# ---- tile_stream_packer ----
## config.mk

```make
export PLATFORM = sky130hd
export DESIGN_NAME = tile_stream_packer
export DESIGN_NICKNAME = d
export VERILOG_FILES = /design/src/rtl/tile_stream_packer_pkg.sv /design/src/rtl/tile_stream_packer_sync_fifo.sv /design/src/rtl/tile_stream_packer.sv
export SDC_FILE = /design/constraint.sdc
export NUM_CORES = 1
export LEC_CHECK = 0
export CELL_PAD_IN_SITES_DETAIL_PLACEMENT = 1
export CELL_PAD_IN_SITES_GLOBAL_PLACEMENT = 1
export CORE_UTILIZATION = 52
export CTS_CLUSTER_DIAMETER = 30
export DETAILED_ROUTE_END_ITERATION = 8
export PLACE_DENSITY = 0.88
export SETUP_SLACK_MARGIN = 0.5
export SLEW_MARGIN = 40
export SYNTH_ARGS = -nofsm -noshare
export SYNTH_HDL_FRONTEND = slang
export SYNTH_SLANG_ARGS = --single-unit
```

## constraint.sdc

```tcl
create_clock -name aclk -period 8.6 [get_ports aclk]
set_input_delay 1.72 -clock aclk [delete_from_list [all_inputs] [get_ports aclk]]
set_output_delay 1.72 -clock aclk [all_outputs]
set_load 0.02 [all_outputs]
```

## src/rtl/tile_stream_packer_pkg.sv

```systemverilog
// tile_stream_pkg: shared FSM state, default geometry and counter-width helper for tile_stream_packer
package tile_stream_pkg;
  typedef enum logic {IDLE, ACTIVE} state_t;
  localparam int TILE_W_DEF = 28;
  localparam int TDATA_W = 32;
  localparam int TILE_BYTES = TILE_W_DEF * 28;
  function automatic int cnt_w(input int n);
    return (n > 1) ? $clog2(n) : 1;
  endfunction
endpackage

```

## src/rtl/tile_stream_packer_sync_fifo.sv

```systemverilog
// sync_fifo: FIFO with registered output stage; DEPTH counts the output register
module sync_fifo
  import tile_stream_pkg::*;
#(
  parameter int W = 8,
  parameter int DEPTH = 8
) (
  input  logic         clk,
  input  logic         rst,
  input  logic         push,
  input  logic [W-1:0] din,
  input  logic         pop,
  output logic [W-1:0] dout,
  output logic         full,
  output logic         empty
);
  localparam int AW = cnt_w(DEPTH);
  logic [W-1:0] mem [DEPTH];
  logic [AW-1:0] wp, rp;
  logic [AW:0] mcnt;
  logic ov, rd, load, wr;
  assign empty = ~ov;
  assign rd = pop & ov;
  assign full = (mcnt + (AW+1)'(ov)) == (AW+1)'(DEPTH);
  assign load = (mcnt != '0) & (~ov | pop);
  assign wr = push & (~full | rd);
  always_ff @(posedge clk)
    if (wr) mem[wp] <= din;
  always_ff @(posedge clk)
    if (rst) begin
      wp <= '0;
      rp <= '0;
      mcnt <= '0;
      ov <= 1'b0;
      dout <= '0;
    end else begin
      if (wr) wp <= wp + 1'b1;
      if (load) begin
        dout <= mem[rp];
        rp <= rp + 1'b1;
      end
      ov <= load | (ov & ~pop);
      mcnt <= mcnt + (AW+1)'(wr) - (AW+1)'(load);
    end
endmodule

```

## src/rtl/tile_stream_packer.sv

```systemverilog
// tile_stream_packer: packs pixel bytes into AXIS words with per-tile tlast; TILE_STREAM_PACKER_TUSER_EN adds m_axis_tuser
module tile_stream_packer
  import tile_stream_pkg::*;
#(
  parameter int BYTES_PER_WORD = TDATA_W / 8,
  parameter int TILE_W = TILE_W_DEF,
  parameter int TILE_H = TILE_BYTES / TILE_W_DEF,
  parameter int FIFO_DEPTH = 8
) (
  input  logic                        aclk,
  input  logic                        reset,
  input  logic [7:0]                  pix_data,
  input  logic                        pix_valid,
  input  logic                        pix_sot,
  input  logic                        err_clr,
  output logic [8*BYTES_PER_WORD-1:0] m_axis_tdata,
  output logic [BYTES_PER_WORD-1:0]   m_axis_tkeep,
  output logic                        m_axis_tlast,
  output logic                        m_axis_tvalid,
  input  logic                        m_axis_tready,
`ifdef TILE_STREAM_PACKER_TUSER_EN
  output logic                        m_axis_tuser,
`endif
  output logic                        overflow,
  output logic                        resync_err,
  output logic [15:0]                 tile_count
);
  localparam int DW = 8 * BYTES_PER_WORD;
  localparam int TB = TILE_W * TILE_H;
  localparam int LW = cnt_w(BYTES_PER_WORD);
  localparam int BW = cnt_w(TB);
`ifdef TILE_STREAM_PACKER_TUSER_EN
  localparam int FW = DW + BYTES_PER_WORD + 2;
`else
  localparam int FW = DW + BYTES_PER_WORD + 1;
`endif
  localparam logic [LW-1:0] LAST_LANE = LW'(BYTES_PER_WORD - 1);
  localparam logic [BW-1:0] LAST_BYTE = BW'(TB - 1);
  localparam logic [BYTES_PER_WORD-1:0] KEEP_ALL = '1;
  state_t state;
  logic [LW-1:0] lane, cur_lane;
  logic [BW-1:0] bcnt, cur_b;
  logic [DW-1:0] word, wdata;
  logic [BYTES_PER_WORD-1:0] keep;
  logic [FW-1:0] din, dout;
  logic start, take, last, done, full, empty, ovf;
  assign start = pix_valid & pix_sot;
  assign take = pix_valid & (pix_sot | (state == ACTIVE));
  assign cur_lane = start ? '0 : lane;
  assign cur_b = start ? '0 : bcnt;
  assign last = cur_b == LAST_BYTE;
  assign done = take & ((cur_lane == LAST_LANE) | last);
  assign keep = KEEP_ALL >> (LAST_LANE - cur_lane);
  assign ovf = done & full & ~(m_axis_tvalid & m_axis_tready);
  assign m_axis_tvalid = ~empty;
  always_comb begin
    wdata = start ? '0 : word;
    wdata[cur_lane*8 +: 8] = pix_data;
  end
`ifdef TILE_STREAM_PACKER_TUSER_EN
  logic first;
  assign din = {start | first, last, keep, wdata};
  assign {m_axis_tuser, m_axis_tlast, m_axis_tkeep, m_axis_tdata} = dout;
  always_ff @(posedge aclk)
    if (reset) first <= 1'b0;
    else if (take) first <= ~done & (start | first);
`else
  assign din = {last, keep, wdata};
  assign {m_axis_tlast, m_axis_tkeep, m_axis_tdata} = dout;
`endif
  // a sot while ACTIVE means the previous tile was cut short
  always_ff @(posedge aclk)
    if (reset) begin
      state <= IDLE;
      lane <= '0;
      bcnt <= '0;
      word <= '0;
      tile_count <= '0;
      overflow <= 1'b0;
      resync_err <= 1'b0;
    end else begin
      if (take) begin
        state <= last ? IDLE : ACTIVE;
        lane <= done ? '0 : cur_lane + 1'b1;
        bcnt <= last ? '0 : cur_b + 1'b1;
        word <= done ? '0 : wdata;
      end
      if (take & last) tile_count <= tile_count + 1'b1;
      overflow <= ovf | (overflow & ~err_clr);
      resync_err <= (start & (state == ACTIVE)) | (resync_err & ~err_clr);
    end
  sync_fifo #(.W(FW), .DEPTH(FIFO_DEPTH)) u_fifo (
    .clk(aclk),
    .rst(reset),
    .push(done),
    .din(din),
    .pop(m_axis_tready),
    .dout(dout),
    .full(full),
    .empty(empty)
  );
endmodule

```

# ---- operand_loader ----
--- config.mk ---
export PLATFORM = sky130hd
export DESIGN_NAME = operand_loader
export DESIGN_NICKNAME = d
export VERILOG_FILES = /design/src/rtl/operand_loader.sv
export SDC_FILE = /design/constraint.sdc
export NUM_CORES = 1
export LEC_CHECK = 0
export CAP_MARGIN = 20
export CORE_MARGIN = 3
export CORE_UTILIZATION = 50
export DETAILED_ROUTE_END_ITERATION = 16
export PLACE_DENSITY = 0.84
export SYNTH_ARGS = -nofsm -noshare
export SYNTH_HDL_FRONTEND = slang
export SYNTH_SLANG_ARGS = --single-unit
--- constraint.sdc ---
create_clock -name clk -period 3.9 [get_ports clk]
set_input_delay 1.17 -clock clk [delete_from_list [all_inputs] [get_ports clk]]
set_output_delay 1.17 -clock clk [all_outputs]
set_load 0.05 [all_outputs]
--- src/rtl/operand_loader.sv ---
// operand_loader
//   Operand-entry stage for the ALU/display datapath. The user sets four slide
//   switches and presses a single load button three times to latch operand A,
//   operand B and the ALU select code, in that order. Once all three are held,
//   valid is raised. A fourth press drops valid and rearms the sequence; the
//   previous a/b/sel values remain visible until each is overwritten.
//
//   Ports:
//     clk    in   1  system clock, rising edge
//     rst_n  in   1  synchronous reset, active low
//     sw     in   4  slide switches (value being entered)
//     btn    in   1  load push button, active high, raw/bouncy
//     a      out  4  signed operand A
//     b      out  4  signed operand B
//     sel    out  4  ALU select code (sel[3] also feeds the display decoder)
//     valid  out  1  a, b and sel form a complete loaded set
//     stage  out  2  current state encoding, for the LEDs
//
//   Build option:
//     OPERAND_LOADER_SYNC_EN - when defined, btn and sw each pass through a
//     2-flop synchronizer (reset to 0) before use, adding 2 cycles of press
//     latency. When undefined, btn/sw are used directly and must already be
//     synchronous to clk.
//
//   The button is accepted after its level has differed from the stable level
//   for DEBOUNCE_CYCLES consecutive samples; only the 0->1 acceptance produces
//   a one-cycle press pulse, and the state machine acts on that pulse.

module operand_loader #(
  parameter int DEBOUNCE_CYCLES = 500000,
  parameter int CNT_W           = $clog2(DEBOUNCE_CYCLES) + 1
) (
  input  logic       clk,
  input  logic       rst_n,
  input  logic [3:0] sw,
  input  logic       btn,
  output logic [3:0] a,
  output logic [3:0] b,
  output logic [3:0] sel,
  output logic       valid,
  output logic [1:0] stage
);

  typedef enum logic [1:0] {
    LOAD_A   = 2'd0,
    LOAD_B   = 2'd1,
    LOAD_SEL = 2'd2,
    RUN      = 2'd3
  } state_t;

  localparam logic [CNT_W-1:0] CNT_MAX = CNT_W'(DEBOUNCE_CYCLES - 1);

  // Sampled inputs seen by the debouncer and the load path.
  logic       btn_s;
  logic [3:0] sw_s;

`ifdef OPERAND_LOADER_SYNC_EN
  logic       btn_meta_q, btn_sync_q;
  logic [3:0] sw_meta_q,  sw_sync_q;

  always_ff @(posedge clk) begin
    if (!rst_n) begin
      btn_meta_q <= 1'b0;
      btn_sync_q <= 1'b0;
      sw_meta_q  <= '0;
      sw_sync_q  <= '0;
    end else begin
      btn_meta_q <= btn;
      btn_sync_q <= btn_meta_q;
      sw_meta_q  <= sw;
      sw_sync_q  <= sw_meta_q;
    end
  end

  assign btn_s = btn_sync_q;
  assign sw_s  = sw_sync_q;
`else
  assign btn_s = btn;
  assign sw_s  = sw;
`endif

  // Debouncer state
  logic [CNT_W-1:0] cnt_q, cnt_d;
  logic             stable_q, stable_d;
  logic             pulse_q, pulse_d;

  // Load state machine
  state_t     state_q, state_d;
  logic [3:0] a_q, a_d;
  logic [3:0] b_q, b_d;
  logic [3:0] sel_q, sel_d;
  logic       valid_q, valid_d;

  // The counter runs only while the sampled level disagrees with the stable
  // level; any agreeing sample restarts it, so a glitch shorter than
  // DEBOUNCE_CYCLES never reaches CNT_MAX. The pulse is raised on the same
  // edge the stable level rises, so it appears one cycle later as a register.
  always_comb begin
    cnt_d    = '0;
    stable_d = stable_q;
    pulse_d  = 1'b0;
    if (btn_s != stable_q) begin
      if (cnt_q == CNT_MAX) begin
        stable_d = btn_s;
        pulse_d  = btn_s;
      end else begin
        cnt_d = cnt_q + 1'b1;
      end
    end
  end

  always_comb begin
    state_d = state_q;
    a_d     = a_q;
    b_d     = b_q;
    sel_d   = sel_q;
    valid_d = valid_q;
    if (pulse_q) begin
      unique case (state_q)
        LOAD_A: begin
          a_d     = sw_s;
          state_d = LOAD_B;
        end
        LOAD_B: begin
          b_d     = sw_s;
          state_d = LOAD_SEL;
        end
        LOAD_SEL: begin
          sel_d   = sw_s;
          valid_d = 1'b1;
          state_d = RUN;
        end
        RUN: begin
          valid_d = 1'b0;
          state_d = LOAD_A;
        end
        default: state_d = LOAD_A;
      endcase
    end
  end

  always_ff @(posedge clk) begin
    if (!rst_n) begin
      cnt_q    <= '0;
      stable_q <= 1'b0;
      pulse_q  <= 1'b0;
      state_q  <= LOAD_A;
      a_q      <= '0;
      b_q      <= '0;
      sel_q    <= '0;
      valid_q  <= 1'b0;
    end else begin
      cnt_q    <= cnt_d;
      stable_q <= stable_d;
      pulse_q  <= pulse_d;
      state_q  <= state_d;
      a_q      <= a_d;
      b_q      <= b_d;
      sel_q    <= sel_d;
      valid_q  <= valid_d;
    end
  end

  assign a     = a_q;
  assign b     = b_q;
  assign sel   = sel_q;
  assign valid = valid_q;
  assign stage = state_q;

endmodule

# ---- uart_rx_ctrl ----
### src/rtl/uart_rx_ctrl.sv
// Frame-sequencing FSM for the UART receiver: line synchroniser, start/parity/stop checking.
// Optional saturating frame-error counter enabled by defining UART_RX_ERR_CNT_EN.
module uart_rx_ctrl #(
    parameter int DATA_WIDTH    = 8,
    parameter int ERR_CNT_WIDTH = 8
) (
    input  logic                     rx_clk,
    input  logic                     rst,
    input  logic                     rx_in,
    input  logic                     par_en,
    input  logic                     par_typ,
    input  logic                     edge_done_tick,
    input  logic                     data_done_tick,
    input  logic                     sampled_bit,
`ifdef UART_RX_ERR_CNT_EN
    input  logic                     err_clr,
    output logic [ERR_CNT_WIDTH-1:0] err_count,
`endif
    output logic                     counter_enable,
    output logic                     sampler_enable,
    output logic                     deserializer_enable,
    output logic                     busy,
    output logic                     data_valid,
    output logic                     parity_error,
    output logic                     stop_error,
    output logic                     start_glitch
);

    localparam logic [2:0] IDLE   = 3'd0;
    localparam logic [2:0] START  = 3'd1;
    localparam logic [2:0] DATA   = 3'd2;
    localparam logic [2:0] PARITY = 3'd3;
    localparam logic [2:0] STOP   = 3'd4;

    generate
        if (DATA_WIDTH < 1 || ERR_CNT_WIDTH < 1) begin : g_param_check
            $error("uart_rx_ctrl: DATA_WIDTH and ERR_CNT_WIDTH must be positive");
        end
    endgenerate

    logic       rx_meta_q, rx_s_q;
    logic [2:0] state_q, state_d;
    logic       par_en_q, par_en_d;
    logic       par_typ_q, par_typ_d;
    logic       acc_q, acc_d;
    logic       parity_error_q, parity_error_d;
    logic       stop_error_q, stop_error_d;
    logic       data_valid_q, data_valid_d;
    logic       start_glitch_q, start_glitch_d;

    always_comb begin
        state_d        = state_q;
        par_en_d       = par_en_q;
        par_typ_d      = par_typ_q;
        acc_d          = acc_q;
        parity_error_d = parity_error_q;
        stop_error_d   = stop_error_q;
        data_valid_d   = 1'b0;
        start_glitch_d = 1'b0;
        case (state_q)
            IDLE: begin
                // Parity config is frozen for the whole frame at start detection
                if (!rx_s_q) begin
                    state_d        = START;
                    par_en_d       = par_en;
                    par_typ_d      = par_typ;
                    acc_d          = 1'b0;
                    parity_error_d = 1'b0;
                    stop_error_d   = 1'b0;
                end
            end
            START: begin
                if (edge_done_tick) begin
                    if (sampled_bit) begin
                        state_d        = IDLE;
                        start_glitch_d = 1'b1;
                    end else begin
                        state_d = DATA;
                    end
                end
            end
            DATA: begin
                if (edge_done_tick) begin
                    acc_d = acc_q ^ sampled_bit;
                    if (data_done_tick) state_d = par_en_q ? PARITY : STOP;
                end
            end
            PARITY: begin
                if (edge_done_tick) begin
                    parity_error_d = sampled_bit != (acc_q ^ par_typ_q);
                    state_d        = STOP;
                end
            end
            STOP: begin
                if (edge_done_tick) begin
                    stop_error_d = ~sampled_bit;
                    data_valid_d = sampled_bit & ~parity_error_q;
                    state_d      = IDLE;
                end
            end
            default: state_d = IDLE;
        endcase
    end

    always_ff @(posedge rx_clk or posedge rst) begin
        if (rst) begin
            rx_meta_q      <= 1'b1;
            rx_s_q         <= 1'b1;
            state_q        <= IDLE;
            par_en_q       <= 1'b0;
            par_typ_q      <= 1'b0;
            acc_q          <= 1'b0;
            parity_error_q <= 1'b0;
            stop_error_q   <= 1'b0;
            data_valid_q   <= 1'b0;
            start_glitch_q <= 1'b0;
        end else begin
            rx_meta_q      <= rx_in;
            rx_s_q         <= rx_meta_q;
            state_q        <= state_d;
            par_en_q       <= par_en_d;
            par_typ_q      <= par_typ_d;
            acc_q          <= acc_d;
            parity_error_q <= parity_error_d;
            stop_error_q   <= stop_error_d;
            data_valid_q   <= data_valid_d;
            start_glitch_q <= start_glitch_d;
        end
    end

`ifdef UART_RX_ERR_CNT_EN
    logic                     err_inc;
    logic [ERR_CNT_WIDTH-1:0] err_count_q;

    assign err_inc = start_glitch_d | (parity_error_d & ~parity_error_q)
                   | (stop_error_d & ~stop_error_q);

    // Clear has priority over a coincident increment; count sticks at all-ones
    always_ff @(posedge rx_clk or posedge rst) begin
        if (rst) begin
            err_count_q <= '0;
        end else if (err_clr) begin
            err_count_q <= '0;
        end else if (err_inc && (err_count_q != {ERR_CNT_WIDTH{1'b1}})) begin
            err_count_q <= err_count_q + {{(ERR_CNT_WIDTH-1){1'b0}}, 1'b1};
        end
    end

    assign err_count = err_count_q;
`endif

    assign counter_enable      = (state_q != IDLE);
    assign sampler_enable      = (state_q != IDLE);
    assign busy                = (state_q != IDLE);
    assign deserializer_enable = (state_q == DATA);
    assign data_valid          = data_valid_q;
    assign parity_error        = parity_error_q;
    assign stop_error          = stop_error_q;
    assign start_glitch        = start_glitch_q;

endmodule

### config.mk
export PLATFORM = sky130hd
export DESIGN_NAME = uart_rx_ctrl
export DESIGN_NICKNAME = d
export VERILOG_FILES = /design/src/rtl/uart_rx_ctrl.sv
export SDC_FILE = /design/constraint.sdc
export NUM_CORES = 1
export LEC_CHECK = 0
export CAP_MARGIN = 5
export CORE_MARGIN = 5
export CORE_UTILIZATION = 40
export CTS_BUF_LIST = sky130_fd_sc_hd__clkbuf_4 sky130_fd_sc_hd__clkbuf_8 sky130_fd_sc_hd__clkbuf_16
export CTS_CLUSTER_SIZE = 10
export DETAILED_ROUTE_END_ITERATION = 16
export PLACE_DENSITY = 0.71
export REMOVE_ABC_BUFFERS = 1
export SLEW_MARGIN = 20
export SYNTH_ARGS = -nofsm -noshare
export SYNTH_HDL_FRONTEND = slang
export SYNTH_SLANG_ARGS = --single-unit
export TNS_END_PERCENT = 50
### constraint.sdc
create_clock -name rx_clk -period 1.4 [get_ports rx_clk]
set_clock_uncertainty 0.15 [all_clocks]
set_input_delay 0.14 -clock rx_clk [delete_from_list [all_inputs] [get_ports rx_clk]]
set_output_delay 0.14 -clock rx_clk [all_outputs]
set_load 0.01 [all_outputs]
==> operand_loader/io_fan.png <==
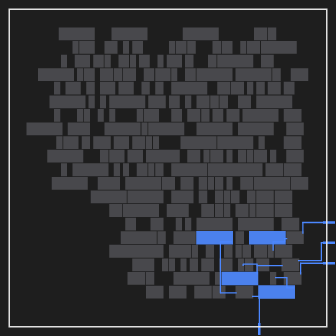
blue -> sel  # direction output, end cells 4, buffers 4, wire 66.2 um

==> reports/results.tsv, operand_loader <==
metric	value	unit
crit_start	stage[1]	
status	finished clean	
final_cell_area	0.00197	mm^2
synth-simple-area-share	0.261	
ys_async_sr_fraction	0	
clk_share	0.0520	
n_antenna_cell	0	
cts-root-buf	clkbuf_4	
power_clock	328	uW
cp_slowest_stage_delay	0.83	ns
worstReg2RegStart	cnt_q[0]	
postSynthAreaPerCell	8.72	um^2
setup_ws	1.14	ns
path_depth	1	
start_kind	flop	
io_buffers	21	
drc	0	
seqPwrFrac	0.522	
crit_family	buffers and inverters	
openroad.warnings	30	
common_cells	37 x dfxtp_1, 25 x nand2_1, 18 x nor2_1, 17 x nand3_1, 12 x a21boi_0	
fillers	295	
flops	37	
drtIter0Drc	91	
arrival	1.59	ns
routed_wl	3.13	mm
largest_register_ffs	20	
n_all_buffers	21	
swShare	0.193	
edf_count	0	
tightest_slew	0.624	ns
place_area	0.00187	mm^2
power_frac_comb	0.026	
-- operand_loader: metal layers --
| metal | up-vias | global-route usage | part of all wire |
|---|---|---|---|
| li1 | 690 | - | - |
| met1 | 598 | 0.215 | 0.47 |
| met2 | 28 | 0.279 | 0.44 |
| met3 | 7 | 0.0642 | 0.067 |
| met4 | 0 | 0.0809 | 0.020 |
| met5 | - | 0 | 0 |
-- operand_loader: tightest hold or removal path, stage by stage, from the launching register on --
cell	delay, ns
dfxtp_1	0.32
nand2_1	0.04
a21boi_0	0.06
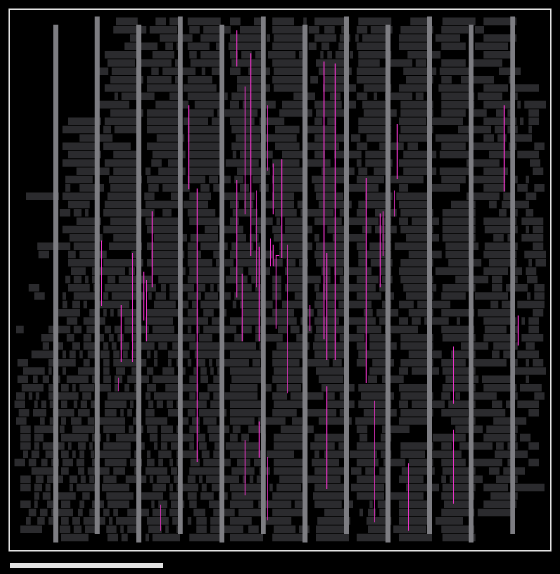
(tile_stream_packer/layer_met4.png)
Bar = 50 um. Supply wires on this layer in grey. Cells faint in the background.
share of all routed wire = 2.8%
wire length on this layer = 1250 um
longest straight run = 96.6 um
nets with wire on the layer = 33

==> reports/results.tsv, tile_stream_packer <==
metric	value	unit
grt_overflow	0	
cp-end-kind	flop	
path_depth	9	
grt_pass1_wl	68.3	mm
final_layout_size_suffix_gt1_frac	0.238	
cts_buffers	81	
pg_seq	2.27	mW
synthCells	960	
nonClkBufAreaFrac	0.0440	
cp_slowest_stage_delay	0.61	ns
post_cts_buffers	0	
final-comb-area	0.00471	mm^2
p_switching	1.93	mW
clkTransAtPathRegs	0.05	ns
p_comb	1.27	mW
cp.required	8.80	ns
top_cell_area_share	0.547	
status	finished clean	
cp-endpoint	u_fifo.mem[4][19]	
cp_num_buf_inv	3	
hold_end	bcnt[1]	
fin_crit_sh	0.581	
pwr-share-clk	0.488	
syn_to_final_growth	26.0	%
crit_family	buffers and inverters	
met1_length	18.2	mm
rrSetupSlack	5.27	ns
worstReg2RegStart	bcnt[1]	
met2_wirelength	23.1	mm
dominant_cells	flip-flops and latches	
routed.top_layer	met4	
cts_tree	yes	
layout_min_cycle_time	5.00	ns
dpl.hpwl	22.7	mm
top_cells_by_area	edfxtp_1 55%, dfxtp_1 14%, mux4_2 10%	
grt_max_degree	76	
avgRoutedWirePerCell	29.5	um
crit_top_cell	nand2_1	
h-tree-depth	3	
synth_seq_share	0.687	
die_y	176	um
r2r_end	u_fifo.mem[4][19]	
logic_gates	484	
seqPwrFrac	0.328	
antenna_found_initial	0	
flops	399	
seq-cell-share	0.546	
dp_slack	3.25	ns
tile_stream_packer: cells in the final DEF (no fill, tap or decap), types with 8 or more instances in the layout:
cell             count
a211oi_1            40
a21oi_1             19
a22o_1              63
buf_4               16
bufinv_16           14
clkbuf_16           82
clkdlybuf4s50_1     68
clkinv_2            12
clkinvlp_4          12
dfxtp_1            108
edfxtp_1           288
ha_1                18
inv_1               13
inv_6               10
mux2i_1             38
mux4_2              72
nand2_1             26
nand3_1             14
nand4_1              8
nor2_1              62
o31ai_1             12
or4_1               12
==> uart_rx_ctrl/placement_by_type.png <==
Bar = 10 um. Fill, decap, tap and diode cells in grey.
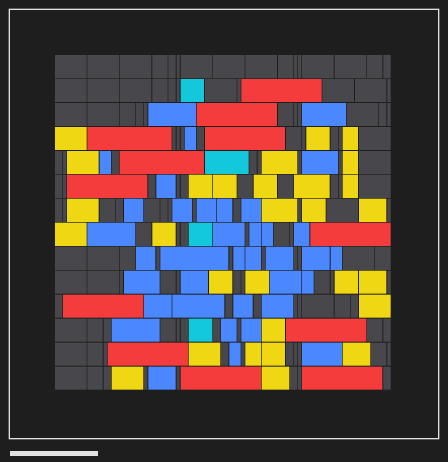
red -> sequential cells  # cells 12
blue -> combinational and other logic  # cells 37
cyan -> clock drivers and dummy loads  # cells 4
yellow -> remaining buffers and delay cells  # cells 29

==> uart_rx_ctrl/io_fan.png <==
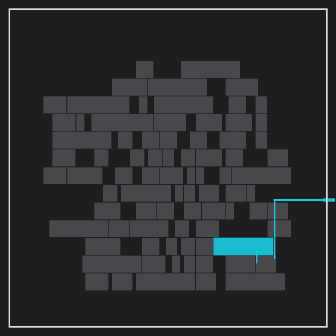
cyan -> start_glitch  # direction output, end cells 1, buffers 1, wire 20.6 um

==> reports/results.tsv, uart_rx_ctrl <==
metric	value	unit
status	complete, but fails checks	
violations	negative setup slack	
io_buffers	15	
openroad.warnings	27	
h-tree-depth	1	
cp_slowest_stage_delay	0.41	ns
ys_async_sr_fraction	1.00	
grt_use_met3	0.0399	
dominant_cells	flip-flops and latches	
drt_pass1_iterations	4	
final_cell_mix	11 x buf_4, 10 x dfrtp_1, 7 x clkdlybuf4s50_1	
logic_gates	34	
sh_comb_area	0.325	
power.density	1940	mW/mm^2
yosysTopAreaCell	dfrtp_1	
fin_util	0.623	
avgRoutedWirePerCell	14.3	um
cts_resized	29	
logic_family	simple AND/OR/NAND/NOR gates	
routed-via-count	523	
power_clock	289	uW
postSynthAreaPerCell	10.8	um^2
grt_max_degree	13	
whs	0.0108	ns
grt_pass1_vias	536	
hold_class	in2async	
design.die.area	0.00236	mm^2
n_antenna_cell	0	
start_kind	flop	
relSlewSlack	0.690	
routed_wl	1.40	mm
fin_setup_tns	-0.752	ns
setup_viol	8	
num_io_pins	16	
maxSlewViolCount	0	
p_comb	938	uW
top_cells_by_area	dfrtp_1 42%, dfstp_2 8.8%, mux2_2 5.7%	
rows	14	
n_all_buffers	29	
yosys_warnings	0	
final-comb-area	294	um^2
pwr-share-clk	0.165	
setup_ws	-0.120	ns
grt_pass1_wl	2.48	mm
top_usage_layer	met2	
clkTransAtPathRegs	0.08	ns
uart_rx_ctrl: critical path, delay by kind of cell (launching register included):
kind	cells	cell delay, ns
simple gates	1	0.39
flops	1	0.41
buf+inv	1	0.15
uart_rx_ctrl: path summary, 6_finish.rpt:
path                                 start  slack, ns              to  depth (start not counted)
worst max-delay path            state_q[1]      -0.12  counter_enable                          2
worst min-delay path                   rst       0.01       par_typ_q                          2
worst max register to register  state_q[0]      -0.11        par_en_q                          4
worst min register to register   rx_meta_q       0.21          rx_s_q                          0
max in group asynchronous              rst       0.74       rx_meta_q                          2
min in group rx_clk                  rx_in       0.11       rx_meta_q                          1

==> layout pictures side by side <==
Met1 routing.
Supply wires on this layer in grey.
(a)
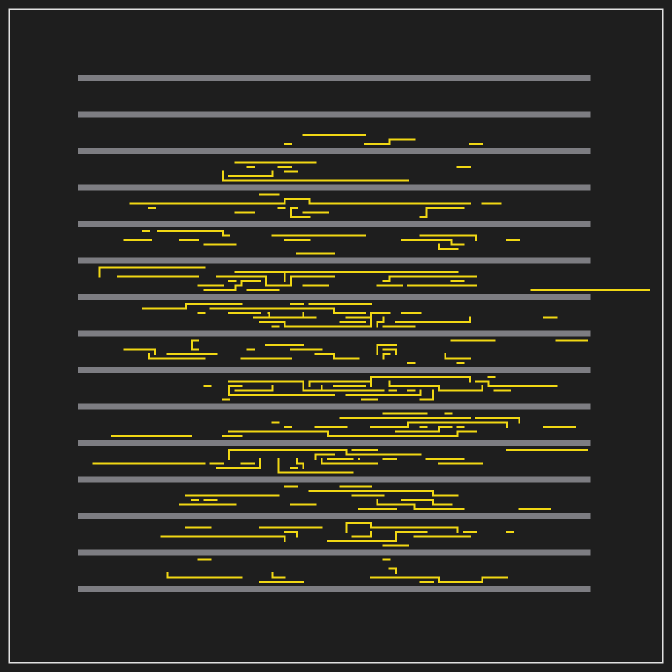
(b)
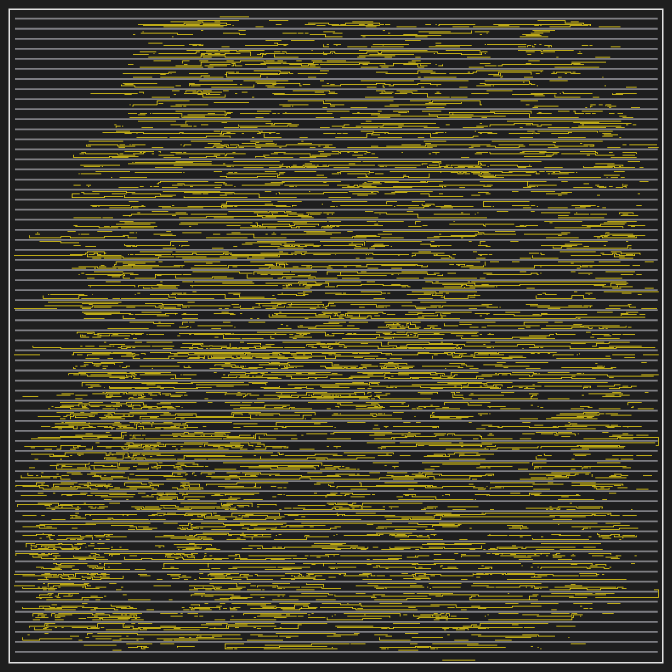
(c)
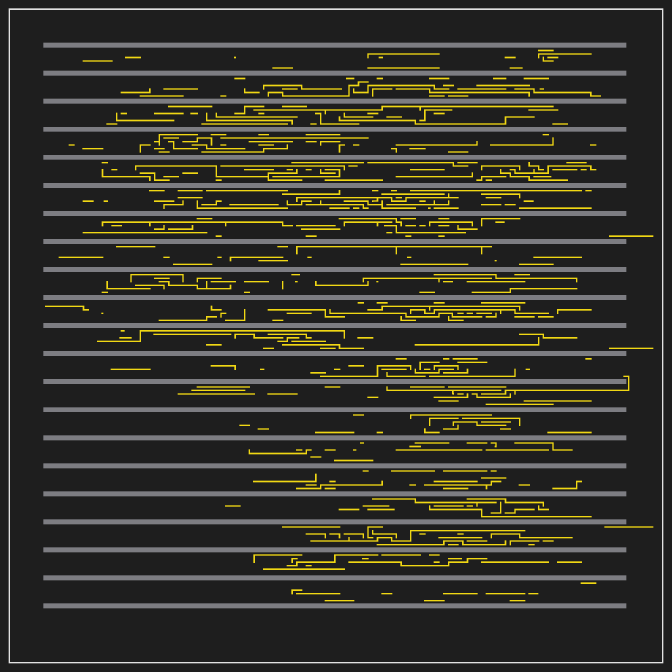
(b) comes from tile_stream_packer.
(a) comes from uart_rx_ctrl.
(c) comes from operand_loader.


# ---- midi_voice_allocator_flat ----
==> midi_voice_allocator_flat/layer_met4.png <==
Bar = 20 um. Supply wires on this layer in grey. Cells faint in the background.
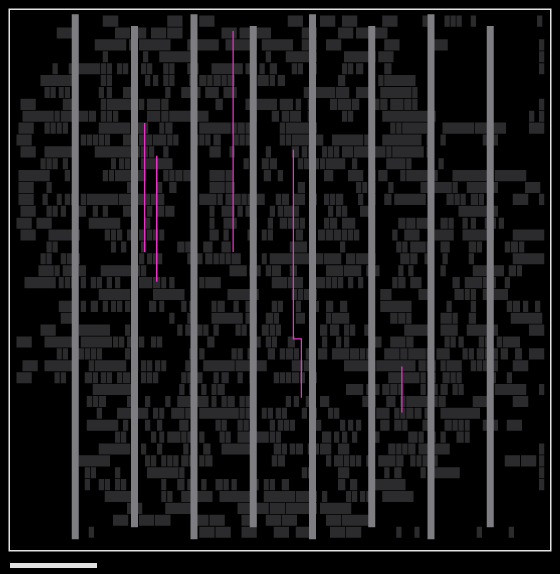

$ cat src/rtl/midi_pkg.sv
// Shared constants and message types for the MIDI voice allocator.
// The parser and allocator both import this package.
package midi_pkg;

   localparam logic [3:0] NOTE_OFF      = 4'h8;
   localparam logic [3:0] NOTE_ON       = 4'h9;
   localparam logic [3:0] CC            = 4'hB;
   localparam logic [3:0] PROG_CHANGE   = 4'hC;
   localparam logic [3:0] CHAN_PRESSURE = 4'hD;

   localparam logic [6:0]  CC_ALL_NOTES_OFF = 7'h7B;
   localparam int unsigned NUM_SLOTS        = 5;

   typedef enum logic [1:0] {
      MsgNone,
      MsgNoteOn,
      MsgNoteOff,
      MsgAllOff
   } msg_kind_e;

   typedef struct packed {
      msg_kind_e  kind;
      logic [6:0] note;
      logic [6:0] velocity;
   } midi_msg_t;

   function automatic logic [2:0] popcount_slots(input logic [NUM_SLOTS-1:0] v);
      logic [2:0] c;
      c = '0;
      for (int unsigned i = 0; i < NUM_SLOTS; i++) begin
         c = c + {2'b00, v[i]};
      end
      return c;
   endfunction

endpackage

$ cat src/rtl/midi_voice_allocator_if.sv
// Byte input and slot-table outputs of the MIDI voice allocator.
// master drives bytes and observes the table; slave is the allocator itself.
interface midi_voice_allocator_if;

   logic [7:0]                              midi_byte_in;
   logic                                    midi_byte_valid_in;
   logic [midi_pkg::NUM_SLOTS-1:0][15:0]    midi_burst_data_out;
   logic [midi_pkg::NUM_SLOTS-1:0]          on_array_out;
   logic                                    midi_burst_change_out;
   logic [2:0]                              voice_count_out;
   logic                                    dropped_out;

   modport master (
      output midi_byte_in,
      output midi_byte_valid_in,
      input  midi_burst_data_out,
      input  on_array_out,
      input  midi_burst_change_out,
      input  voice_count_out,
      input  dropped_out
   );

   modport slave (
      input  midi_byte_in,
      input  midi_byte_valid_in,
      output midi_burst_data_out,
      output on_array_out,
      output midi_burst_change_out,
      output voice_count_out,
      output dropped_out
   );

endinterface

$ cat src/rtl/midi_byte_parser.sv
// MIDI byte-stream parser with running status; emits a one-cycle msg_valid_out,
// combinationally, in the cycle carrying the final byte of a relevant message.
module midi_byte_parser
   import midi_pkg::*;
#(
   parameter logic [3:0] CHANNEL = 4'd0
) (
   input  logic       clk_in,
   input  logic       rst_in,
   input  logic [7:0] byte_in,
   input  logic       byte_valid_in,
   output logic       msg_valid_out,
   output midi_msg_t  msg_out
);

   typedef enum logic [1:0] {
      StWaitStatus,
      StWaitD1,
      StWaitD2
   } state_e;

   state_e     state_q, state_d;
   logic [7:0] status_q, status_d;
   logic [6:0] d1_q, d1_d;
   logic       complete;
   logic       one_byte;
   logic [6:0] d1_final, d2_final;

   assign one_byte = (status_q[7:4] == PROG_CHANGE) || (status_q[7:4] == CHAN_PRESSURE);

   always_comb begin
      state_d  = state_q;
      status_d = status_q;
      d1_d     = d1_q;
      complete = 1'b0;
      d1_final = d1_q;
      d2_final = '0;
      if (byte_valid_in) begin
         if (byte_in[7:4] == 4'hF) begin
            // Real-time bytes (F8-FF) pass through without touching anything.
            if (!byte_in[3]) begin
               status_d = '0;
               state_d  = StWaitStatus;
            end
         end else if (byte_in[7]) begin
            status_d = byte_in;
            state_d  = StWaitD1;
         end else if (state_q == StWaitD2) begin
            complete = 1'b1;
            d2_final = byte_in[6:0];
            state_d  = StWaitD1;
         end else if ((state_q == StWaitD1) || status_q[7]) begin
            if (one_byte) begin
               complete = 1'b1;
               d1_final = byte_in[6:0];
               state_d  = StWaitD1;
            end else begin
               d1_d    = byte_in[6:0];
               state_d = StWaitD2;
            end
         end
      end
   end

   always_comb begin
      msg_out.kind     = MsgNone;
      msg_out.note     = d1_final;
      msg_out.velocity = d2_final;
      if (complete && (status_q[3:0] == CHANNEL)) begin
         case (status_q[7:4])
            NOTE_ON:  msg_out.kind = (d2_final != 7'd0) ? MsgNoteOn : MsgNoteOff;
            NOTE_OFF: msg_out.kind = MsgNoteOff;
            CC: begin
               if (d1_final == CC_ALL_NOTES_OFF) msg_out.kind = MsgAllOff;
            end
            default: msg_out.kind = MsgNone;
         endcase
      end
      msg_valid_out = (msg_out.kind != MsgNone);
   end

   always_ff @(posedge clk_in) begin
      if (rst_in) begin
         state_q  <= StWaitStatus;
         status_q <= '0;
         d1_q     <= '0;
      end else begin
         state_q  <= state_d;
         status_q <= status_d;
         d1_q     <= d1_d;
      end
   end

endmodule

$ cat src/rtl/midi_voice_allocator.sv
// Polyphonic voice allocator: maps note-on/off messages onto a small slot table
// and reports table changes and dropped notes one cycle after the final byte.
module midi_voice_allocator
   import midi_pkg::*;
#(
   parameter logic [3:0]  CHANNEL    = 4'd0,
   parameter int unsigned FIRST_SLOT = 1
) (
   input  logic                   clk_in,
   input  logic                   rst_in,
   midi_voice_allocator_if.slave  bus_if
);

   logic      msg_valid;
   midi_msg_t msg;

   logic [NUM_SLOTS-1:0][15:0] data_q, data_d;
   logic [NUM_SLOTS-1:0]       on_q, on_d;
   logic [NUM_SLOTS-1:0]       hit_oh, free_oh;
   logic                       free_found;
   logic                       change_q, change_d;
   logic                       dropped_q, dropped_d;
   logic [2:0]                 count_q, count_d;

   midi_byte_parser #(
      .CHANNEL (CHANNEL)
   ) u_parser (
      .clk_in        (clk_in),
      .rst_in        (rst_in),
      .byte_in       (bus_if.midi_byte_in),
      .byte_valid_in (bus_if.midi_byte_valid_in),
      .msg_valid_out (msg_valid),
      .msg_out       (msg)
   );

   // Slots below FIRST_SLOT are never matched nor allocated, so they stay zero.
   always_comb begin
      hit_oh     = '0;
      free_oh    = '0;
      free_found = 1'b0;
      for (int unsigned i = FIRST_SLOT; i < NUM_SLOTS; i++) begin
         hit_oh[i] = on_q[i] && (data_q[i][15:8] == {1'b0, msg.note});
         if (!on_q[i] && !free_found) begin
            free_oh[i] = 1'b1;
            free_found = 1'b1;
         end
      end
   end

   always_comb begin
      data_d    = data_q;
      on_d      = on_q;
      change_d  = 1'b0;
      dropped_d = 1'b0;
      if (msg_valid) begin
         case (msg.kind)
            MsgNoteOn: begin
               if (|hit_oh) begin
                  for (int unsigned i = 0; i < NUM_SLOTS; i++) begin
                     if (hit_oh[i] && (data_q[i][7:0] != {1'b0, msg.velocity})) begin
                        data_d[i][7:0] = {1'b0, msg.velocity};
                        change_d       = 1'b1;
                     end
                  end
               end else if (free_found) begin
                  for (int unsigned i = 0; i < NUM_SLOTS; i++) begin
                     if (free_oh[i]) begin
                        on_d[i]   = 1'b1;
                        data_d[i] = {1'b0, msg.note, 1'b0, msg.velocity};
                     end
                  end
                  change_d = 1'b1;
               end else begin
                  dropped_d = 1'b1;
               end
            end
            MsgNoteOff: begin
               for (int unsigned i = 0; i < NUM_SLOTS; i++) begin
                  if (hit_oh[i]) begin
                     on_d[i]   = 1'b0;
                     data_d[i] = '0;
                  end
               end
               change_d = |hit_oh;
            end
            MsgAllOff: begin
               on_d     = '0;
               data_d   = '0;
               change_d = |on_q;
            end
            default: ;
         endcase
      end
      count_d = popcount_slots(on_d);
   end

   always_ff @(posedge clk_in) begin
      if (rst_in) begin
         data_q    <= '0;
         on_q      <= '0;
         change_q  <= 1'b0;
         dropped_q <= 1'b0;
         count_q   <= '0;
      end else begin
         data_q    <= data_d;
         on_q      <= on_d;
         change_q  <= change_d;
         dropped_q <= dropped_d;
         count_q   <= count_d;
      end
   end

   assign bus_if.midi_burst_data_out   = data_q;
   assign bus_if.on_array_out          = on_q;
   assign bus_if.midi_burst_change_out = change_q;
   assign bus_if.voice_count_out       = count_q;
   assign bus_if.dropped_out           = dropped_q;

endmodule

$ cat src/flat_wrapper.sv
// flat-port wrapper written by rule: the top's interface ports become plain ports
module midi_voice_allocator_flat import midi_pkg::*;
#(
   parameter logic [3:0]  CHANNEL    = 4'd0,
   parameter int unsigned FIRST_SLOT = 1
)
  (clk_in, rst_in, bus_if_midi_byte_in, bus_if_midi_byte_valid_in, bus_if_midi_burst_data_out, bus_if_on_array_out, bus_if_midi_burst_change_out, bus_if_voice_count_out, bus_if_dropped_out);
  midi_voice_allocator_if bus_if_i ();
  input  logic clk_in;
  input  logic rst_in;
  input wire logic [$bits(bus_if_i.midi_byte_in)-1:0] bus_if_midi_byte_in;
  input wire logic [$bits(bus_if_i.midi_byte_valid_in)-1:0] bus_if_midi_byte_valid_in;
  output wire logic [$bits(bus_if_i.midi_burst_data_out)-1:0] bus_if_midi_burst_data_out;
  output wire logic [$bits(bus_if_i.on_array_out)-1:0] bus_if_on_array_out;
  output wire logic [$bits(bus_if_i.midi_burst_change_out)-1:0] bus_if_midi_burst_change_out;
  output wire logic [$bits(bus_if_i.voice_count_out)-1:0] bus_if_voice_count_out;
  output wire logic [$bits(bus_if_i.dropped_out)-1:0] bus_if_dropped_out;
  assign bus_if_i.midi_byte_in = bus_if_midi_byte_in;
  assign bus_if_i.midi_byte_valid_in = bus_if_midi_byte_valid_in;
  assign bus_if_midi_burst_data_out = bus_if_i.midi_burst_data_out;
  assign bus_if_on_array_out = bus_if_i.on_array_out;
  assign bus_if_midi_burst_change_out = bus_if_i.midi_burst_change_out;
  assign bus_if_voice_count_out = bus_if_i.voice_count_out;
  assign bus_if_dropped_out = bus_if_i.dropped_out;
  midi_voice_allocator #(.CHANNEL(CHANNEL), .FIRST_SLOT(FIRST_SLOT)) u_core (.clk_in(clk_in), .rst_in(rst_in), .bus_if(bus_if_i));
endmodule
$ cat config.mk
export PLATFORM = sky130hd
export DESIGN_NAME = midi_voice_allocator_flat
export DESIGN_NICKNAME = d
export VERILOG_FILES = /design/src/rtl/midi_pkg.sv /design/src/rtl/midi_voice_allocator_if.sv /design/src/rtl/midi_byte_parser.sv /design/src/rtl/midi_voice_allocator.sv /design/src/flat_wrapper.sv
export SDC_FILE = /design/constraint.sdc
export NUM_CORES = 1
export LEC_CHECK = 0
export ABC_AREA = 1
export CAP_MARGIN = 20
export CORE_UTILIZATION = 37
export CTS_BUF_LIST = sky130_fd_sc_hd__clkbuf_16
export CTS_CLUSTER_DIAMETER = 80
export DETAILED_ROUTE_END_ITERATION = 10
export PLACE_DENSITY = 0.56
export RECOVER_POWER = 50
export SLEW_MARGIN = 20
export SYNTH_ARGS = -nofsm -noshare
export SYNTH_HDL_FRONTEND = slang
export SYNTH_SLANG_ARGS = --single-unit
$ cat constraint.sdc
create_clock -name clk_in -period 9.5 [get_ports clk_in]
set_input_delay 1.425 -clock clk_in [delete_from_list [all_inputs] [get_ports clk_in]]
set_output_delay 1.425 -clock clk_in [all_outputs]
set_load 0.02 [all_outputs]
# ---- regfile_bus_arbiter_flat ----
<file path="src/rtl/regfile_bus_arbiter_if.sv">
// Signal bundle between the register-bus arbiter, its requesters and the register file.
// The master side is the arbiter; the slave side is everything it serves or drives.
interface regfile_bus_arbiter_if #(
  parameter int NUM_REQ    = 4,
  parameter int DATA_WIDTH = 16,
  parameter int ADDR_WIDTH = 6
);
  logic [NUM_REQ-1:0]            req_valid;
  logic [2*NUM_REQ-1:0]          req_op;
  logic [ADDR_WIDTH*NUM_REQ-1:0] req_src;
  logic [ADDR_WIDTH*NUM_REQ-1:0] req_dst;
  logic [DATA_WIDTH*NUM_REQ-1:0] req_imm;
  logic [NUM_REQ-1:0]            req_ready;
  logic [NUM_REQ-1:0]            resp_valid;
  logic [DATA_WIDTH-1:0]         resp_data;
  logic                          resp_err;
  logic [ADDR_WIDTH-1:0]         register_addr;
  logic                          bus_register_out_en;
  logic                          bus_register_input_en;
  logic [DATA_WIDTH-1:0]         bus_data_in;
  logic [DATA_WIDTH-1:0]         bus_data_out;
  logic                          bus_data_out_en;
  logic                          busy;

  modport master (
    input  req_valid, req_op, req_src, req_dst, req_imm, bus_data_in,
    output req_ready, resp_valid, resp_data, resp_err, register_addr,
           bus_register_out_en, bus_register_input_en, bus_data_out,
           bus_data_out_en, busy
  );

  modport slave (
    output req_valid, req_op, req_src, req_dst, req_imm, bus_data_in,
    input  req_ready, resp_valid, resp_data, resp_err, register_addr,
           bus_register_out_en, bus_register_input_en, bus_data_out,
           bus_data_out_en, busy
  );
endinterface

</file>
<file path="src/rtl/regfile_bus_arbiter.sv">
// Round-robin arbiter for the shared register bus: grants one requester at a time and
// splits its MOVE/LOAD/READ into single-address read and write phases.
module regfile_bus_arbiter #(
  parameter int NUM_REQ    = 4,
  parameter int DATA_WIDTH = 16,
  parameter int ADDR_WIDTH = 6
) (
  input  logic                 arbiter_clock,
  input  logic                 arbiter_reset,
  regfile_bus_arbiter_if.master bus
);
  localparam int PTR_W = (NUM_REQ > 1) ? $clog2(NUM_REQ) : 1;
  localparam logic [1:0] OP_MOVE = 2'b00;
  localparam logic [1:0] OP_LOAD = 2'b01;
  localparam logic [1:0] OP_READ = 2'b10;
  localparam logic [1:0] OP_RSVD = 2'b11;

  typedef enum logic [1:0] {IDLE, READ, WRITE, RESP} state_t;

  state_t                state, state_nxt;
  logic [PTR_W-1:0]      rr_ptr, grant, pick;
  logic                  pick_found;
  logic [1:0]            op_q;
  logic [ADDR_WIDTH-1:0] src_q, dst_q;
  logic [DATA_WIDTH-1:0] hold, resp_data_q;
  logic                  err_q;

  logic [1:0]            op_arr  [NUM_REQ];
  logic [ADDR_WIDTH-1:0] src_arr [NUM_REQ];
  logic [ADDR_WIDTH-1:0] dst_arr [NUM_REQ];
  logic [DATA_WIDTH-1:0] imm_arr [NUM_REQ];

  for (genvar i = 0; i < NUM_REQ; i++) begin : g_unpack
    assign op_arr[i]  = bus.req_op[2*i +: 2];
    assign src_arr[i] = bus.req_src[ADDR_WIDTH*i +: ADDR_WIDTH];
    assign dst_arr[i] = bus.req_dst[ADDR_WIDTH*i +: ADDR_WIDTH];
    assign imm_arr[i] = bus.req_imm[DATA_WIDTH*i +: DATA_WIDTH];
  end

  function automatic logic [PTR_W-1:0] wrap_inc(input logic [PTR_W-1:0] p);
    return (p == PTR_W'(NUM_REQ - 1)) ? '0 : p + PTR_W'(1);
  endfunction

  // First pending requester at or after rr_ptr, wrapping modulo NUM_REQ.
  always_comb begin
    logic [PTR_W:0] idx;
    pick_found = 1'b0;
    pick       = rr_ptr;
    idx        = '0;
    for (int i = 0; i < NUM_REQ; i++) begin
      idx = {1'b0, rr_ptr} + (PTR_W+1)'(i);
      if (idx >= (PTR_W+1)'(NUM_REQ)) idx = idx - (PTR_W+1)'(NUM_REQ);
      if (!pick_found && bus.req_valid[idx[PTR_W-1:0]]) begin
        pick_found = 1'b1;
        pick       = idx[PTR_W-1:0];
      end
    end
  end

  always_ff @(posedge arbiter_clock or negedge arbiter_reset) begin
    if (!arbiter_reset) state <= IDLE;
    else                state <= state_nxt;
  end

  always_comb begin
    state_nxt                 = state;
    bus.req_ready             = '0;
    bus.resp_valid            = '0;
    bus.resp_err              = 1'b0;
    bus.register_addr         = '0;
    bus.bus_register_out_en   = 1'b0;
    bus.bus_register_input_en = 1'b0;
    bus.bus_data_out          = '0;
    bus.bus_data_out_en       = 1'b0;
    case (state)
      IDLE: begin
        // Gating with reset keeps an asserted req_valid from looking accepted while held in reset.
        if (pick_found && arbiter_reset) begin
          bus.req_ready[pick] = 1'b1;
          case (op_arr[pick])
            OP_MOVE, OP_READ: state_nxt = READ;
            OP_LOAD:          state_nxt = WRITE;
            default:          state_nxt = RESP;
          endcase
        end
      end
      READ: begin
        bus.register_addr       = src_q;
        bus.bus_register_out_en = 1'b1;
        state_nxt               = (op_q == OP_MOVE) ? WRITE : RESP;
      end
      WRITE: begin
        bus.register_addr         = dst_q;
        bus.bus_data_out          = hold;
        bus.bus_data_out_en       = 1'b1;
        bus.bus_register_input_en = 1'b1;
        state_nxt                 = RESP;
      end
      RESP: begin
        bus.resp_valid[grant] = 1'b1;
        bus.resp_err          = err_q;
        state_nxt             = IDLE;
      end
      default: state_nxt = IDLE;
    endcase
  end

  always_ff @(posedge arbiter_clock or negedge arbiter_reset) begin
    if (!arbiter_reset) begin
      rr_ptr      <= '0;
      grant       <= '0;
      op_q        <= '0;
      src_q       <= '0;
      dst_q       <= '0;
      hold        <= '0;
      err_q       <= 1'b0;
      resp_data_q <= '0;
    end else begin
      case (state)
        IDLE: begin
          if (pick_found) begin
            grant  <= pick;
            rr_ptr <= wrap_inc(pick);
            op_q   <= op_arr[pick];
            src_q  <= src_arr[pick];
            dst_q  <= dst_arr[pick];
            hold   <= (op_arr[pick] == OP_LOAD) ? imm_arr[pick] : '0;
            err_q  <= (op_arr[pick] == OP_RSVD);
          end
        end
        READ: hold        <= bus.bus_data_in;
        RESP: resp_data_q <= hold;
        default: ;
      endcase
    end
  end

  // resp_data shows the live result during RESP and keeps it until the next one.
  assign bus.resp_data = (state == RESP) ? hold : resp_data_q;
  assign bus.busy      = (state != IDLE);
endmodule

</file>
<file path="src/flat_wrapper.sv">
// flat-port wrapper written by rule: the top's interface ports become plain ports
module regfile_bus_arbiter_flat 
#(
  parameter int NUM_REQ    = 4,
  parameter int DATA_WIDTH = 16,
  parameter int ADDR_WIDTH = 6
)
  (arbiter_clock, arbiter_reset, bus_req_valid, bus_req_op, bus_req_src, bus_req_dst, bus_req_imm, bus_bus_data_in, bus_req_ready, bus_resp_valid, bus_resp_data, bus_resp_err, bus_register_addr, bus_bus_register_out_en, bus_bus_register_input_en, bus_bus_data_out, bus_bus_data_out_en, bus_busy);
  regfile_bus_arbiter_if #(.NUM_REQ(NUM_REQ), .DATA_WIDTH(DATA_WIDTH), .ADDR_WIDTH(ADDR_WIDTH)) bus_i ();
  input  logic arbiter_clock;
  input  logic arbiter_reset;
  input wire logic [$bits(bus_i.req_valid)-1:0] bus_req_valid;
  input wire logic [$bits(bus_i.req_op)-1:0] bus_req_op;
  input wire logic [$bits(bus_i.req_src)-1:0] bus_req_src;
  input wire logic [$bits(bus_i.req_dst)-1:0] bus_req_dst;
  input wire logic [$bits(bus_i.req_imm)-1:0] bus_req_imm;
  input wire logic [$bits(bus_i.bus_data_in)-1:0] bus_bus_data_in;
  output wire logic [$bits(bus_i.req_ready)-1:0] bus_req_ready;
  output wire logic [$bits(bus_i.resp_valid)-1:0] bus_resp_valid;
  output wire logic [$bits(bus_i.resp_data)-1:0] bus_resp_data;
  output wire logic [$bits(bus_i.resp_err)-1:0] bus_resp_err;
  output wire logic [$bits(bus_i.register_addr)-1:0] bus_register_addr;
  output wire logic [$bits(bus_i.bus_register_out_en)-1:0] bus_bus_register_out_en;
  output wire logic [$bits(bus_i.bus_register_input_en)-1:0] bus_bus_register_input_en;
  output wire logic [$bits(bus_i.bus_data_out)-1:0] bus_bus_data_out;
  output wire logic [$bits(bus_i.bus_data_out_en)-1:0] bus_bus_data_out_en;
  output wire logic [$bits(bus_i.busy)-1:0] bus_busy;
  assign bus_i.req_valid = bus_req_valid;
  assign bus_i.req_op = bus_req_op;
  assign bus_i.req_src = bus_req_src;
  assign bus_i.req_dst = bus_req_dst;
  assign bus_i.req_imm = bus_req_imm;
  assign bus_i.bus_data_in = bus_bus_data_in;
  assign bus_req_ready = bus_i.req_ready;
  assign bus_resp_valid = bus_i.resp_valid;
  assign bus_resp_data = bus_i.resp_data;
  assign bus_resp_err = bus_i.resp_err;
  assign bus_register_addr = bus_i.register_addr;
  assign bus_bus_register_out_en = bus_i.bus_register_out_en;
  assign bus_bus_register_input_en = bus_i.bus_register_input_en;
  assign bus_bus_data_out = bus_i.bus_data_out;
  assign bus_bus_data_out_en = bus_i.bus_data_out_en;
  assign bus_busy = bus_i.busy;
  regfile_bus_arbiter #(.NUM_REQ(NUM_REQ), .DATA_WIDTH(DATA_WIDTH), .ADDR_WIDTH(ADDR_WIDTH)) u_core (.arbiter_clock(arbiter_clock), .arbiter_reset(arbiter_reset), .bus(bus_i));
endmodule
</file>
<file path="config.mk">
export PLATFORM = sky130hd
export DESIGN_NAME = regfile_bus_arbiter_flat
export DESIGN_NICKNAME = d
export VERILOG_FILES = /design/src/rtl/regfile_bus_arbiter_if.sv /design/src/rtl/regfile_bus_arbiter.sv /design/src/flat_wrapper.sv
export SDC_FILE = /design/constraint.sdc
export NUM_CORES = 1
export LEC_CHECK = 0
export ABC_AREA = 1
export CORE_MARGIN = 4
export CORE_UTILIZATION = 40
export CTS_BUF_LIST = sky130_fd_sc_hd__clkbuf_2 sky130_fd_sc_hd__clkbuf_4 sky130_fd_sc_hd__clkbuf_8
export DETAILED_ROUTE_END_ITERATION = 8
export HOLD_SLACK_MARGIN = 0.06
export PLACE_DENSITY_LB_ADDON = 0.12
export RECOVER_POWER = 100
export REMOVE_ABC_BUFFERS = 1
export SYNTH_ARGS = -nofsm -noshare
export SYNTH_HDL_FRONTEND = slang
export SYNTH_SLANG_ARGS = --single-unit
</file>
<file path="constraint.sdc">
create_clock -name arbiter_clock -period 7.55 [get_ports arbiter_clock]
set_input_delay 1.8875 -clock arbiter_clock [delete_from_list [all_inputs] [get_ports arbiter_clock]]
set_output_delay 1.8875 -clock arbiter_clock [all_outputs]
set_load 0.02 [all_outputs]
</file>

==> layout pictures side by side <==
Placement density heat map.
shot_01.png
The die is cut into 12 by 12 equal tiles; white is low, dark blue is high, 0 to 100% covered.
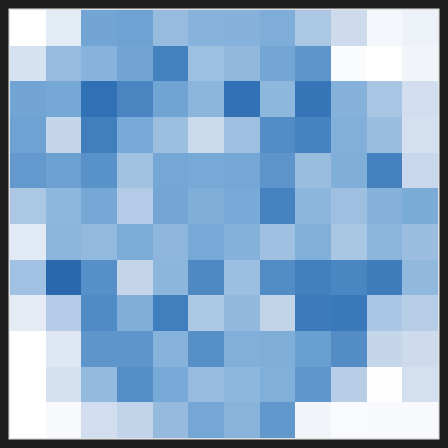
shot_02.png
The die is cut into 11 by 11 equal tiles; white is low, dark blue is high, 0 to 100% covered.
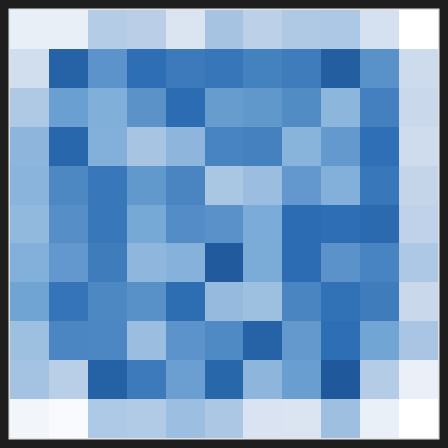
The one with the highest utilization is shot_02.png.
shot_02.png: regfile_bus_arbiter_flat
shot_01.png: midi_voice_allocator_flat

Key to shot_01.png:
tiles over 75% full = 0.70%
mean over tiles = 41%
fullest tile = 77%
nearly empty tiles = 4.2%

==> regfile_bus_arbiter_flat/io_fan.png <==
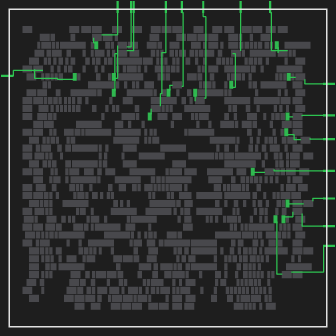
green -> bus_bus_data_out  # direction output, end cells 16, buffers 16, wire 372 um

==> reports/results.tsv, regfile_bus_arbiter_flat <==
metric	value	unit
synth-adder-area-share	0.0247	
grt_util_met1	0.285	
syn_to_final_growth	48.7	%
violations	max-capacitance violations, max-slew violations	
routed-via-count	4750	
synthFlopType	dfrtp_1	
synth_seq_share	0.327	
power_clock	204	uW
place.gp.congestion	0.800	
grt_overflow	0	
cts_tree	yes	
maxPowerGroup	combinational cells	
die_width	109	um
post_cts_buffers	0	
pg_seq	529	uW
cts_hold_buffers	0	
flop_area	0.00133	mm^2
largestRegisters	u_core.hold (16), u_core.resp_data_q (16)	
final-comb-area	0.00229	mm^2
maxSlewViolCount	140	
p_leak	3.03	nW
drt_pass1_iterations	5	
min_delay_path_depth	2	
synthXorXnorAreaFrac	0	
worstSetupPathType	in2out	
clk_path_buf_depth	2	
max_cap_violations	3	
logic_family	simple AND/OR/NAND/NOR gates	
cp_slowest_stage_delay	0.61	ns
io_buffers	192	
top_usage_layer	met2	
place_area	0.00599	mm^2
taps	133	
flops	53	
p_switching	1.67	mW
avgRoutedWirePerCell	14.3	um
cp_slowest_cell	clkdlybuf4s50_1	
synth_chip_area	0.00406	mm^2
arrival	5.12	ns
fp.coreArea	0.00982	mm^2
via_per_inst	5.01	
power_frac_comb	0.755	
seqPwrFrac	0.177	
dpl.hpwl	9.93	mm
pwr-share-clk	0.068	
met1_length	5.68	mm
power.total	3.00	mW
n_all_inverters	45	
n_all_buffers	199	
relSlewSlack	-0.983	
clk_share	0.0199	
routed_wl	13.5	mm
hold_end	u_core.resp_data_q[4]	
synth_cell_types	29	
status	complete, but fails checks	
n_antenna_cell	0	
antenna_found_initial	0	
start_kind	primary input	
## regfile_bus_arbiter_flat: metrics by stage
stage | cells | setup slack [ns] | hold slack [ns] | utilization
after global routing | 949 | 0.205 | 0.509 | 0.614
after CTS | 949 | 0.641 | 0.480 | 0.622
after floorplan | 609 | 1.46 | 0.444 | -
after global placement | 941 | 0.791 | 0.449 | 0.610
after detailed placement | 941 | 0.640 | 0.454 | 0.610
final | 949 | 0.544 | 0.470 | 0.614
==> midi_voice_allocator_flat/layer_met1.png <==
Supply wires on this layer in grey.
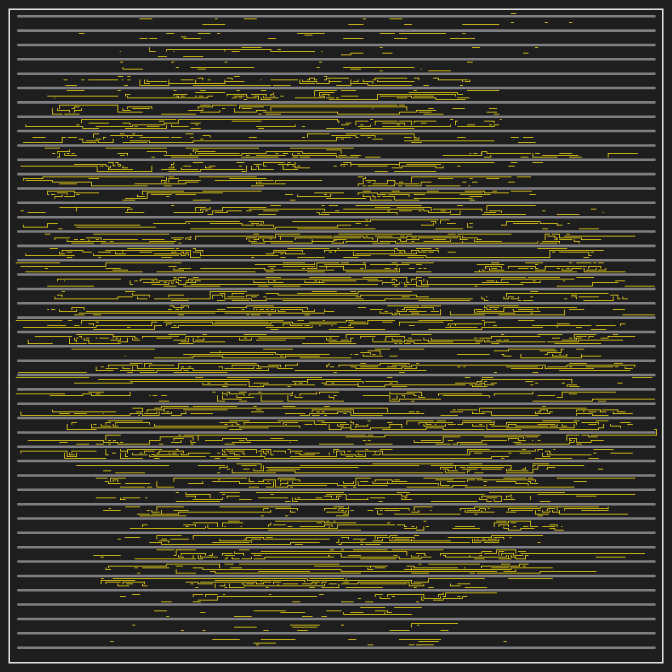
share of all routed wire = 51%
longest straight run = 43.0 um
main direction = horizontal
wire length on this layer = 8470 um
GR Util met1: 0.335
Vias: 5378

## Picture notes: midi_voice_allocator_flat/layer_met4.png
share of all routed wire = 1.1%
main direction = vertical
nets with wire on the layer = 4
WL final: 16.6 mm

==> reports/results.tsv, midi_voice_allocator_flat <==
metric	value	unit
whs	0.468	ns
openroad.warnings	26	
cts_tree	yes	
rsz0062_at_grt	no	
synth_seq_share	0.304	
layout_min_cycle_time	5.56	ns
maxSlewViolCount	0	
ys_cells	864	
ir_worst_vdd	0.0766	mV
num_io_pins	101	
rrSetupSlack	5.05	ns
worstSetupPathType	in2reg	
clock_latency	0.35	ns
setup_ws	3.94	ns
logic_family	simple AND/OR/NAND/NOR gates	
avgRoutedWirePerCell	14.8	um
final-comb-area	0.00316	mm^2
netlist_area	0.00547	mm^2
grtUsageTotal	0.226	
status	finished clean	
## midi_voice_allocator_flat: area by class of cell
type,count,area share
tap,184,0.0352
clock buffer,9,0.0344
clock inverter,6,0.00918
timing repair buffer,78,0.119
sequential,83,0.254
inverter,113,0.0656
multi-input combinational,648,0.483
## midi_voice_allocator_flat: state kept, by name, indices dropped and copies added (netlist names)
signal                               flops
u_core.bus_if.midi_burst_data_out       56
u_core.u_parser.status_q                 8
u_core.u_parser.d1_q                     7
u_core.bus_if.on_array_out               5
u_core.bus_if.voice_count_out            3
u_core.u_parser.state_q                  2
u_core.bus_if.dropped_out                1
u_core.bus_if.midi_burst_change_out      1

# ---- mem_arbiter ----
==> mem_arbiter/congestion.png <==
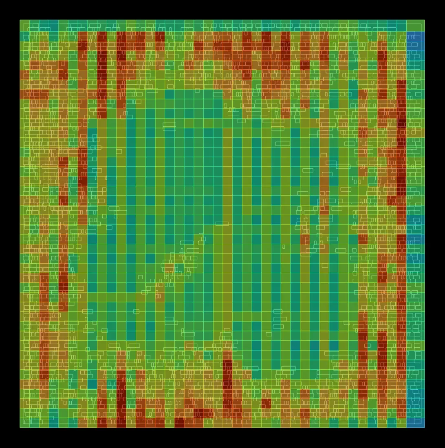

<file path="src/rtl/mem_arbiter.sv">
// rtl/mem_arbiter.sv - I/D cache to single memory port arbiter with registered command and ack pulse
// Optional ARB_ROUND_ROBIN_EN: alternate grants on simultaneous requests instead of D-over-I priority.
module mem_arbiter #(
    parameter int ADDR_WIDTH = 32,
    parameter int DATA_WIDTH = 128
) (
    input  logic                  clk,
    input  logic                  reset,
    input  logic                  i_req,
    input  logic [ADDR_WIDTH-1:0] i_addr,
    output logic                  i_ack,
    output logic [DATA_WIDTH-1:0] i_rdata,
    input  logic                  d_req,
    input  logic                  d_write,
    input  logic [ADDR_WIDTH-1:0] d_addr,
    input  logic [DATA_WIDTH-1:0] d_wdata,
    output logic                  d_ack,
    output logic [DATA_WIDTH-1:0] d_rdata,
    output logic                  mem_req,
    output logic                  mem_write,
    output logic [ADDR_WIDTH-1:0] mem_addr,
    output logic [DATA_WIDTH-1:0] mem_wdata,
    input  logic                  mem_ack,
    input  logic [DATA_WIDTH-1:0] mem_rdata
);

    typedef enum logic [1:0] {IDLE, BUSY_I, BUSY_D, RESP} state_t;

    localparam logic GRANT_I = 1'b0;
    localparam logic GRANT_D = 1'b1;

    state_t state;
    state_t state_next;
    logic   last_grant;
    logic   grant_d;
    logic   grant_i;

    always_comb begin
        grant_d = 1'b0;
        grant_i = 1'b0;
`ifdef ARB_ROUND_ROBIN_EN
        grant_d = d_req && (!i_req || (last_grant == GRANT_I));
`else
        grant_d = d_req;
`endif
        grant_i = i_req && !grant_d;
    end

`ifndef ARB_ROUND_ROBIN_EN
    // last_grant is still tracked in fixed mode so both builds share one state set
    logic last_grant_unused;
    assign last_grant_unused = last_grant;
`endif

    always_ff @(posedge clk) begin
        if (reset) begin
            state <= IDLE;
        end else begin
            state <= state_next;
        end
    end

    always_comb begin
        state_next = state;
        case (state)
            IDLE: begin
                if (grant_d) begin
                    state_next = BUSY_D;
                end else if (grant_i) begin
                    state_next = BUSY_I;
                end
            end
            BUSY_I, BUSY_D: begin
                if (mem_ack) begin
                    state_next = RESP;
                end
            end
            RESP:    state_next = IDLE;
            default: state_next = IDLE;
        endcase
    end

    always_ff @(posedge clk) begin
        if (reset) begin
            mem_req    <= 1'b0;
            mem_write  <= 1'b0;
            mem_addr   <= '0;
            mem_wdata  <= '0;
            i_ack      <= 1'b0;
            d_ack      <= 1'b0;
            i_rdata    <= '0;
            d_rdata    <= '0;
            last_grant <= GRANT_I;
        end else begin
            case (state)
                IDLE: begin
                    if (grant_d) begin
                        mem_req    <= 1'b1;
                        mem_write  <= d_write;
                        mem_addr   <= d_addr;
                        mem_wdata  <= d_wdata;
                        last_grant <= GRANT_D;
                    end else if (grant_i) begin
                        mem_req    <= 1'b1;
                        mem_write  <= 1'b0;
                        mem_addr   <= i_addr;
                        mem_wdata  <= '0;
                        last_grant <= GRANT_I;
                    end
                end
                BUSY_I: begin
                    if (mem_ack) begin
                        i_rdata   <= mem_rdata;
                        i_ack     <= 1'b1;
                        mem_req   <= 1'b0;
                        mem_write <= 1'b0;
                    end
                end
                BUSY_D: begin
                    if (mem_ack) begin
                        // write-backs complete with an ack but leave the last refill line intact
                        if (!mem_write) begin
                            d_rdata <= mem_rdata;
                        end
                        d_ack     <= 1'b1;
                        mem_req   <= 1'b0;
                        mem_write <= 1'b0;
                    end
                end
                RESP: begin
                    i_ack <= 1'b0;
                    d_ack <= 1'b0;
                end
                default: ;
            endcase
        end
    end

endmodule

</file>
<file path="config.mk">
export PLATFORM = sky130hd
export DESIGN_NAME = mem_arbiter
export DESIGN_NICKNAME = d
export VERILOG_FILES = /design/src/rtl/mem_arbiter.sv
export SDC_FILE = /design/constraint.sdc
export NUM_CORES = 1
export LEC_CHECK = 0
export ABC_AREA = 1
export CAP_MARGIN = 10
export CORE_AREA = 2 2 287 289
export CTS_CLUSTER_SIZE = 28
export DETAILED_ROUTE_END_ITERATION = 8
export DIE_AREA = 0 0 289 291
export GPL_ROUTABILITY_DRIVEN = 1
export HOLD_SLACK_MARGIN = 0.15
export PLACE_DENSITY = 0.52
export SLEW_MARGIN = 10
export SYNTH_ARGS = -nofsm -noshare
export SYNTH_HDL_FRONTEND = slang
export SYNTH_SLANG_ARGS = --single-unit
</file>
<file path="constraint.sdc">
create_clock -name clk -period 1.5 [get_ports clk]
set_input_delay 0.45 -clock clk [delete_from_list [all_inputs] [get_ports clk]]
set_output_delay 0.45 -clock clk [all_outputs]
set_load 0.02 [all_outputs]
</file>
# ---- hazard_scoreboard ----
$ cat src/rtl/hazard_scoreboard.sv
// Register-pending-write scoreboard for an in-order read stage.
// Tracks outstanding writes to R0..R6 and holds issue on RAW hazards, full counters or flush.
module hazard_scoreboard (
    input  logic       clk,
    input  logic       reset,
    input  logic       rd1_en,
    input  logic [2:0] rd1_add,
    input  logic       rd2_en,
    input  logic [2:0] rd2_add,
    input  logic       issue_valid,
    input  logic       issue_wen,
    input  logic [2:0] issue_dest,
    input  logic       wb_valid,
    input  logic [2:0] wb_add,
    input  logic       flush,
    output logic       stall,
    output logic       issue_fire,
    output logic [7:0] busy,
    output logic [1:0] state,
    output logic [7:0] stall_cycles
);

    typedef enum logic [1:0] {
        RUN   = 2'b00,
        STALL = 2'b01,
        FLUSH = 2'b10
    } state_t;

    state_t     st_q, st_d;
    logic [1:0] fcnt_q, fcnt_d;
    logic [1:0] cnt    [7];
    logic [1:0] cnt_rd [8];
    logic       hazard, dest_full, inc, dec;

    // R7 is the PC and is never tracked, so its view is tied to zero.
    always_comb begin
        for (int unsigned i = 0; i < 7; i++) begin
            cnt_rd[i] = cnt[i];
        end
        cnt_rd[7] = '0;
    end

    always_comb begin
        busy = '0;
        for (int unsigned i = 0; i < 8; i++) begin
            busy[i] = (cnt_rd[i] != '0);
        end
    end

    assign hazard     = (rd1_en && (cnt_rd[rd1_add] != '0)) ||
                        (rd2_en && (cnt_rd[rd2_add] != '0));
    assign dest_full  = issue_wen && (issue_dest != 3'd7) && (cnt_rd[issue_dest] == 2'd3);
    assign stall      = issue_valid && ((st_q == FLUSH) || flush || hazard || dest_full);
    assign issue_fire = issue_valid && !stall;
    assign inc        = issue_fire && issue_wen && (issue_dest != 3'd7);
    assign dec        = wb_valid && (wb_add != 3'd7) && (cnt_rd[wb_add] != '0);
    assign state      = st_q;

    always_comb begin
        st_d   = st_q;
        fcnt_d = fcnt_q;
        if (flush) begin
            st_d   = FLUSH;
            fcnt_d = 2'd2;
        end else if (st_q == FLUSH) begin
            fcnt_d = fcnt_q - 2'd1;
            if (fcnt_q <= 2'd1) begin
                st_d   = RUN;
                fcnt_d = '0;
            end
        end else begin
            st_d = (issue_valid && (hazard || dest_full)) ? STALL : RUN;
        end
    end

    always_ff @(posedge clk) begin
        if (!reset) begin
            st_q         <= RUN;
            fcnt_q       <= '0;
            stall_cycles <= '0;
            for (int unsigned i = 0; i < 7; i++) begin
                cnt[i] <= '0;
            end
        end else begin
            st_q   <= st_d;
            fcnt_q <= fcnt_d;
            if (stall && (stall_cycles != 8'hFF)) begin
                stall_cycles <= stall_cycles + 8'd1;
            end
            // Simultaneous issue and retire on one register cancel out.
            for (int unsigned i = 0; i < 7; i++) begin
                if (inc && (issue_dest == 3'(i)) && !(dec && (wb_add == 3'(i)))) begin
                    cnt[i] <= cnt[i] + 2'd1;
                end else if (dec && (wb_add == 3'(i)) && !(inc && (issue_dest == 3'(i)))) begin
                    cnt[i] <= cnt[i] - 2'd1;
                end
            end
        end
    end

endmodule

$ cat config.mk
export PLATFORM = sky130hd
export DESIGN_NAME = hazard_scoreboard
export DESIGN_NICKNAME = d
export VERILOG_FILES = /design/src/rtl/hazard_scoreboard.sv
export SDC_FILE = /design/constraint.sdc
export NUM_CORES = 1
export LEC_CHECK = 0
export ABC_CLOCK_PERIOD_IN_PS = 2100
export CORE_ASPECT_RATIO = 0.9
export CORE_MARGIN = 2
export CORE_UTILIZATION = 46
export CTS_CLUSTER_SIZE = 25
export DETAILED_ROUTE_END_ITERATION = 10
export PLACE_DENSITY = 0.76
export REMOVE_ABC_BUFFERS = 1
export SYNTH_ARGS = -nofsm -noshare
export SYNTH_HDL_FRONTEND = slang
export SYNTH_SLANG_ARGS = --single-unit
$ cat constraint.sdc
create_clock -name clk -period 2.1 [get_ports clk]
set_input_delay 0.21 -clock clk [delete_from_list [all_inputs] [get_ports clk]]
set_output_delay 0.21 -clock clk [all_outputs]
set_load 0.01 [all_outputs]
# ---- sub_bytes_serial ----
## src/rtl/sub_bytes_serial.sv

```systemverilog
// sub_bytes_serial: byte-serial AES SubBytes through one external S-box (SBOX_LAT 0 or 1).
// Define SUBBYTES_SHIFTROWS_EN to fuse ShiftRows into the write-back addressing.
module sub_bytes_serial #(
    parameter int SBOX_LAT = 0
) (
    input  logic         clk,
    input  logic         rst,
    input  logic         in_valid,
    output logic         in_ready,
    input  logic [127:0] in_state,
    output logic [7:0]   sbox_in,
    input  logic [7:0]   sbox_out,
    output logic         out_valid,
    input  logic         out_ready,
    output logic [127:0] out_state,
    output logic         busy
);
    typedef enum logic [1:0] {IDLE, RUN, DONE} state_t;
    localparam bit REG = (SBOX_LAT == 1);

    state_t       state, state_nx;
    logic [127:0] src;
    logic [3:0]   rd_idx, wr_idx, wr_idx_q, dst;
    logic         tail, wr_en_q, wr_en, last, accept;

    always_comb begin
        state_nx  = state;
        in_ready  = (state == IDLE) || (state == DONE && out_ready);
        accept    = in_valid && in_ready;
        out_valid = state == DONE;
        busy      = state == RUN;
        wr_idx    = REG ? wr_idx_q : rd_idx;
        wr_en     = (state == RUN) && (REG ? wr_en_q : 1'b1);
        last      = REG ? tail : rd_idx == 4'd15;
        sbox_in   = (state == RUN) ? src[{~rd_idx, 3'b000} +: 8] : 8'd0;
        if (accept)
            state_nx = RUN;
        else if (state == RUN && last)
            state_nx = DONE;
        else if (state == DONE && out_ready)
            state_nx = IDLE;
    end

`ifdef SUBBYTES_SHIFTROWS_EN
    // byte at column c, row r lands in column (c - r) mod 4, same row
    assign dst = {wr_idx[3:2] - wr_idx[1:0], wr_idx[1:0]};
`else
    assign dst = wr_idx;
`endif

    always_ff @(posedge clk or posedge rst) begin
        if (rst) begin
            state     <= IDLE;
            src       <= '0;
            rd_idx    <= '0;
            wr_idx_q  <= '0;
            wr_en_q   <= 1'b0;
            tail      <= 1'b0;
            out_state <= '0;
        end else begin
            state    <= state_nx;
            wr_idx_q <= rd_idx;
            wr_en_q  <= (state == RUN) && !tail;
            if (accept) begin
                src    <= in_state;
                rd_idx <= '0;
                tail   <= 1'b0;
            end else if (state == RUN) begin
                // read index parks on byte 15 while a registered S-box drains
                rd_idx <= (rd_idx == 4'd15) ? rd_idx : rd_idx + 4'd1;
                tail   <= rd_idx == 4'd15;
            end
            if (wr_en)
                out_state[{~dst, 3'b000} +: 8] <= sbox_out;
        end
    end
endmodule

```

## config.mk

```make
export PLATFORM = sky130hd
export DESIGN_NAME = sub_bytes_serial
export DESIGN_NICKNAME = d
export VERILOG_FILES = /design/src/rtl/sub_bytes_serial.sv
export SDC_FILE = /design/constraint.sdc
export NUM_CORES = 1
export LEC_CHECK = 0
export ABC_CLOCK_PERIOD_IN_PS = 20900
export CORE_MARGIN = 2
export CORE_UTILIZATION = 56
export CTS_BUF_LIST = sky130_fd_sc_hd__clkbuf_2
export DETAILED_ROUTE_END_ITERATION = 12
export DONT_BUFFER_PORTS = 1
export PLACE_DENSITY = 0.81
export SLEW_MARGIN = 5
export SYNTH_ARGS = -nofsm -noshare
export SYNTH_HDL_FRONTEND = slang
export SYNTH_SLANG_ARGS = --single-unit
```

## constraint.sdc

```tcl
create_clock -name clk -period 20.9 [get_ports clk]
set_input_delay 2.09 -clock clk [delete_from_list [all_inputs] [get_ports clk]]
set_output_delay 2.09 -clock clk [all_outputs]
set_load 0.05 [all_outputs]
```

==> mem_arbiter/placement_by_type.png <==
Bar = 100 um. Fill, decap, tap and diode cells in grey.
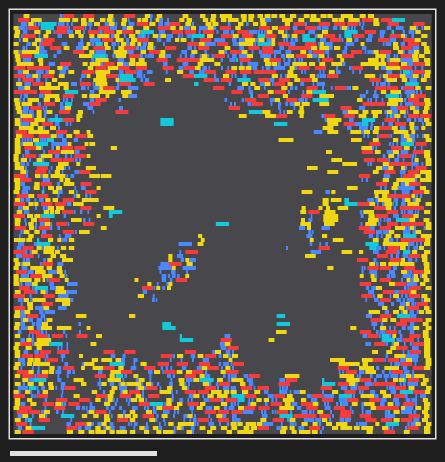
red -> sequential cells  # cells 422
cyan -> clock drivers and dummy loads  # cells 91
yellow -> remaining buffers and delay cells  # cells 970
blue -> combinational and other logic  # cells 1400
Seq/total area: 0.287
num rows: 105

## Picture notes: mem_arbiter/congestion.png
Routed WL per cell: 19.1 um
Util after Layout: 0.386
GRT busiest layer: met2
GR Util met1: 0.184
met2 usage in global routing: 0.289

==> reports/results.tsv, mem_arbiter <==
metric	value	unit
met1_length	29.2	mm
dp_cells	3721	
seqPwrFrac	0.295	
taps	1070	
edf_count	0	
setup_ws	-0.152	ns
swShare	0.366	
setup_viol	376	
nonClkBufAreaFrac	0.367	
fin_crit_sh	1.10	
n_all_inverters	17	
worstSetupPathType	reg2out	
postSynthAreaPerCell	7.63	um^2
place_area	0.0243	mm^2
grt_pass1_wl	106	mm
synth_chip_area	0.0150	mm^2
n_all_buffers	970	
final_cells	3957	
openroad.warnings	32	
common_cells	582 x nor2_1, 422 x dfxtp_1, 365 x nand2_1, 287 x o21ai_0, 133 x a21oi_1	
hold_class	in2reg	
grt_overflow	0	
cp_max_fo	2	
fin_setup_tns	-12.21	ns
synthCells	1964	
n_antenna_cell	4	
grt_pass1_vias	16500	
yosysTopAreaCell	dfxtp_1	
design.die.area	0.0841	mm^2
status	complete, but fails checks	
cp.required	1.05	ns
power_frac_comb	0.467	
drt_pass1_iterations	5	
routed-via-count	16600	
largestRegisters	d_rdata (128), i_rdata (128), mem_wdata (128)	
p_switching	19.8	mW
hold_end	d_ack	
cts_resized	3105	
syn_to_final_growth	109	%
antenna_left	0	
final_layout_size_suffix_gt1_frac	0.512	
violations	negative setup slack	
routed.top_layer	met5	
synthXorXnorAreaFrac	0	
fp.coreArea	0.0812	mm^2
power_clock	12.8	mW
tightest_slew	0.383	ns
worstReg2RegStart	state[0]	
top_cells_by_area	dfxtp_1 56%, nor2_1 15%, o21ai_0 9.6%	
finalHoldViolCount	0	
mem_arbiter: how the worst max path moves through the flow:
stage / depth (start not counted) / slack, ns / endpoint / start
after floorplan: 9 / 0.02 / d_rdata[117] / state[0]
after CTS: 2 / -0.22 / mem_write / mem_write
after global placement: 8 / -0.45 / d_rdata[13] / mem_ack
after detailed placement: 8 / -0.49 / d_rdata[107] / mem_ack
after global routing: 10 / -0.23 / d_rdata[41] / state[1]
final: 2 / -0.15 / mem_write / mem_write
mem_arbiter: worst max-delay path: stages (launching register included):
cell     delay [ns]
dfxtp_4        0.34
buf_6          0.13
buf_6          0.13
==> sub_bytes_serial/placement_by_type.png <==
Bar = 50 um. Fill, decap, tap and diode cells in grey.
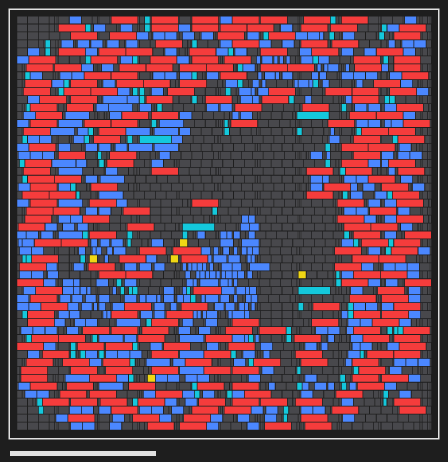
yellow -> remaining buffers and delay cells  # cells 5
cyan -> clock drivers and dummy loads  # cells 117
red -> sequential cells  # cells 262
blue -> combinational and other logic  # cells 452

==> reports/results.tsv, sub_bytes_serial <==
metric	value	unit
synthFlopType	dfrtp_1	
postSynthAreaPerCell	15.1	um^2
grt_pass1_vias	7334	
yosysTopAreaCell	dfrtp_1	
edf_count	0	
status	finished clean	
worstReg2RegStart	dst[1]	
pwr-share-clk	0.155	
muxShareOfSynthArea	0.323	
worstSetupPathType	reg2out	
max_cap_violations	0	
flops	262	
finalNetCount	933	
ir_worst_vdd	0.111	mV
antenna_left	0	
synth_cell_types	42	
fin_crit_sh	0.264	
design.die.area	0.0214	mm^2
layout_min_cycle_time	5.53	ns
fillers	1566	
place_area	0.0115	mm^2
sub_bytes_serial: path summary, 6_finish.rpt:
kind	slack, ns	to	cells past startpoint
min in group asynchronous	1.24	out_state[30]	1
hold / removal	0.51	src[28]	1
setup / recovery	15.37	sbox_in[3]	4
max in group asynchronous	17.96	src[39]	2
hold reg to reg	0.51	src[28]	1
setup reg to reg	17.35	out_state[102]	5
sub_bytes_serial: routing by layer:
layer	GRT usage	share of wire
met5	0	0.0018
met1	0.278	0.36
met3	0.125	0.12
met4	0.0976	0.021
met2	0.432	0.51
==> hazard_scoreboard/cell_density.png <==
The die is cut into 7 by 7 equal tiles; white is low, dark blue is high, 0 to 100% covered.
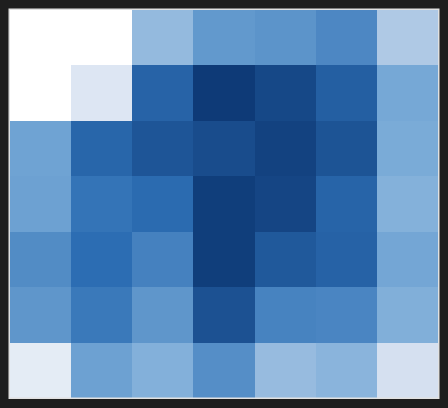
fullest tile = 96%
emptiest ninth of the die = north-west
nearly empty tiles = 6.1%
mean over tiles = 60%
densest ninth of the die = centre
tiles over 75% full = 37%
Util after Layout: 0.720
core area: 0.00407 mm^2
fp util: 0.476

==> reports/results.tsv, hazard_scoreboard <==
metric	value	unit
swShare	0.293	
synthAoiAreaFrac	0.153	
met2_wirelength	2.67	mm
p_leak	1.08	nW
seqPwrFrac	0.422	
grt_use_met3	0.0429	
path_depth	8	
final-comb-area	0.00133	mm^2
cts_tree	yes	
power.total	1.37	mW
h-tree-depth	1	
fin_setup_tns	-3.85	ns
die_y	65.6	um
power_frac_comb	0.298	
relSlewSlack	0.508	
seq-cell-share	0.225	
cp-endpoint	cnt[0][1]	
setup_viol	31	
top_cell_area_share	0.217	
design.die.area	0.00476	mm^2
r2r_end	cnt[0][1]	
p_comb	407	uW
place.gp.congestion	0.851	
clock_latency	0.28	ns
synth-adder-area-share	0.0129	
openroad.warnings	27	
hold_class	reg2reg	
crit_start	cnt[0][1]	
clock_sinks	26	
dominant_cells	combinational gates	
ys_ff	26	
ir_worst_vdd	0.465	mV
synth_cell_types	51	
logic_family	simple AND/OR/NAND/NOR gates	
clk_path_buf_depth	2	
status	complete, but fails checks	
ys_async_sr_fraction	0	
met1_length	2.40	mm
dp_cells	342	
synth_seq_share	0.340	
maxSlewViolCount	0	
clock_buffers	4	
pg_seq	576	uW
start_kind	flop	
flop_area	661	um^2
finalNetCount	329	
grtUsageTotal	0.244	
post_cts_buffers	7	
top_usage_layer	met2	
tightest_slew	0.738	ns
violations	negative setup slack	
min_delay_path_depth	2	
synth_chip_area	0.00194	mm^2
ff2ff_path_depth	8	
drt_pass1_iterations	4	
rows	22	
power_clock	382	uW
dpl.hpwl	3.72	mm
fin_crit_sh	1.10	
synth_top_cell_by_count	nand2_1	
drtIter0Drc	133	
whs	0.487	ns
setup_ws	-0.220	ns
yosysTopAreaCell	edfxtp_1	
num_io_pins	40	
hold_end	stall_cycles[5]	
rsz0062_at_grt	yes	
routed-via-count	2014	
clk_share	0.0226	
## hazard_scoreboard: stage by stage
step | setup slack, ns | utilization | instance area (um^2)
after floorplan | -0.0928 | - | 1870
final | -0.220 | 0.720 | 2930
after detailed placement | -0.521 | 0.646 | 2630
after global routing | -0.273 | 0.720 | 2930
after CTS | -0.113 | 0.690 | 2810
after global placement | -0.427 | 0.646 | 2630
## hazard_scoreboard: flip-flops by register name (all words and copies together), names as in the netlist
register,count
cnt,14
fcnt_q,2
stall_cycles,8
state,2

# ---- jstk_poll_sched ----
==> jstk_poll_sched/layer_met4.png <==
Bar = 20 um. Supply wires on this layer in grey. Cells faint in the background.
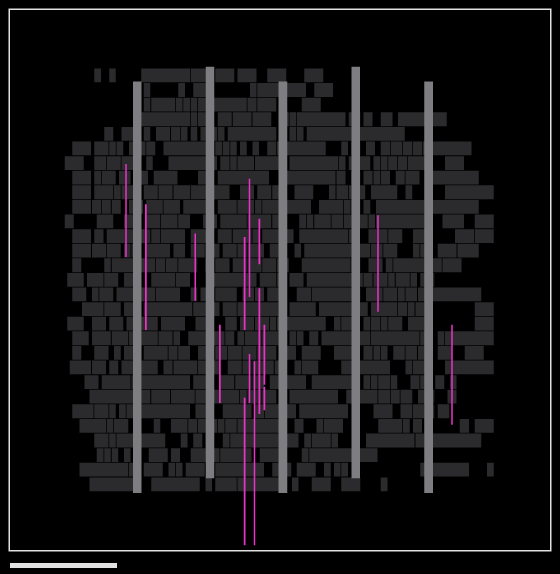

### src/rtl/jstk_pkg.sv
// Shared definitions for the joystick poll scheduler: direction codes, FSM encoding,
// command-byte prefix and result-word field offsets.
package jstk_pkg;

    typedef enum logic [1:0] {
        DirUp    = 2'd0,
        DirRight = 2'd1,
        DirDown  = 2'd2,
        DirLeft  = 2'd3
    } dir_e;

    typedef enum logic [2:0] {
        StIdle,
        StReq,
        StXfer,
        StCapture,
        StRelease
    } state_e;

    localparam logic [5:0] CmdPrefix = 6'b100000;

    // Bit offsets of the position/button fields inside the 40-bit transfer result
    localparam int unsigned XLoLsb = 32;
    localparam int unsigned XHiLsb = 24;
    localparam int unsigned YLoLsb = 16;
    localparam int unsigned YHiLsb = 8;
    localparam int unsigned BtnLsb = 0;

endpackage

### src/rtl/jstk_dir_decode.sv
// Combinational direction decoder: maps a joystick position and the current direction to a
// candidate direction and whether it may be accepted (dead zone, no 180-degree reversal).
module jstk_dir_decode
    import jstk_pkg::*;
#(
    parameter int unsigned CENTER   = 512,
    parameter int unsigned DEADZONE = 200
) (
    input  logic [9:0] x_i,
    input  logic [9:0] y_i,
    input  logic [1:0] dir_i,
    output logic [1:0] cand_o,
    output logic       accept_o
);

    logic signed [10:0] dx, dy;
    logic [10:0]        abs_x, abs_y;
    logic               in_dead;
    dir_e               cand;

    always_comb begin
        dx      = {1'b0, x_i} - 11'(CENTER);
        dy      = {1'b0, y_i} - 11'(CENTER);
        abs_x   = dx[10] ? 11'(-dx) : 11'(dx);
        abs_y   = dy[10] ? 11'(-dy) : 11'(dy);
        in_dead = (abs_x <= 11'(DEADZONE)) && (abs_y <= 11'(DEADZONE));

        // Ties between the axes resolve towards X
        if (abs_x >= abs_y) begin
            cand = (!dx[10] && (dx != '0)) ? DirRight : DirLeft;
        end else begin
            cand = (!dy[10] && (dy != '0)) ? DirUp : DirDown;
        end

        cand_o   = cand;
        accept_o = !in_dead && (cand != dir_i) && (cand != (dir_i ^ 2'b10));
    end

endmodule

### src/rtl/jstk_poll_sched.sv
// Periodic poll scheduler for the SPI joystick controller: issues a transfer every POLL_CYCLES
// clocks, supervises it with a watchdog, captures the result and tracks the snake direction.
module jstk_poll_sched
    import jstk_pkg::*;
#(
    parameter int unsigned POLL_CYCLES    = 1000,
    parameter int unsigned TIMEOUT_CYCLES = 255,
    parameter int unsigned CENTER         = 512,
    parameter int unsigned DEADZONE       = 200
) (
    input  logic        CLK,
    input  logic        RESET_N,
    input  logic        EN,
    input  logic [1:0]  LED,
    input  logic        SS,
    input  logic [39:0] DOUT,
    output logic        sndRec,
    output logic [7:0]  DIN,
    output logic [9:0]  X,
    output logic [9:0]  Y,
    output logic [2:0]  BTN,
    output logic [1:0]  DIR,
    output logic        dir_valid,
    output logic        sample_valid,
    output logic        timeout_err
);

    localparam int unsigned PollW = $clog2(POLL_CYCLES + 1);
    localparam int unsigned TimeW = $clog2(TIMEOUT_CYCLES + 1);

    state_e             state_q, state_d;
    logic [PollW-1:0]   poll_cnt_q, poll_cnt_d;
    logic [TimeW-1:0]   wdog_q, wdog_d;
    logic               wdog_expired;

    logic               snd_rec_q, snd_rec_d;
    logic [7:0]         din_q, din_d;
    logic [9:0]         x_q, x_d, y_q, y_d;
    logic [2:0]         btn_q, btn_d;
    logic [1:0]         dir_q, dir_d;
    logic               dir_valid_q, dir_valid_d;
    logic               sample_valid_q, sample_valid_d;
    logic               timeout_err_q, timeout_err_d;

    logic [9:0]         cap_x, cap_y;
    logic [1:0]         cand;
    logic               accept;
    logic               unused_dout;

    assign cap_x       = {DOUT[XHiLsb +: 2], DOUT[XLoLsb +: 8]};
    assign cap_y       = {DOUT[YHiLsb +: 2], DOUT[YLoLsb +: 8]};
    assign unused_dout = ^{DOUT[31:26], DOUT[15:10], DOUT[7:3]};

    jstk_dir_decode #(
        .CENTER   (CENTER),
        .DEADZONE (DEADZONE)
    ) u_dir_decode (
        .x_i      (cap_x),
        .y_i      (cap_y),
        .dir_i    (dir_q),
        .cand_o   (cand),
        .accept_o (accept)
    );

    always_ff @(posedge CLK or negedge RESET_N) begin
        if (!RESET_N) begin
            state_q    <= StIdle;
            poll_cnt_q <= '0;
            wdog_q     <= '0;
        end else begin
            state_q    <= state_d;
            poll_cnt_q <= poll_cnt_d;
            wdog_q     <= wdog_d;
        end
    end

    always_comb begin
        state_d      = state_q;
        poll_cnt_d   = poll_cnt_q;
        wdog_d       = wdog_q;
        wdog_expired = (wdog_q == TimeW'(TIMEOUT_CYCLES - 1));
        unique case (state_q)
            StIdle: begin
                // Counter saturates at its last value while polling is disabled
                if (poll_cnt_q == PollW'(POLL_CYCLES - 1)) begin
                    if (EN) begin
                        poll_cnt_d = '0;
                        wdog_d     = '0;
                        state_d    = StReq;
                    end
                end else begin
                    poll_cnt_d = poll_cnt_q + PollW'(1);
                end
            end
            StReq: begin
                if (wdog_expired) begin
                    state_d = StRelease;
                end else begin
                    wdog_d = wdog_q + TimeW'(1);
                    if (!SS) state_d = StXfer;
                end
            end
            StXfer: begin
                if (SS) begin
                    state_d = StCapture;
                end else if (wdog_expired) begin
                    state_d = StRelease;
                end else begin
                    wdog_d = wdog_q + TimeW'(1);
                end
            end
            StCapture: state_d = StRelease;
            StRelease: state_d = StIdle;
            default:   state_d = StIdle;
        endcase
    end

    // Output next-state is derived from the transition so every output is registered
    always_comb begin
        snd_rec_d      = (state_d == StReq) || (state_d == StXfer);
        din_d          = (state_d == StReq) ? {CmdPrefix, LED} : din_q;
        x_d            = x_q;
        y_d            = y_q;
        btn_d          = btn_q;
        dir_d          = dir_q;
        dir_valid_d    = 1'b0;
        sample_valid_d = 1'b0;
        timeout_err_d  = timeout_err_q;
        if (state_q == StXfer && state_d == StCapture) begin
            x_d            = cap_x;
            y_d            = cap_y;
            btn_d          = DOUT[BtnLsb +: 3];
            sample_valid_d = 1'b1;
            timeout_err_d  = 1'b0;
            if (accept) begin
                dir_d       = cand;
                dir_valid_d = 1'b1;
            end
        end
        if ((state_q == StReq || state_q == StXfer) && state_d == StRelease) begin
            timeout_err_d = 1'b1;
        end
    end

    always_ff @(posedge CLK or negedge RESET_N) begin
        if (!RESET_N) begin
            snd_rec_q      <= 1'b0;
            din_q          <= {CmdPrefix, 2'b00};
            x_q            <= '0;
            y_q            <= '0;
            btn_q          <= '0;
            dir_q          <= DirRight;
            dir_valid_q    <= 1'b0;
            sample_valid_q <= 1'b0;
            timeout_err_q  <= 1'b0;
        end else begin
            snd_rec_q      <= snd_rec_d;
            din_q          <= din_d;
            x_q            <= x_d;
            y_q            <= y_d;
            btn_q          <= btn_d;
            dir_q          <= dir_d;
            dir_valid_q    <= dir_valid_d;
            sample_valid_q <= sample_valid_d;
            timeout_err_q  <= timeout_err_d;
        end
    end

    assign sndRec       = snd_rec_q;
    assign DIN          = din_q;
    assign X            = x_q;
    assign Y            = y_q;
    assign BTN          = btn_q;
    assign DIR          = dir_q;
    assign dir_valid    = dir_valid_q;
    assign sample_valid = sample_valid_q;
    assign timeout_err  = timeout_err_q;

endmodule

### config.mk
export PLATFORM = sky130hd
export DESIGN_NAME = jstk_poll_sched
export DESIGN_NICKNAME = d
export VERILOG_FILES = /design/src/rtl/jstk_pkg.sv /design/src/rtl/jstk_dir_decode.sv /design/src/rtl/jstk_poll_sched.sv
export SDC_FILE = /design/constraint.sdc
export NUM_CORES = 1
export LEC_CHECK = 0
export CORE_MARGIN = 10
export CORE_UTILIZATION = 50
export CTS_CLUSTER_SIZE = 40
export DETAILED_ROUTE_END_ITERATION = 16
export PLACE_DENSITY = 0.79
export SLEW_MARGIN = 20
export SYNTH_ARGS = -nofsm -noshare
export SYNTH_HDL_FRONTEND = slang
export SYNTH_SLANG_ARGS = --single-unit
### constraint.sdc
create_clock -name CLK -period 2.9 [get_ports CLK]
set_input_delay 0.87 -clock CLK [delete_from_list [all_inputs] [get_ports CLK]]
set_output_delay 0.87 -clock CLK [all_outputs]
set_load 0.03 [all_outputs]
# ---- npc_exec_core_flat ----
**src/rtl/npc_exec_core_if.sv**
```systemverilog
// Execute-core bus: register-file ports, ALU operands/result and funct3 decode.
// The master side is the NPC decode logic; the slave side is npc_exec_core.
interface npc_exec_core_if #(
    parameter int XLEN      = 32,
    parameter int NREG_LOG2 = 5
);
    logic                 wen;
    logic [NREG_LOG2-1:0] waddr;
    logic [XLEN-1:0]      wdata;
    logic [NREG_LOG2-1:0] raddr1;
    logic [XLEN-1:0]      rdata1;
    logic [NREG_LOG2-1:0] raddr2;
    logic [XLEN-1:0]      rdata2;
    logic [XLEN-1:0]      alu_src1;
    logic [XLEN-1:0]      alu_src2;
    logic [9:0]           alu_op;
    logic [XLEN-1:0]      alu_result;
    logic [2:0]           funct3;
    logic [7:0]           funct3_d;

    modport master (
        output wen, waddr, wdata, raddr1, raddr2,
        output alu_src1, alu_src2, alu_op, funct3,
        input  rdata1, rdata2, alu_result, funct3_d
    );

    modport slave (
        input  wen, waddr, wdata, raddr1, raddr2,
        input  alu_src1, alu_src2, alu_op, funct3,
        output rdata1, rdata2, alu_result, funct3_d
    );
endinterface

```
**src/rtl/npc_exec_core.sv**
```systemverilog
// RV32 NPC execute core: 2R1W register file with hardwired x0, one-hot ALU,
// and a 3-to-8 one-hot funct3 decoder.
module npc_exec_core #(
    parameter int XLEN      = 32,
    parameter int NREG_LOG2 = 5
) (
    input  logic              clk,
    input  logic              reset,
    npc_exec_core_if.slave    bus
);
    localparam int NREGS = 2 ** NREG_LOG2;
    localparam int SHW   = $clog2(XLEN);

    typedef enum logic [3:0] {
        OP_ADD, OP_SUB, OP_SLT, OP_SLTU, OP_AND,
        OP_OR,  OP_XOR, OP_SLL, OP_SRL,  OP_SRA
    } alu_op_e;

    // ------------------------------------------------------------ register file
    logic [XLEN-1:0] regs [NREGS];

    // NOTE: the whole array is reset so reads never see X, which keeps it in
    // flops rather than a RAM macro; state updates use non-blocking (<=).
    always_ff @(posedge clk or posedge reset) begin
        if (reset) begin
            for (int i = 0; i < NREGS; i++) regs[i] <= '0;
        end else if (bus.wen && (bus.waddr != '0)) begin
            regs[bus.waddr] <= bus.wdata;
        end
    end

    // x0 is forced to zero at the read mux; no write-to-read bypass.
    assign bus.rdata1 = (bus.raddr1 == '0) ? '0 : regs[bus.raddr1];
    assign bus.rdata2 = (bus.raddr2 == '0) ? '0 : regs[bus.raddr2];

    // -------------------------------------------------------------------- ALU
    logic [XLEN-1:0] a, b, result;
    logic [SHW-1:0]  shamt;
    logic [XLEN-1:0] res [10];

    assign a     = bus.alu_src1;
    assign b     = bus.alu_src2;
    assign shamt = b[SHW-1:0];

    always_comb begin
        res[OP_ADD]  = a + b;
        res[OP_SUB]  = a - b;
        res[OP_SLT]  = {{(XLEN-1){1'b0}}, ($signed(a) < $signed(b))};
        res[OP_SLTU] = {{(XLEN-1){1'b0}}, (a < b)};
        res[OP_AND]  = a & b;
        res[OP_OR]   = a | b;
        res[OP_XOR]  = a ^ b;
        res[OP_SLL]  = a << shamt;
        res[OP_SRL]  = a >> shamt;
        res[OP_SRA]  = XLEN'($signed(a) >>> shamt);

        // AND-OR select: no op gives 0, several ops give the OR of their results.
        result = '0;
        for (int i = 0; i < 10; i++) begin
            if (bus.alu_op[i]) result = result | res[i];
        end
    end

    assign bus.alu_result = result;

    // ---------------------------------------------------------------- decoder
    always_comb begin
        bus.funct3_d              = '0;
        bus.funct3_d[bus.funct3]  = 1'b1;
    end
endmodule

```
**src/flat_wrapper.sv**
```systemverilog
// flat-port wrapper written by rule: the top's interface ports become plain ports
module npc_exec_core_flat 
#(
    parameter int XLEN      = 32,
    parameter int NREG_LOG2 = 5
)
  (clk, reset, bus_wen, bus_waddr, bus_wdata, bus_raddr1, bus_raddr2, bus_alu_src1, bus_alu_src2, bus_alu_op, bus_funct3, bus_rdata1, bus_rdata2, bus_alu_result, bus_funct3_d);
  npc_exec_core_if #(.XLEN(XLEN), .NREG_LOG2(NREG_LOG2)) bus_i ();
  input  logic clk;
  input  logic reset;
  input wire logic [$bits(bus_i.wen)-1:0] bus_wen;
  input wire logic [$bits(bus_i.waddr)-1:0] bus_waddr;
  input wire logic [$bits(bus_i.wdata)-1:0] bus_wdata;
  input wire logic [$bits(bus_i.raddr1)-1:0] bus_raddr1;
  input wire logic [$bits(bus_i.raddr2)-1:0] bus_raddr2;
  input wire logic [$bits(bus_i.alu_src1)-1:0] bus_alu_src1;
  input wire logic [$bits(bus_i.alu_src2)-1:0] bus_alu_src2;
  input wire logic [$bits(bus_i.alu_op)-1:0] bus_alu_op;
  input wire logic [$bits(bus_i.funct3)-1:0] bus_funct3;
  output wire logic [$bits(bus_i.rdata1)-1:0] bus_rdata1;
  output wire logic [$bits(bus_i.rdata2)-1:0] bus_rdata2;
  output wire logic [$bits(bus_i.alu_result)-1:0] bus_alu_result;
  output wire logic [$bits(bus_i.funct3_d)-1:0] bus_funct3_d;
  assign bus_i.wen = bus_wen;
  assign bus_i.waddr = bus_waddr;
  assign bus_i.wdata = bus_wdata;
  assign bus_i.raddr1 = bus_raddr1;
  assign bus_i.raddr2 = bus_raddr2;
  assign bus_i.alu_src1 = bus_alu_src1;
  assign bus_i.alu_src2 = bus_alu_src2;
  assign bus_i.alu_op = bus_alu_op;
  assign bus_i.funct3 = bus_funct3;
  assign bus_rdata1 = bus_i.rdata1;
  assign bus_rdata2 = bus_i.rdata2;
  assign bus_alu_result = bus_i.alu_result;
  assign bus_funct3_d = bus_i.funct3_d;
  npc_exec_core #(.XLEN(XLEN), .NREG_LOG2(NREG_LOG2)) u_core (.clk(clk), .reset(reset), .bus(bus_i));
endmodule
```
**config.mk**
```make
export PLATFORM = sky130hd
export DESIGN_NAME = npc_exec_core_flat
export DESIGN_NICKNAME = d
export VERILOG_FILES = /design/src/rtl/npc_exec_core_if.sv /design/src/rtl/npc_exec_core.sv /design/src/flat_wrapper.sv
export SDC_FILE = /design/constraint.sdc
export NUM_CORES = 2
export LEC_CHECK = 0
export ABC_AREA = 0
export CORE_UTILIZATION = 45
export DETAILED_ROUTE_END_ITERATION = 7
export PLACE_DENSITY = 0.6
export SYNTH_ARGS = -nofsm -noshare
export SYNTH_HDL_FRONTEND = slang
export SYNTH_SLANG_ARGS = --single-unit
export TNS_END_PERCENT = 100
```
**constraint.sdc**
```tcl
create_clock -name clk -period 43.7 [get_ports clk]
set_input_delay 8.74 -clock clk [delete_from_list [all_inputs] [get_ports clk]]
set_output_delay 8.74 -clock clk [all_outputs]
set_load 0.02 [all_outputs]
```
==> jstk_poll_sched/cell_density.png <==
The die is cut into 10 by 10 equal tiles; white is low, dark blue is high, 0 to 100% covered.
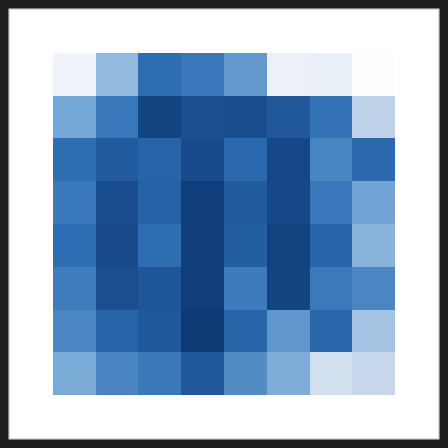
emptiest ninth of the die = north-east
mean over tiles = 44%
tiles over 75% full = 32%
Util after Layout: 0.717
fp util: 0.514

About jstk_poll_sched/layer_met4.png:
nets with wire on the layer = 14
longest straight run = 34.0 um
main direction = vertical
WL final: 9.39 mm
Vias: 3212

==> reports/results.tsv, jstk_poll_sched <==
metric	value	unit
status	complete, but fails checks	
violations	negative setup slack	
relSlewSlack	0.512	
drt_pass1_iterations	5	
avgRoutedWirePerCell	16.6	um
cp_max_fo	4	
maxSlewViolCount	0	
grt_pass1_wl	14.9	mm
setup_viol	3	
final_layout_size_suffix_gt1_frac	0.246	
die_width	101	um
tightest_slew	0.732	ns
power.density	331	mW/mm^2
setup_ws	-0.427	ns
met2_wirelength	4.81	mm
netlist_area	0.00325	mm^2
worstReg2RegStart	poll_cnt_q[0]	
yosysTopAreaCell	dfrtp_1	
drtIter0Drc	105	
grt_pass1_vias	3148	
edf_count	0	
met1_length	3.75	mm
p_switching	430	uW
cts_buffers	5	
antenna_found_initial	0	
seqPwrFrac	0.488	
final_cells	565	
mostFrequentLayoutCell	nand2_1	
top_cells_by_area	dfrtp_1 39%, nand2_1 8.3%, ha_1 5.4%	
arrival	3.58	ns
final_cell_area	0.00453	mm^2
drc	0	
crit_family	AND-OR/OR-AND gates	
grtUsageTotal	0.177	
clock_latency	0.32	ns
dpl.hpwl	6.78	mm
design.die.area	0.0101	mm^2
path_cells	dlygate4sd2_1, nor3_4, buf_4, buf_4, a21oi_1, xnor2_1, buf_4, buf_4, a2111oi_1, a211oi_2, a211o_1, mux2i_1, a221o_1	
cp-end-kind	flop	
cts_hold_buffers	0	
swShare	0.287	
maxPowerGroup	sequential cells	
jstk_poll_sched: area by class of cell:
| cell class | instances | area, um^2 |
|---|---|---|
| clock buffers | 6 | 72.6 |
| flip-flops and latches | 52 | 1300 |
| inverters | 15 | 56.3 |
| well taps | 77 | 96.3 |
| fillers | 491 | 1790 |
| clock inverters | 2 | 16.3 |
| multi-input cells | 292 | 1950 |
| repair buffers | 121 | 1030 |
jstk_poll_sched: per-layer routing:
metal,vias to the layer above,track usage
li1,1528,-
met1,1520,0.203
met2,134,0.310
met3,30,0.0364
met4,0,0.0717
met5,-,0
==> npc_exec_core_flat/placement_by_type.png <==
Bar = 100 um. Fill, decap, tap and diode cells in grey.
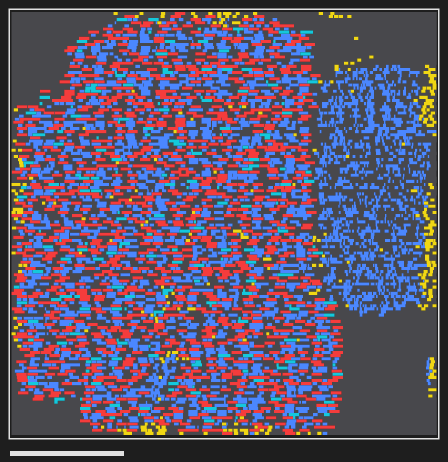
yellow -> remaining buffers and delay cells  # cells 306
blue -> combinational and other logic  # cells 3025
cyan -> clock drivers and dummy loads  # cells 205
red -> sequential cells  # cells 1024
Util after Layout: 0.507
Seq/total area: 0.368
num rows: 136
post-route cell area: 0.0697 mm^2

==> reports/results.tsv, npc_exec_core_flat <==
metric	value	unit
hold_class	reg2reg	
clk_share	0.0540	
whs	0.393	ns
ys_ff	1024	
synth_nets	4755	
postSynthAreaPerCell	13.8	um^2
drtIter0Drc	4001	
grt_pass1_vias	43100	
met2_wirelength	96.8	mm
synthAoiAreaFrac	0.0516	
cp-end-kind	primary output	
drt_pass1_iterations	8	
clk_path_buf_depth	3	
p_leak	29.6	nW
dp_slack	21.17	ns
num_io_pins	231	
power.total	2.98	mW
final_layout_size_suffix_gt1_frac	0.440	
synth-simple-area-share	0.0372	
status	finished clean	
clock_buffers	158	
start_kind	primary input	
hold_end	u_core.regs[1001]	
nonClkBufAreaFrac	0.0417	
routed-via-count	42000	
cts_hold_buffers	0	
initial_core_util	0.454	
fp.coreArea	0.137	mm^2
muxShareOfSynthArea	0.440	
worstReg2RegStart	u_core.regs[611]	
via_per_inst	6.61	
top_usage_layer	met2	
cp.required	34.96	ns
avgRoutedWirePerCell	31.6	um
fmax	0.0441	GHz
max_cap_violations	0	
top_cell_area_share	0.411	
fillers	11800	
grt_use_met2	0.466	
regMostFlops	u_core.regs	
grt_max_degree	168	
netlist_area	0.0624	mm^2
finalHoldViolCount	0	
cp-endpoint	bus_alu_result[20]	
final-comb-area	0.0347	mm^2
cts_tree	yes	
[npc_exec_core_flat: worst max-delay path, stage by stage]
cell and delay [ns]:
clkdlybuf4s50_1 0.45, buf_4 0.38, inv_1 0.44, ha_1 0.56, nor3b_1 0.34, nor3_1 0.12, a211oi_2 0.60, o21ai_1 0.26
o21bai_1 0.53, a211oi_1 0.15, o21bai_1 0.20, a221oi_1 0.10, o21ai_1 0.34, clkdlybuf4s50_1 0.67
[npc_exec_core_flat: report_power, final]
part,internal (mW),switching (mW),total [mW]
combinational,0.434,0.324,0.758
sequential,1.13,0.125,1.25
clock,0.569,0.404,0.973
total,2.13,0.853,2.98

# ---- uart_tx_fifo_flat ----
==> uart_tx_fifo_flat/placement_by_type.png <==
Bar = 20 um. Fill, decap, tap and diode cells in grey.
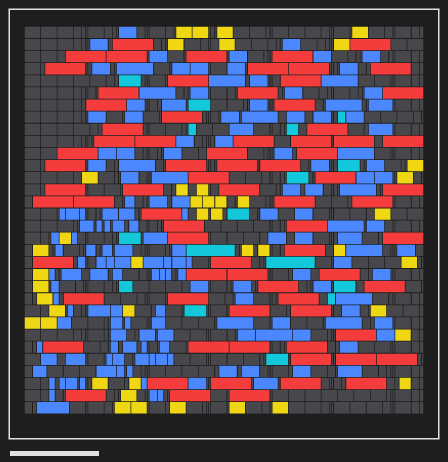

==> config.mk <==
export PLATFORM = sky130hd
export DESIGN_NAME = uart_tx_fifo_flat
export DESIGN_NICKNAME = d
export VERILOG_FILES = /design/src/rtl/uart_tx_fifo_if.sv /design/src/rtl/uart_tx_fifo.sv /design/src/flat_wrapper.sv
export SDC_FILE = /design/constraint.sdc
export NUM_CORES = 1
export LEC_CHECK = 0
export ABC_AREA = 0
export CAP_MARGIN = 0
export CORE_MARGIN = 3
export CORE_UTILIZATION = 45
export DETAILED_ROUTE_END_ITERATION = 10
export GPL_ROUTABILITY_DRIVEN = 0
export GPL_TIMING_DRIVEN = 1
export SLEW_MARGIN = 20
export SYNTH_ARGS = -nofsm -noshare
export SYNTH_HDL_FRONTEND = slang
export SYNTH_SLANG_ARGS = --single-unit
export TNS_END_PERCENT = 5
==> constraint.sdc <==
create_clock -name CLK -period 3.5 [get_ports CLK]
set_clock_uncertainty 0.1 [all_clocks]
set_input_delay 0.7 -clock CLK [delete_from_list [all_inputs] [get_ports CLK]]
set_output_delay 0.7 -clock CLK [all_outputs]
set_load 0.02 [all_outputs]
==> src/rtl/uart_tx_fifo_if.sv <==
// Host/serializer side signal bundle for the UART transmit FIFO.
// master drives the strobes and write data, slave is the FIFO itself.
interface uart_tx_fifo_if #(
   parameter int DATA_WIDTH = 8,
   parameter int DEPTH      = 8
);
   localparam int ADDR_WIDTH = $clog2(DEPTH);

   logic                  CLR;
   logic                  WR_EN;
   logic [DATA_WIDTH-1:0] WR_DATA;
   logic                  FULL;
   logic                  EMPTY;
   logic [ADDR_WIDTH:0]   COUNT;
   logic                  OVERFLOW;
   logic                  UNDERFLOW;
   logic [DATA_WIDTH-1:0] P_DATA;
   logic                  Data_Valid;
   logic                  ser_en;

   modport master (
      output CLR, WR_EN, WR_DATA, ser_en,
      input  FULL, EMPTY, COUNT, OVERFLOW, UNDERFLOW, P_DATA, Data_Valid
   );

   modport slave (
      input  CLR, WR_EN, WR_DATA, ser_en,
      output FULL, EMPTY, COUNT, OVERFLOW, UNDERFLOW, P_DATA, Data_Valid
   );
endinterface

==> src/rtl/uart_tx_fifo.sv <==
// Show-ahead transmit byte FIFO feeding the UART TX FSM; the head byte is
// popped on the FSM's ser_en load strobe so consecutive frames run gap-free.
module uart_tx_fifo #(
   parameter int DATA_WIDTH = 8,
   parameter int DEPTH      = 8
) (
   input  logic           CLK,
   input  logic           RST,
   uart_tx_fifo_if.slave  bus
);
   localparam int ADDR_WIDTH = $clog2(DEPTH);
   localparam logic [ADDR_WIDTH:0] FULL_CNT = (ADDR_WIDTH+1)'(DEPTH);

   if (DEPTH < 2 || (DEPTH & (DEPTH - 1)) != 0) begin : g_bad_depth
      $error("uart_tx_fifo: DEPTH must be a power of 2 and at least 2");
   end

   logic [DEPTH-1:0][DATA_WIDTH-1:0] mem;
   logic [ADDR_WIDTH-1:0]            wr_ptr, rd_ptr;
   logic [ADDR_WIDTH:0]              count;
   logic                             overflow, underflow;
   logic                             full, empty, wr_acc, pop;

   // Both decisions use registered occupancy only, so Data_Valid never
   // loops back through ser_en and a write at FULL is dropped even on a pop.
   assign full   = (count == FULL_CNT);
   assign empty  = (count == '0);
   assign wr_acc = bus.WR_EN && !full;
   assign pop    = bus.ser_en && !empty;

   always_ff @(posedge CLK or negedge RST) begin
      if (!RST) begin
         mem       <= '0;
         wr_ptr    <= '0;
         rd_ptr    <= '0;
         count     <= '0;
         overflow  <= 1'b0;
         underflow <= 1'b0;
      end else if (bus.CLR) begin
         // Storage is left as-is; only the bookkeeping is flushed.
         wr_ptr    <= '0;
         rd_ptr    <= '0;
         count     <= '0;
         overflow  <= 1'b0;
         underflow <= 1'b0;
      end else begin
         if (wr_acc) begin
            mem[wr_ptr] <= bus.WR_DATA;
            wr_ptr      <= wr_ptr + ADDR_WIDTH'(1);
         end
         if (pop) rd_ptr <= rd_ptr + ADDR_WIDTH'(1);
         if (wr_acc && !pop)      count <= count + (ADDR_WIDTH+1)'(1);
         else if (pop && !wr_acc) count <= count - (ADDR_WIDTH+1)'(1);
         if (bus.WR_EN && full)   overflow  <= 1'b1;
         if (bus.ser_en && empty) underflow <= 1'b1;
      end
   end

   assign bus.FULL       = full;
   assign bus.EMPTY      = empty;
   assign bus.COUNT      = count;
   assign bus.OVERFLOW   = overflow;
   assign bus.UNDERFLOW  = underflow;
   assign bus.P_DATA     = mem[rd_ptr];
   assign bus.Data_Valid = !empty;
endmodule

==> src/flat_wrapper.sv <==
// flat-port wrapper written by rule: the top's interface ports become plain ports
module uart_tx_fifo_flat 
#(
   parameter int DATA_WIDTH = 8,
   parameter int DEPTH      = 8
)
  (CLK, RST, bus_CLR, bus_WR_EN, bus_WR_DATA, bus_ser_en, bus_FULL, bus_EMPTY, bus_COUNT, bus_OVERFLOW, bus_UNDERFLOW, bus_P_DATA, bus_Data_Valid);
  uart_tx_fifo_if #(.DATA_WIDTH(DATA_WIDTH), .DEPTH(DEPTH)) bus_i ();
  input  logic CLK;
  input  logic RST;
  input wire logic [$bits(bus_i.CLR)-1:0] bus_CLR;
  input wire logic [$bits(bus_i.WR_EN)-1:0] bus_WR_EN;
  input wire logic [$bits(bus_i.WR_DATA)-1:0] bus_WR_DATA;
  input wire logic [$bits(bus_i.ser_en)-1:0] bus_ser_en;
  output wire logic [$bits(bus_i.FULL)-1:0] bus_FULL;
  output wire logic [$bits(bus_i.EMPTY)-1:0] bus_EMPTY;
  output wire logic [$bits(bus_i.COUNT)-1:0] bus_COUNT;
  output wire logic [$bits(bus_i.OVERFLOW)-1:0] bus_OVERFLOW;
  output wire logic [$bits(bus_i.UNDERFLOW)-1:0] bus_UNDERFLOW;
  output wire logic [$bits(bus_i.P_DATA)-1:0] bus_P_DATA;
  output wire logic [$bits(bus_i.Data_Valid)-1:0] bus_Data_Valid;
  assign bus_i.CLR = bus_CLR;
  assign bus_i.WR_EN = bus_WR_EN;
  assign bus_i.WR_DATA = bus_WR_DATA;
  assign bus_i.ser_en = bus_ser_en;
  assign bus_FULL = bus_i.FULL;
  assign bus_EMPTY = bus_i.EMPTY;
  assign bus_COUNT = bus_i.COUNT;
  assign bus_OVERFLOW = bus_i.OVERFLOW;
  assign bus_UNDERFLOW = bus_i.UNDERFLOW;
  assign bus_P_DATA = bus_i.P_DATA;
  assign bus_Data_Valid = bus_i.Data_Valid;
  uart_tx_fifo #(.DATA_WIDTH(DATA_WIDTH), .DEPTH(DEPTH)) u_core (.CLK(CLK), .RST(RST), .bus(bus_i));
endmodule
# ---- instr_fetch ----
$ cat config.mk
export PLATFORM = sky130hd
export DESIGN_NAME = instr_fetch
export DESIGN_NICKNAME = d
export VERILOG_FILES = /design/src/rtl/instr_fetch.sv
export SDC_FILE = /design/constraint.sdc
export NUM_CORES = 1
export LEC_CHECK = 0
export CAP_MARGIN = 25
export CORE_MARGIN = 4
export CORE_UTILIZATION = 38
export DETAILED_ROUTE_END_ITERATION = 16
export PLACE_DENSITY = 0.93
export SLEW_MARGIN = 20
export SYNTH_ARGS = -nofsm -noshare
export SYNTH_HDL_FRONTEND = slang
export SYNTH_SLANG_ARGS = --single-unit
$ cat constraint.sdc
create_clock -name clk -period 2.05 [get_ports clk]
set_input_delay 0.41 -clock clk [delete_from_list [all_inputs] [get_ports clk]]
set_output_delay 0.41 -clock clk [all_outputs]
set_load 0.01 [all_outputs]
$ cat src/rtl/instr_fetch.sv
// Instruction fetch sequencer: loads opcodes into the instruction memory while idle, then
// walks it, capturing and splitting each 27-bit word for the execution engine.
module instr_fetch #(
  parameter int unsigned PROG_LEN  = 5,
  parameter int unsigned MAX_WORDS = 10
) (
  input  logic        clk,
  input  logic        reset,
  input  logic        start,
  input  logic        load_valid,
  input  logic [26:0] load_data,
  output logic        load_ready,
  output logic [3:0]  load_count,
  output logic [3:0]  mem_pointer,
  output logic        mem_write_data,
  output logic        mem_read_data,
  output logic [26:0] mem_data_to_write,
  input  logic [26:0] mem_data,
  output logic        instr_valid,
  input  logic        instr_ready,
  output logic [4:0]  instr_opcode,
  output logic [6:0]  instr_dest,
  output logic [6:0]  instr_src1,
  output logic [6:0]  instr_src2,
  output logic [7:0]  instr_scalar,
  output logic        busy,
  output logic        done
);

  localparam logic [3:0] MaxWords = 4'(MAX_WORDS);
  localparam logic [3:0] ProgLen  = 4'(PROG_LEN);

  typedef enum logic [1:0] {
    StIdle,
    StReq,
    StWait,
    StIssue
  } state_e;

  state_e      state_q, state_d;
  logic [3:0]  pc_q, pc_d;
  logic [3:0]  run_len_q, run_len_d;
  logic [3:0]  load_count_q, load_count_d;
  logic [26:0] instr_q, instr_d;
  logic        done_q, done_d;
  logic        wr_en;

  // start wins over a simultaneous load offer
  assign load_ready = (state_q == StIdle) && (load_count_q < MaxWords);
  assign wr_en      = load_valid & load_ready & ~start;

  always_comb begin
    state_d      = state_q;
    pc_d         = pc_q;
    run_len_d    = run_len_q;
    load_count_d = load_count_q;
    instr_d      = instr_q;
    done_d       = 1'b0;
    unique case (state_q)
      StIdle: begin
        if (start) begin
          pc_d      = 4'd0;
          run_len_d = (load_count_q != 4'd0) ? load_count_q : ProgLen;
          state_d   = StReq;
        end else if (wr_en) begin
          load_count_d = load_count_q + 4'd1;
        end
      end
      StReq: begin
        state_d = StWait;
      end
      StWait: begin
        instr_d = mem_data;
        state_d = StIssue;
      end
      StIssue: begin
        if (instr_ready) begin
          if (pc_q == run_len_q - 4'd1) begin
            done_d  = 1'b1;
            state_d = StIdle;
          end else begin
            pc_d    = pc_q + 4'd1;
            state_d = StReq;
          end
        end
      end
      default: state_d = StIdle;
    endcase
  end

  always_ff @(posedge clk or posedge reset) begin
    if (reset) begin
      state_q      <= StIdle;
      pc_q         <= 4'd0;
      run_len_q    <= 4'd0;
      load_count_q <= 4'd0;
      instr_q      <= 27'd0;
      done_q       <= 1'b0;
    end else begin
      state_q      <= state_d;
      pc_q         <= pc_d;
      run_len_q    <= run_len_d;
      load_count_q <= load_count_d;
      instr_q      <= instr_d;
      done_q       <= done_d;
    end
  end

  assign load_count        = load_count_q;
  assign mem_pointer       = (state_q == StIdle) ? load_count_q : pc_q;
  assign mem_write_data    = wr_en;
  assign mem_read_data     = (state_q == StReq);
  assign mem_data_to_write = load_data;
  assign instr_valid       = (state_q == StIssue);
  assign busy              = (state_q != StIdle);
  assign done              = done_q;

  // scalar deliberately overlaps src2
  assign instr_opcode = instr_q[26:22];
  assign instr_dest   = instr_q[21:15];
  assign instr_src1   = instr_q[14:8];
  assign instr_src2   = instr_q[7:1];
  assign instr_scalar = instr_q[7:0];

  a_hold_stable: assert property (@(posedge clk) disable iff (reset)
    (instr_valid && !instr_ready) |=> (instr_valid && $stable(instr_q)));
  a_no_rw_clash: assert property (@(posedge clk) disable iff (reset)
    !(mem_read_data && mem_write_data));
  a_pc_bound: assert property (@(posedge clk) disable iff (reset)
    busy |-> (pc_q < run_len_q));

endmodule

==> instr_fetch/placement_by_type.png <==
Bar = 20 um. Fill, decap, tap and diode cells in grey.
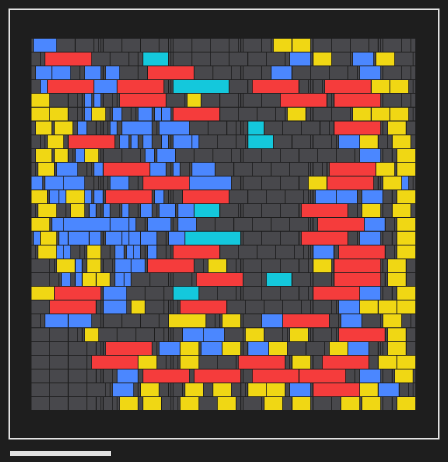
red -> sequential cells  # cells 42
cyan -> clock drivers and dummy loads  # cells 8
blue -> combinational and other logic  # cells 108
yellow -> remaining buffers and delay cells  # cells 91

==> reports/results.tsv, instr_fetch <==
metric	value	unit
netlist_area	0.00222	mm^2
fmax	0.512	GHz
cp-endpoint	mem_pointer[3]	
path_depth	4	
power.total	5.02	mW
synthAoiAreaFrac	0.0648	
cp.required	1.64	ns
synth-adder-area-share	0.0507	
clk_share	0.0449	
n_all_buffers	91	
place_area	0.00291	mm^2
hold_class	in2async	
routed-via-count	1534	
grt_overflow	0	
clock_latency	0.29	ns
cts_buffers	5	
cp-end-kind	primary output	
synthFlopType	dfrtp_1	
fp.coreArea	0.00557	mm^2
setup_ws	0.0969	ns
finalHoldViolCount	0	
setup_viol	0	
dp_cells	312	
h-tree-depth	2	
start_kind	flop	
status	finished clean	
power.density	1640	mW/mm^2
layout_min_cycle_time	1.95	ns
sh_comb_area	0.280	
edf_count	0	
synth_chip_area	0.00222	mm^2
ys_async_sr_fraction	1.00	
grt_util_met1	0.168	
die_width	84.5	um
syn_to_final_growth	38.0	%
n_antenna_cell	0	
yosys_warnings	0	
dp_slack	-0.0451	ns
grt_pass1_vias	1621	
nonClkBufAreaFrac	0.290	
crit_start	state_q[0]	
cp_slowest_stage_delay	0.40	ns
yosysTopAreaCell	dfrtp_1	
mostFrequentLayoutCell	clkdlybuf4s50_1	
fin_setup_tns	0	ns
flop_area	0.00105	mm^2
synth-simple-area-share	0.0681	
final_cell_area	0.00307	mm^2
crit_family	flip-flops	
flops	42	
drt_pass1_iterations	4	
ir_worst_vdd	0.770	mV
n_all_inverters	11	
postSynthAreaPerCell	11.7	um^2
worstReg2RegStart	run_len_q[0]	
antenna_found_initial	0	
rsz0062_at_grt	no	
rows	27	
antenna_left	0	
tightest_slew	0.582	ns
cp_max_fo	6	
maxSlewViolCount	0	
grt_use_met2	0.226	
## instr_fetch: timing repair
action / in CTS / in global routing
buffers inserted: 1 / 0
hold buffers: 0 / 0
resized: 10 / 3
setup endpoints to repair: 7 / 3
## instr_fetch: cell usage after synthesis, types with 3 or more instances
cell type	number
buf_4	34
mux2_2	29
dfrtp_1	42
nor3_1	3
inv_1	11
o2111ai_1	4
o21ai_0	11
nand2_1	13
ha_1	9
buf_2	5
## instr_fetch: power breakdown
part	switching [mW]	internal (mW)
clock	0.284	0.488
sequential	0.292	1.24
combinational	1.15	1.57
==> uart_tx_fifo_flat/io_fan.png <==
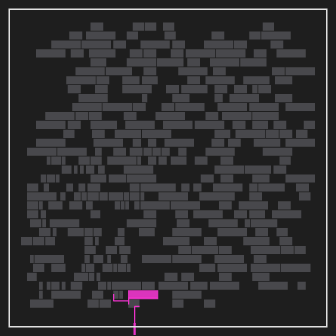
magenta -> bus_UNDERFLOW  # direction output, end cells 1, buffers 1, wire 24.4 um

Notes on uart_tx_fifo_flat/placement_by_type.png above:
yellow -> remaining buffers and delay cells  # cells 44
cyan -> clock drivers and dummy loads  # cells 16
red -> sequential cells  # cells 76
blue -> combinational and other logic  # cells 162

==> reports/results.tsv, uart_tx_fifo_flat <==
metric	value	unit
status	finished clean	
final_cells	400	
arrival	2.51	ns
ys_cells	249	
final_cell_area	0.00435	mm^2
netlist_area	0.00366	mm^2
pwr-share-clk	0.218	
finalHoldViolCount	0	
avgRoutedWirePerCell	18.6	um
clock_latency	0.35	ns
cts_resized	0	
clock_sinks	76	
layout_min_cycle_time	3.31	ns
synthXorXnorAreaFrac	0.0144	
seqPwrFrac	0.384	
path_depth	4	
cp_num_buf_inv	2	
num_io_pins	30	
setup_ws	0.194	ns
fin_crit_sh	0.945	
synthFlopType	dfrtp_1	
setup_viol	0	
routed-via-count	2167	
[uart_tx_fifo_flat: power groups by stage]
stage               combinational (mW)  sequential [mW]  clock [mW]
finish                            1.33             1.28       0.728
detailed placement                1.36             1.30           0
global placement                  1.33             1.30           0
global route                      1.45             1.32       0.790
CTS                               1.36             1.29       0.747
floorplan                        0.933             1.26           0
[uart_tx_fifo_flat: cell type report]
type,instances,area (um^2),area share
Multi-Input combinational cell,156,1680,0.386
Timing Repair Buffer,44,400,0.0921
Clock buffer,9,124,0.0285
Clock inverter,7,91.3,0.0210
Inverter,6,22.5,0.00518
Tap cell,102,128,0.0294
Sequential cell,76,1900,0.438

==> gallery <==
Placement density heat map.
Plate I
The die is cut into 10 by 10 equal tiles; white is low, dark blue is high, 0 to 100% covered.
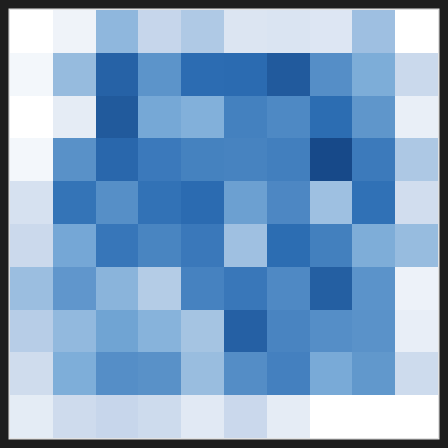
Plate II
The die is cut into 8 by 8 equal tiles; white is low, dark blue is high, 0 to 100% covered.
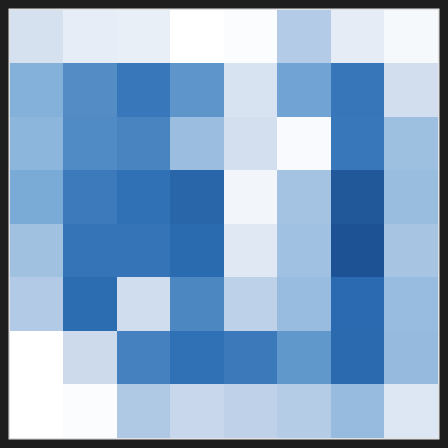
Plate I is uart_tx_fifo_flat.
Plate II is instr_fetch.



==> screenshots <==
Signal wires on met4.
picture 1
Bar = 20 um. Supply wires on this layer in grey. Cells faint in the background.
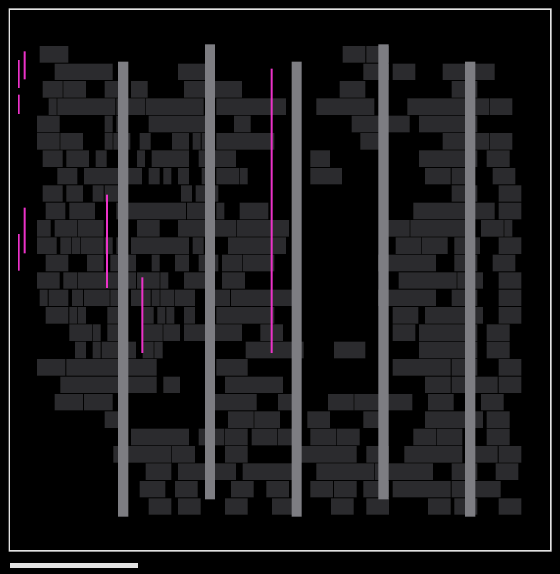
picture 2
Bar = 100 um. Supply wires on this layer in grey. Cells faint in the background.
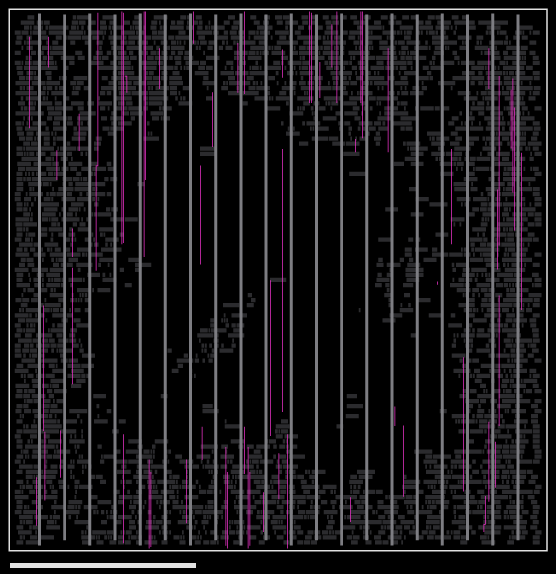
picture 3
Bar = 100 um. Supply wires on this layer in grey. Cells faint in the background.
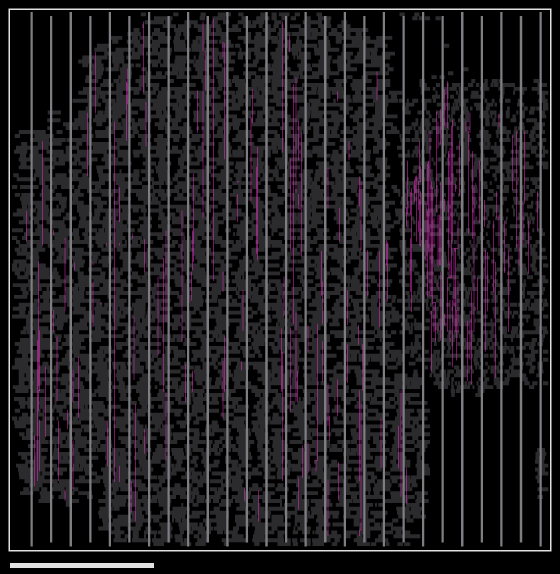
picture 4
Bar = 20 um. Supply wires on this layer in grey. Cells faint in the background.
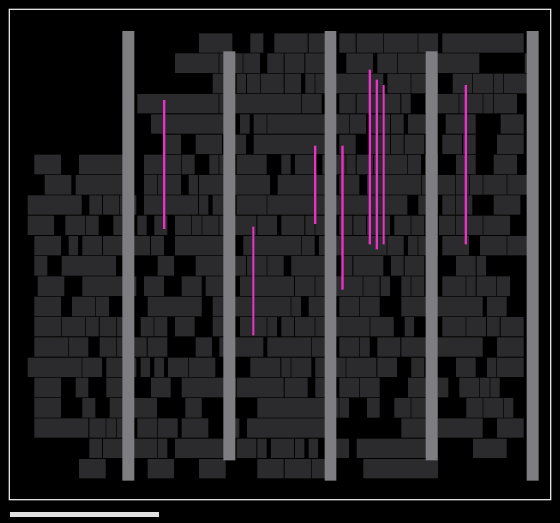
picture 5
Bar = 50 um. Supply wires on this layer in grey. Cells faint in the background.
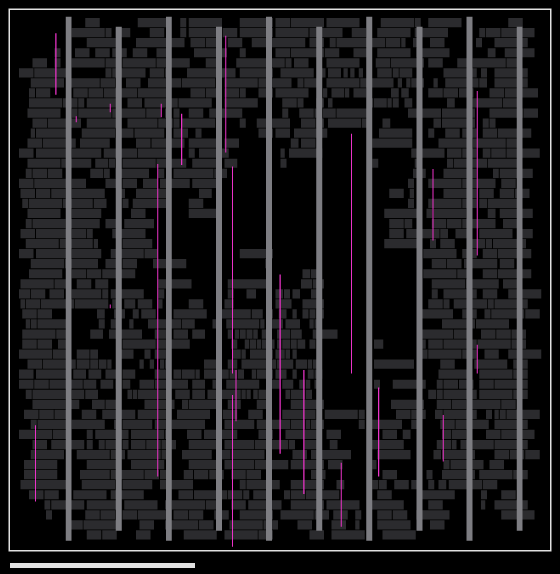
Picture 1 comes from instr_fetch.
Picture 3 comes from npc_exec_core_flat.
Picture 2 comes from mem_arbiter.
Picture 5 comes from sub_bytes_serial.
Picture 4 comes from hazard_scoreboard.

Key to picture 3:
nets with wire on the layer = 117
wire length on this layer = 7940 um


==> notes/layouts.md <==
Pictures saved along the way, in no particular order.

Track usage over the die.
image #1
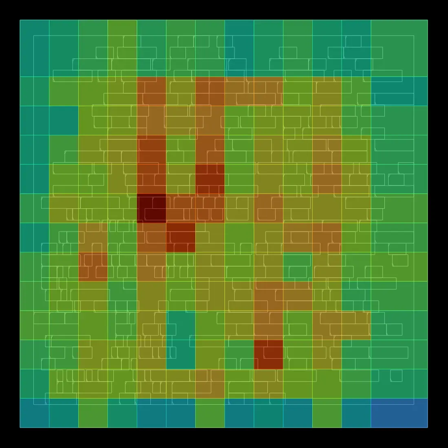
image #2
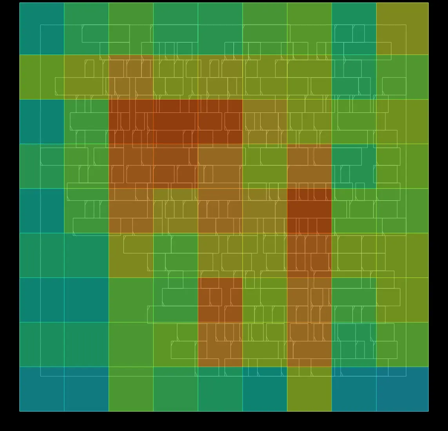
image #3
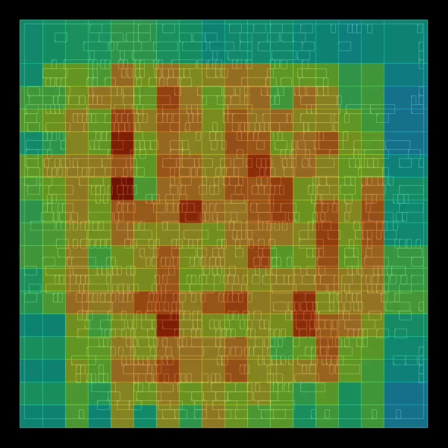
image #4
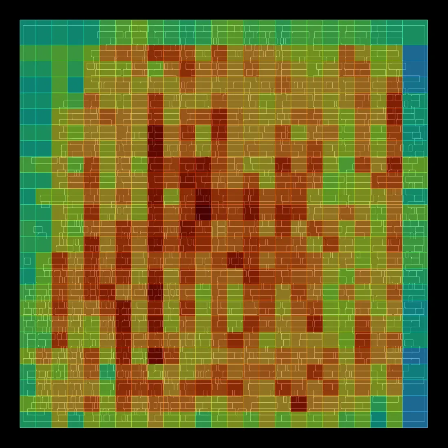
image #5
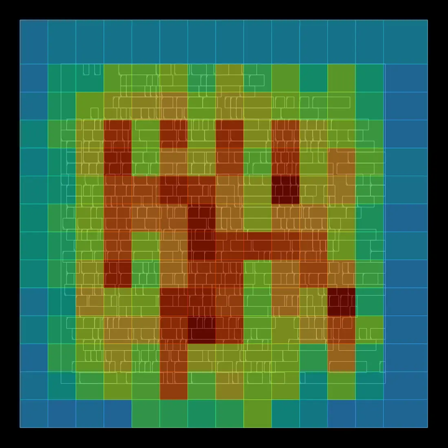
image #6
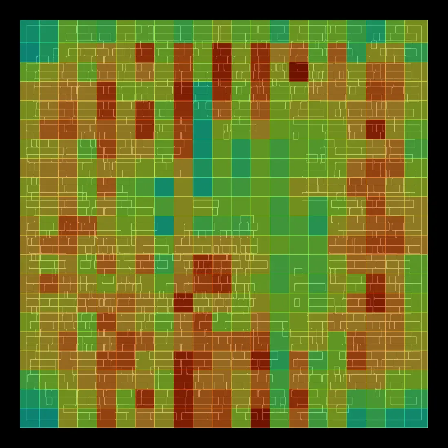
- jstk_poll_sched = image #5
- operand_loader = image #2
- uart_tx_fifo_flat = image #1
- sub_bytes_serial = image #6
- midi_voice_allocator_flat = image #3
- tile_stream_packer = image #4

Power and IR drop assume default switching activity.
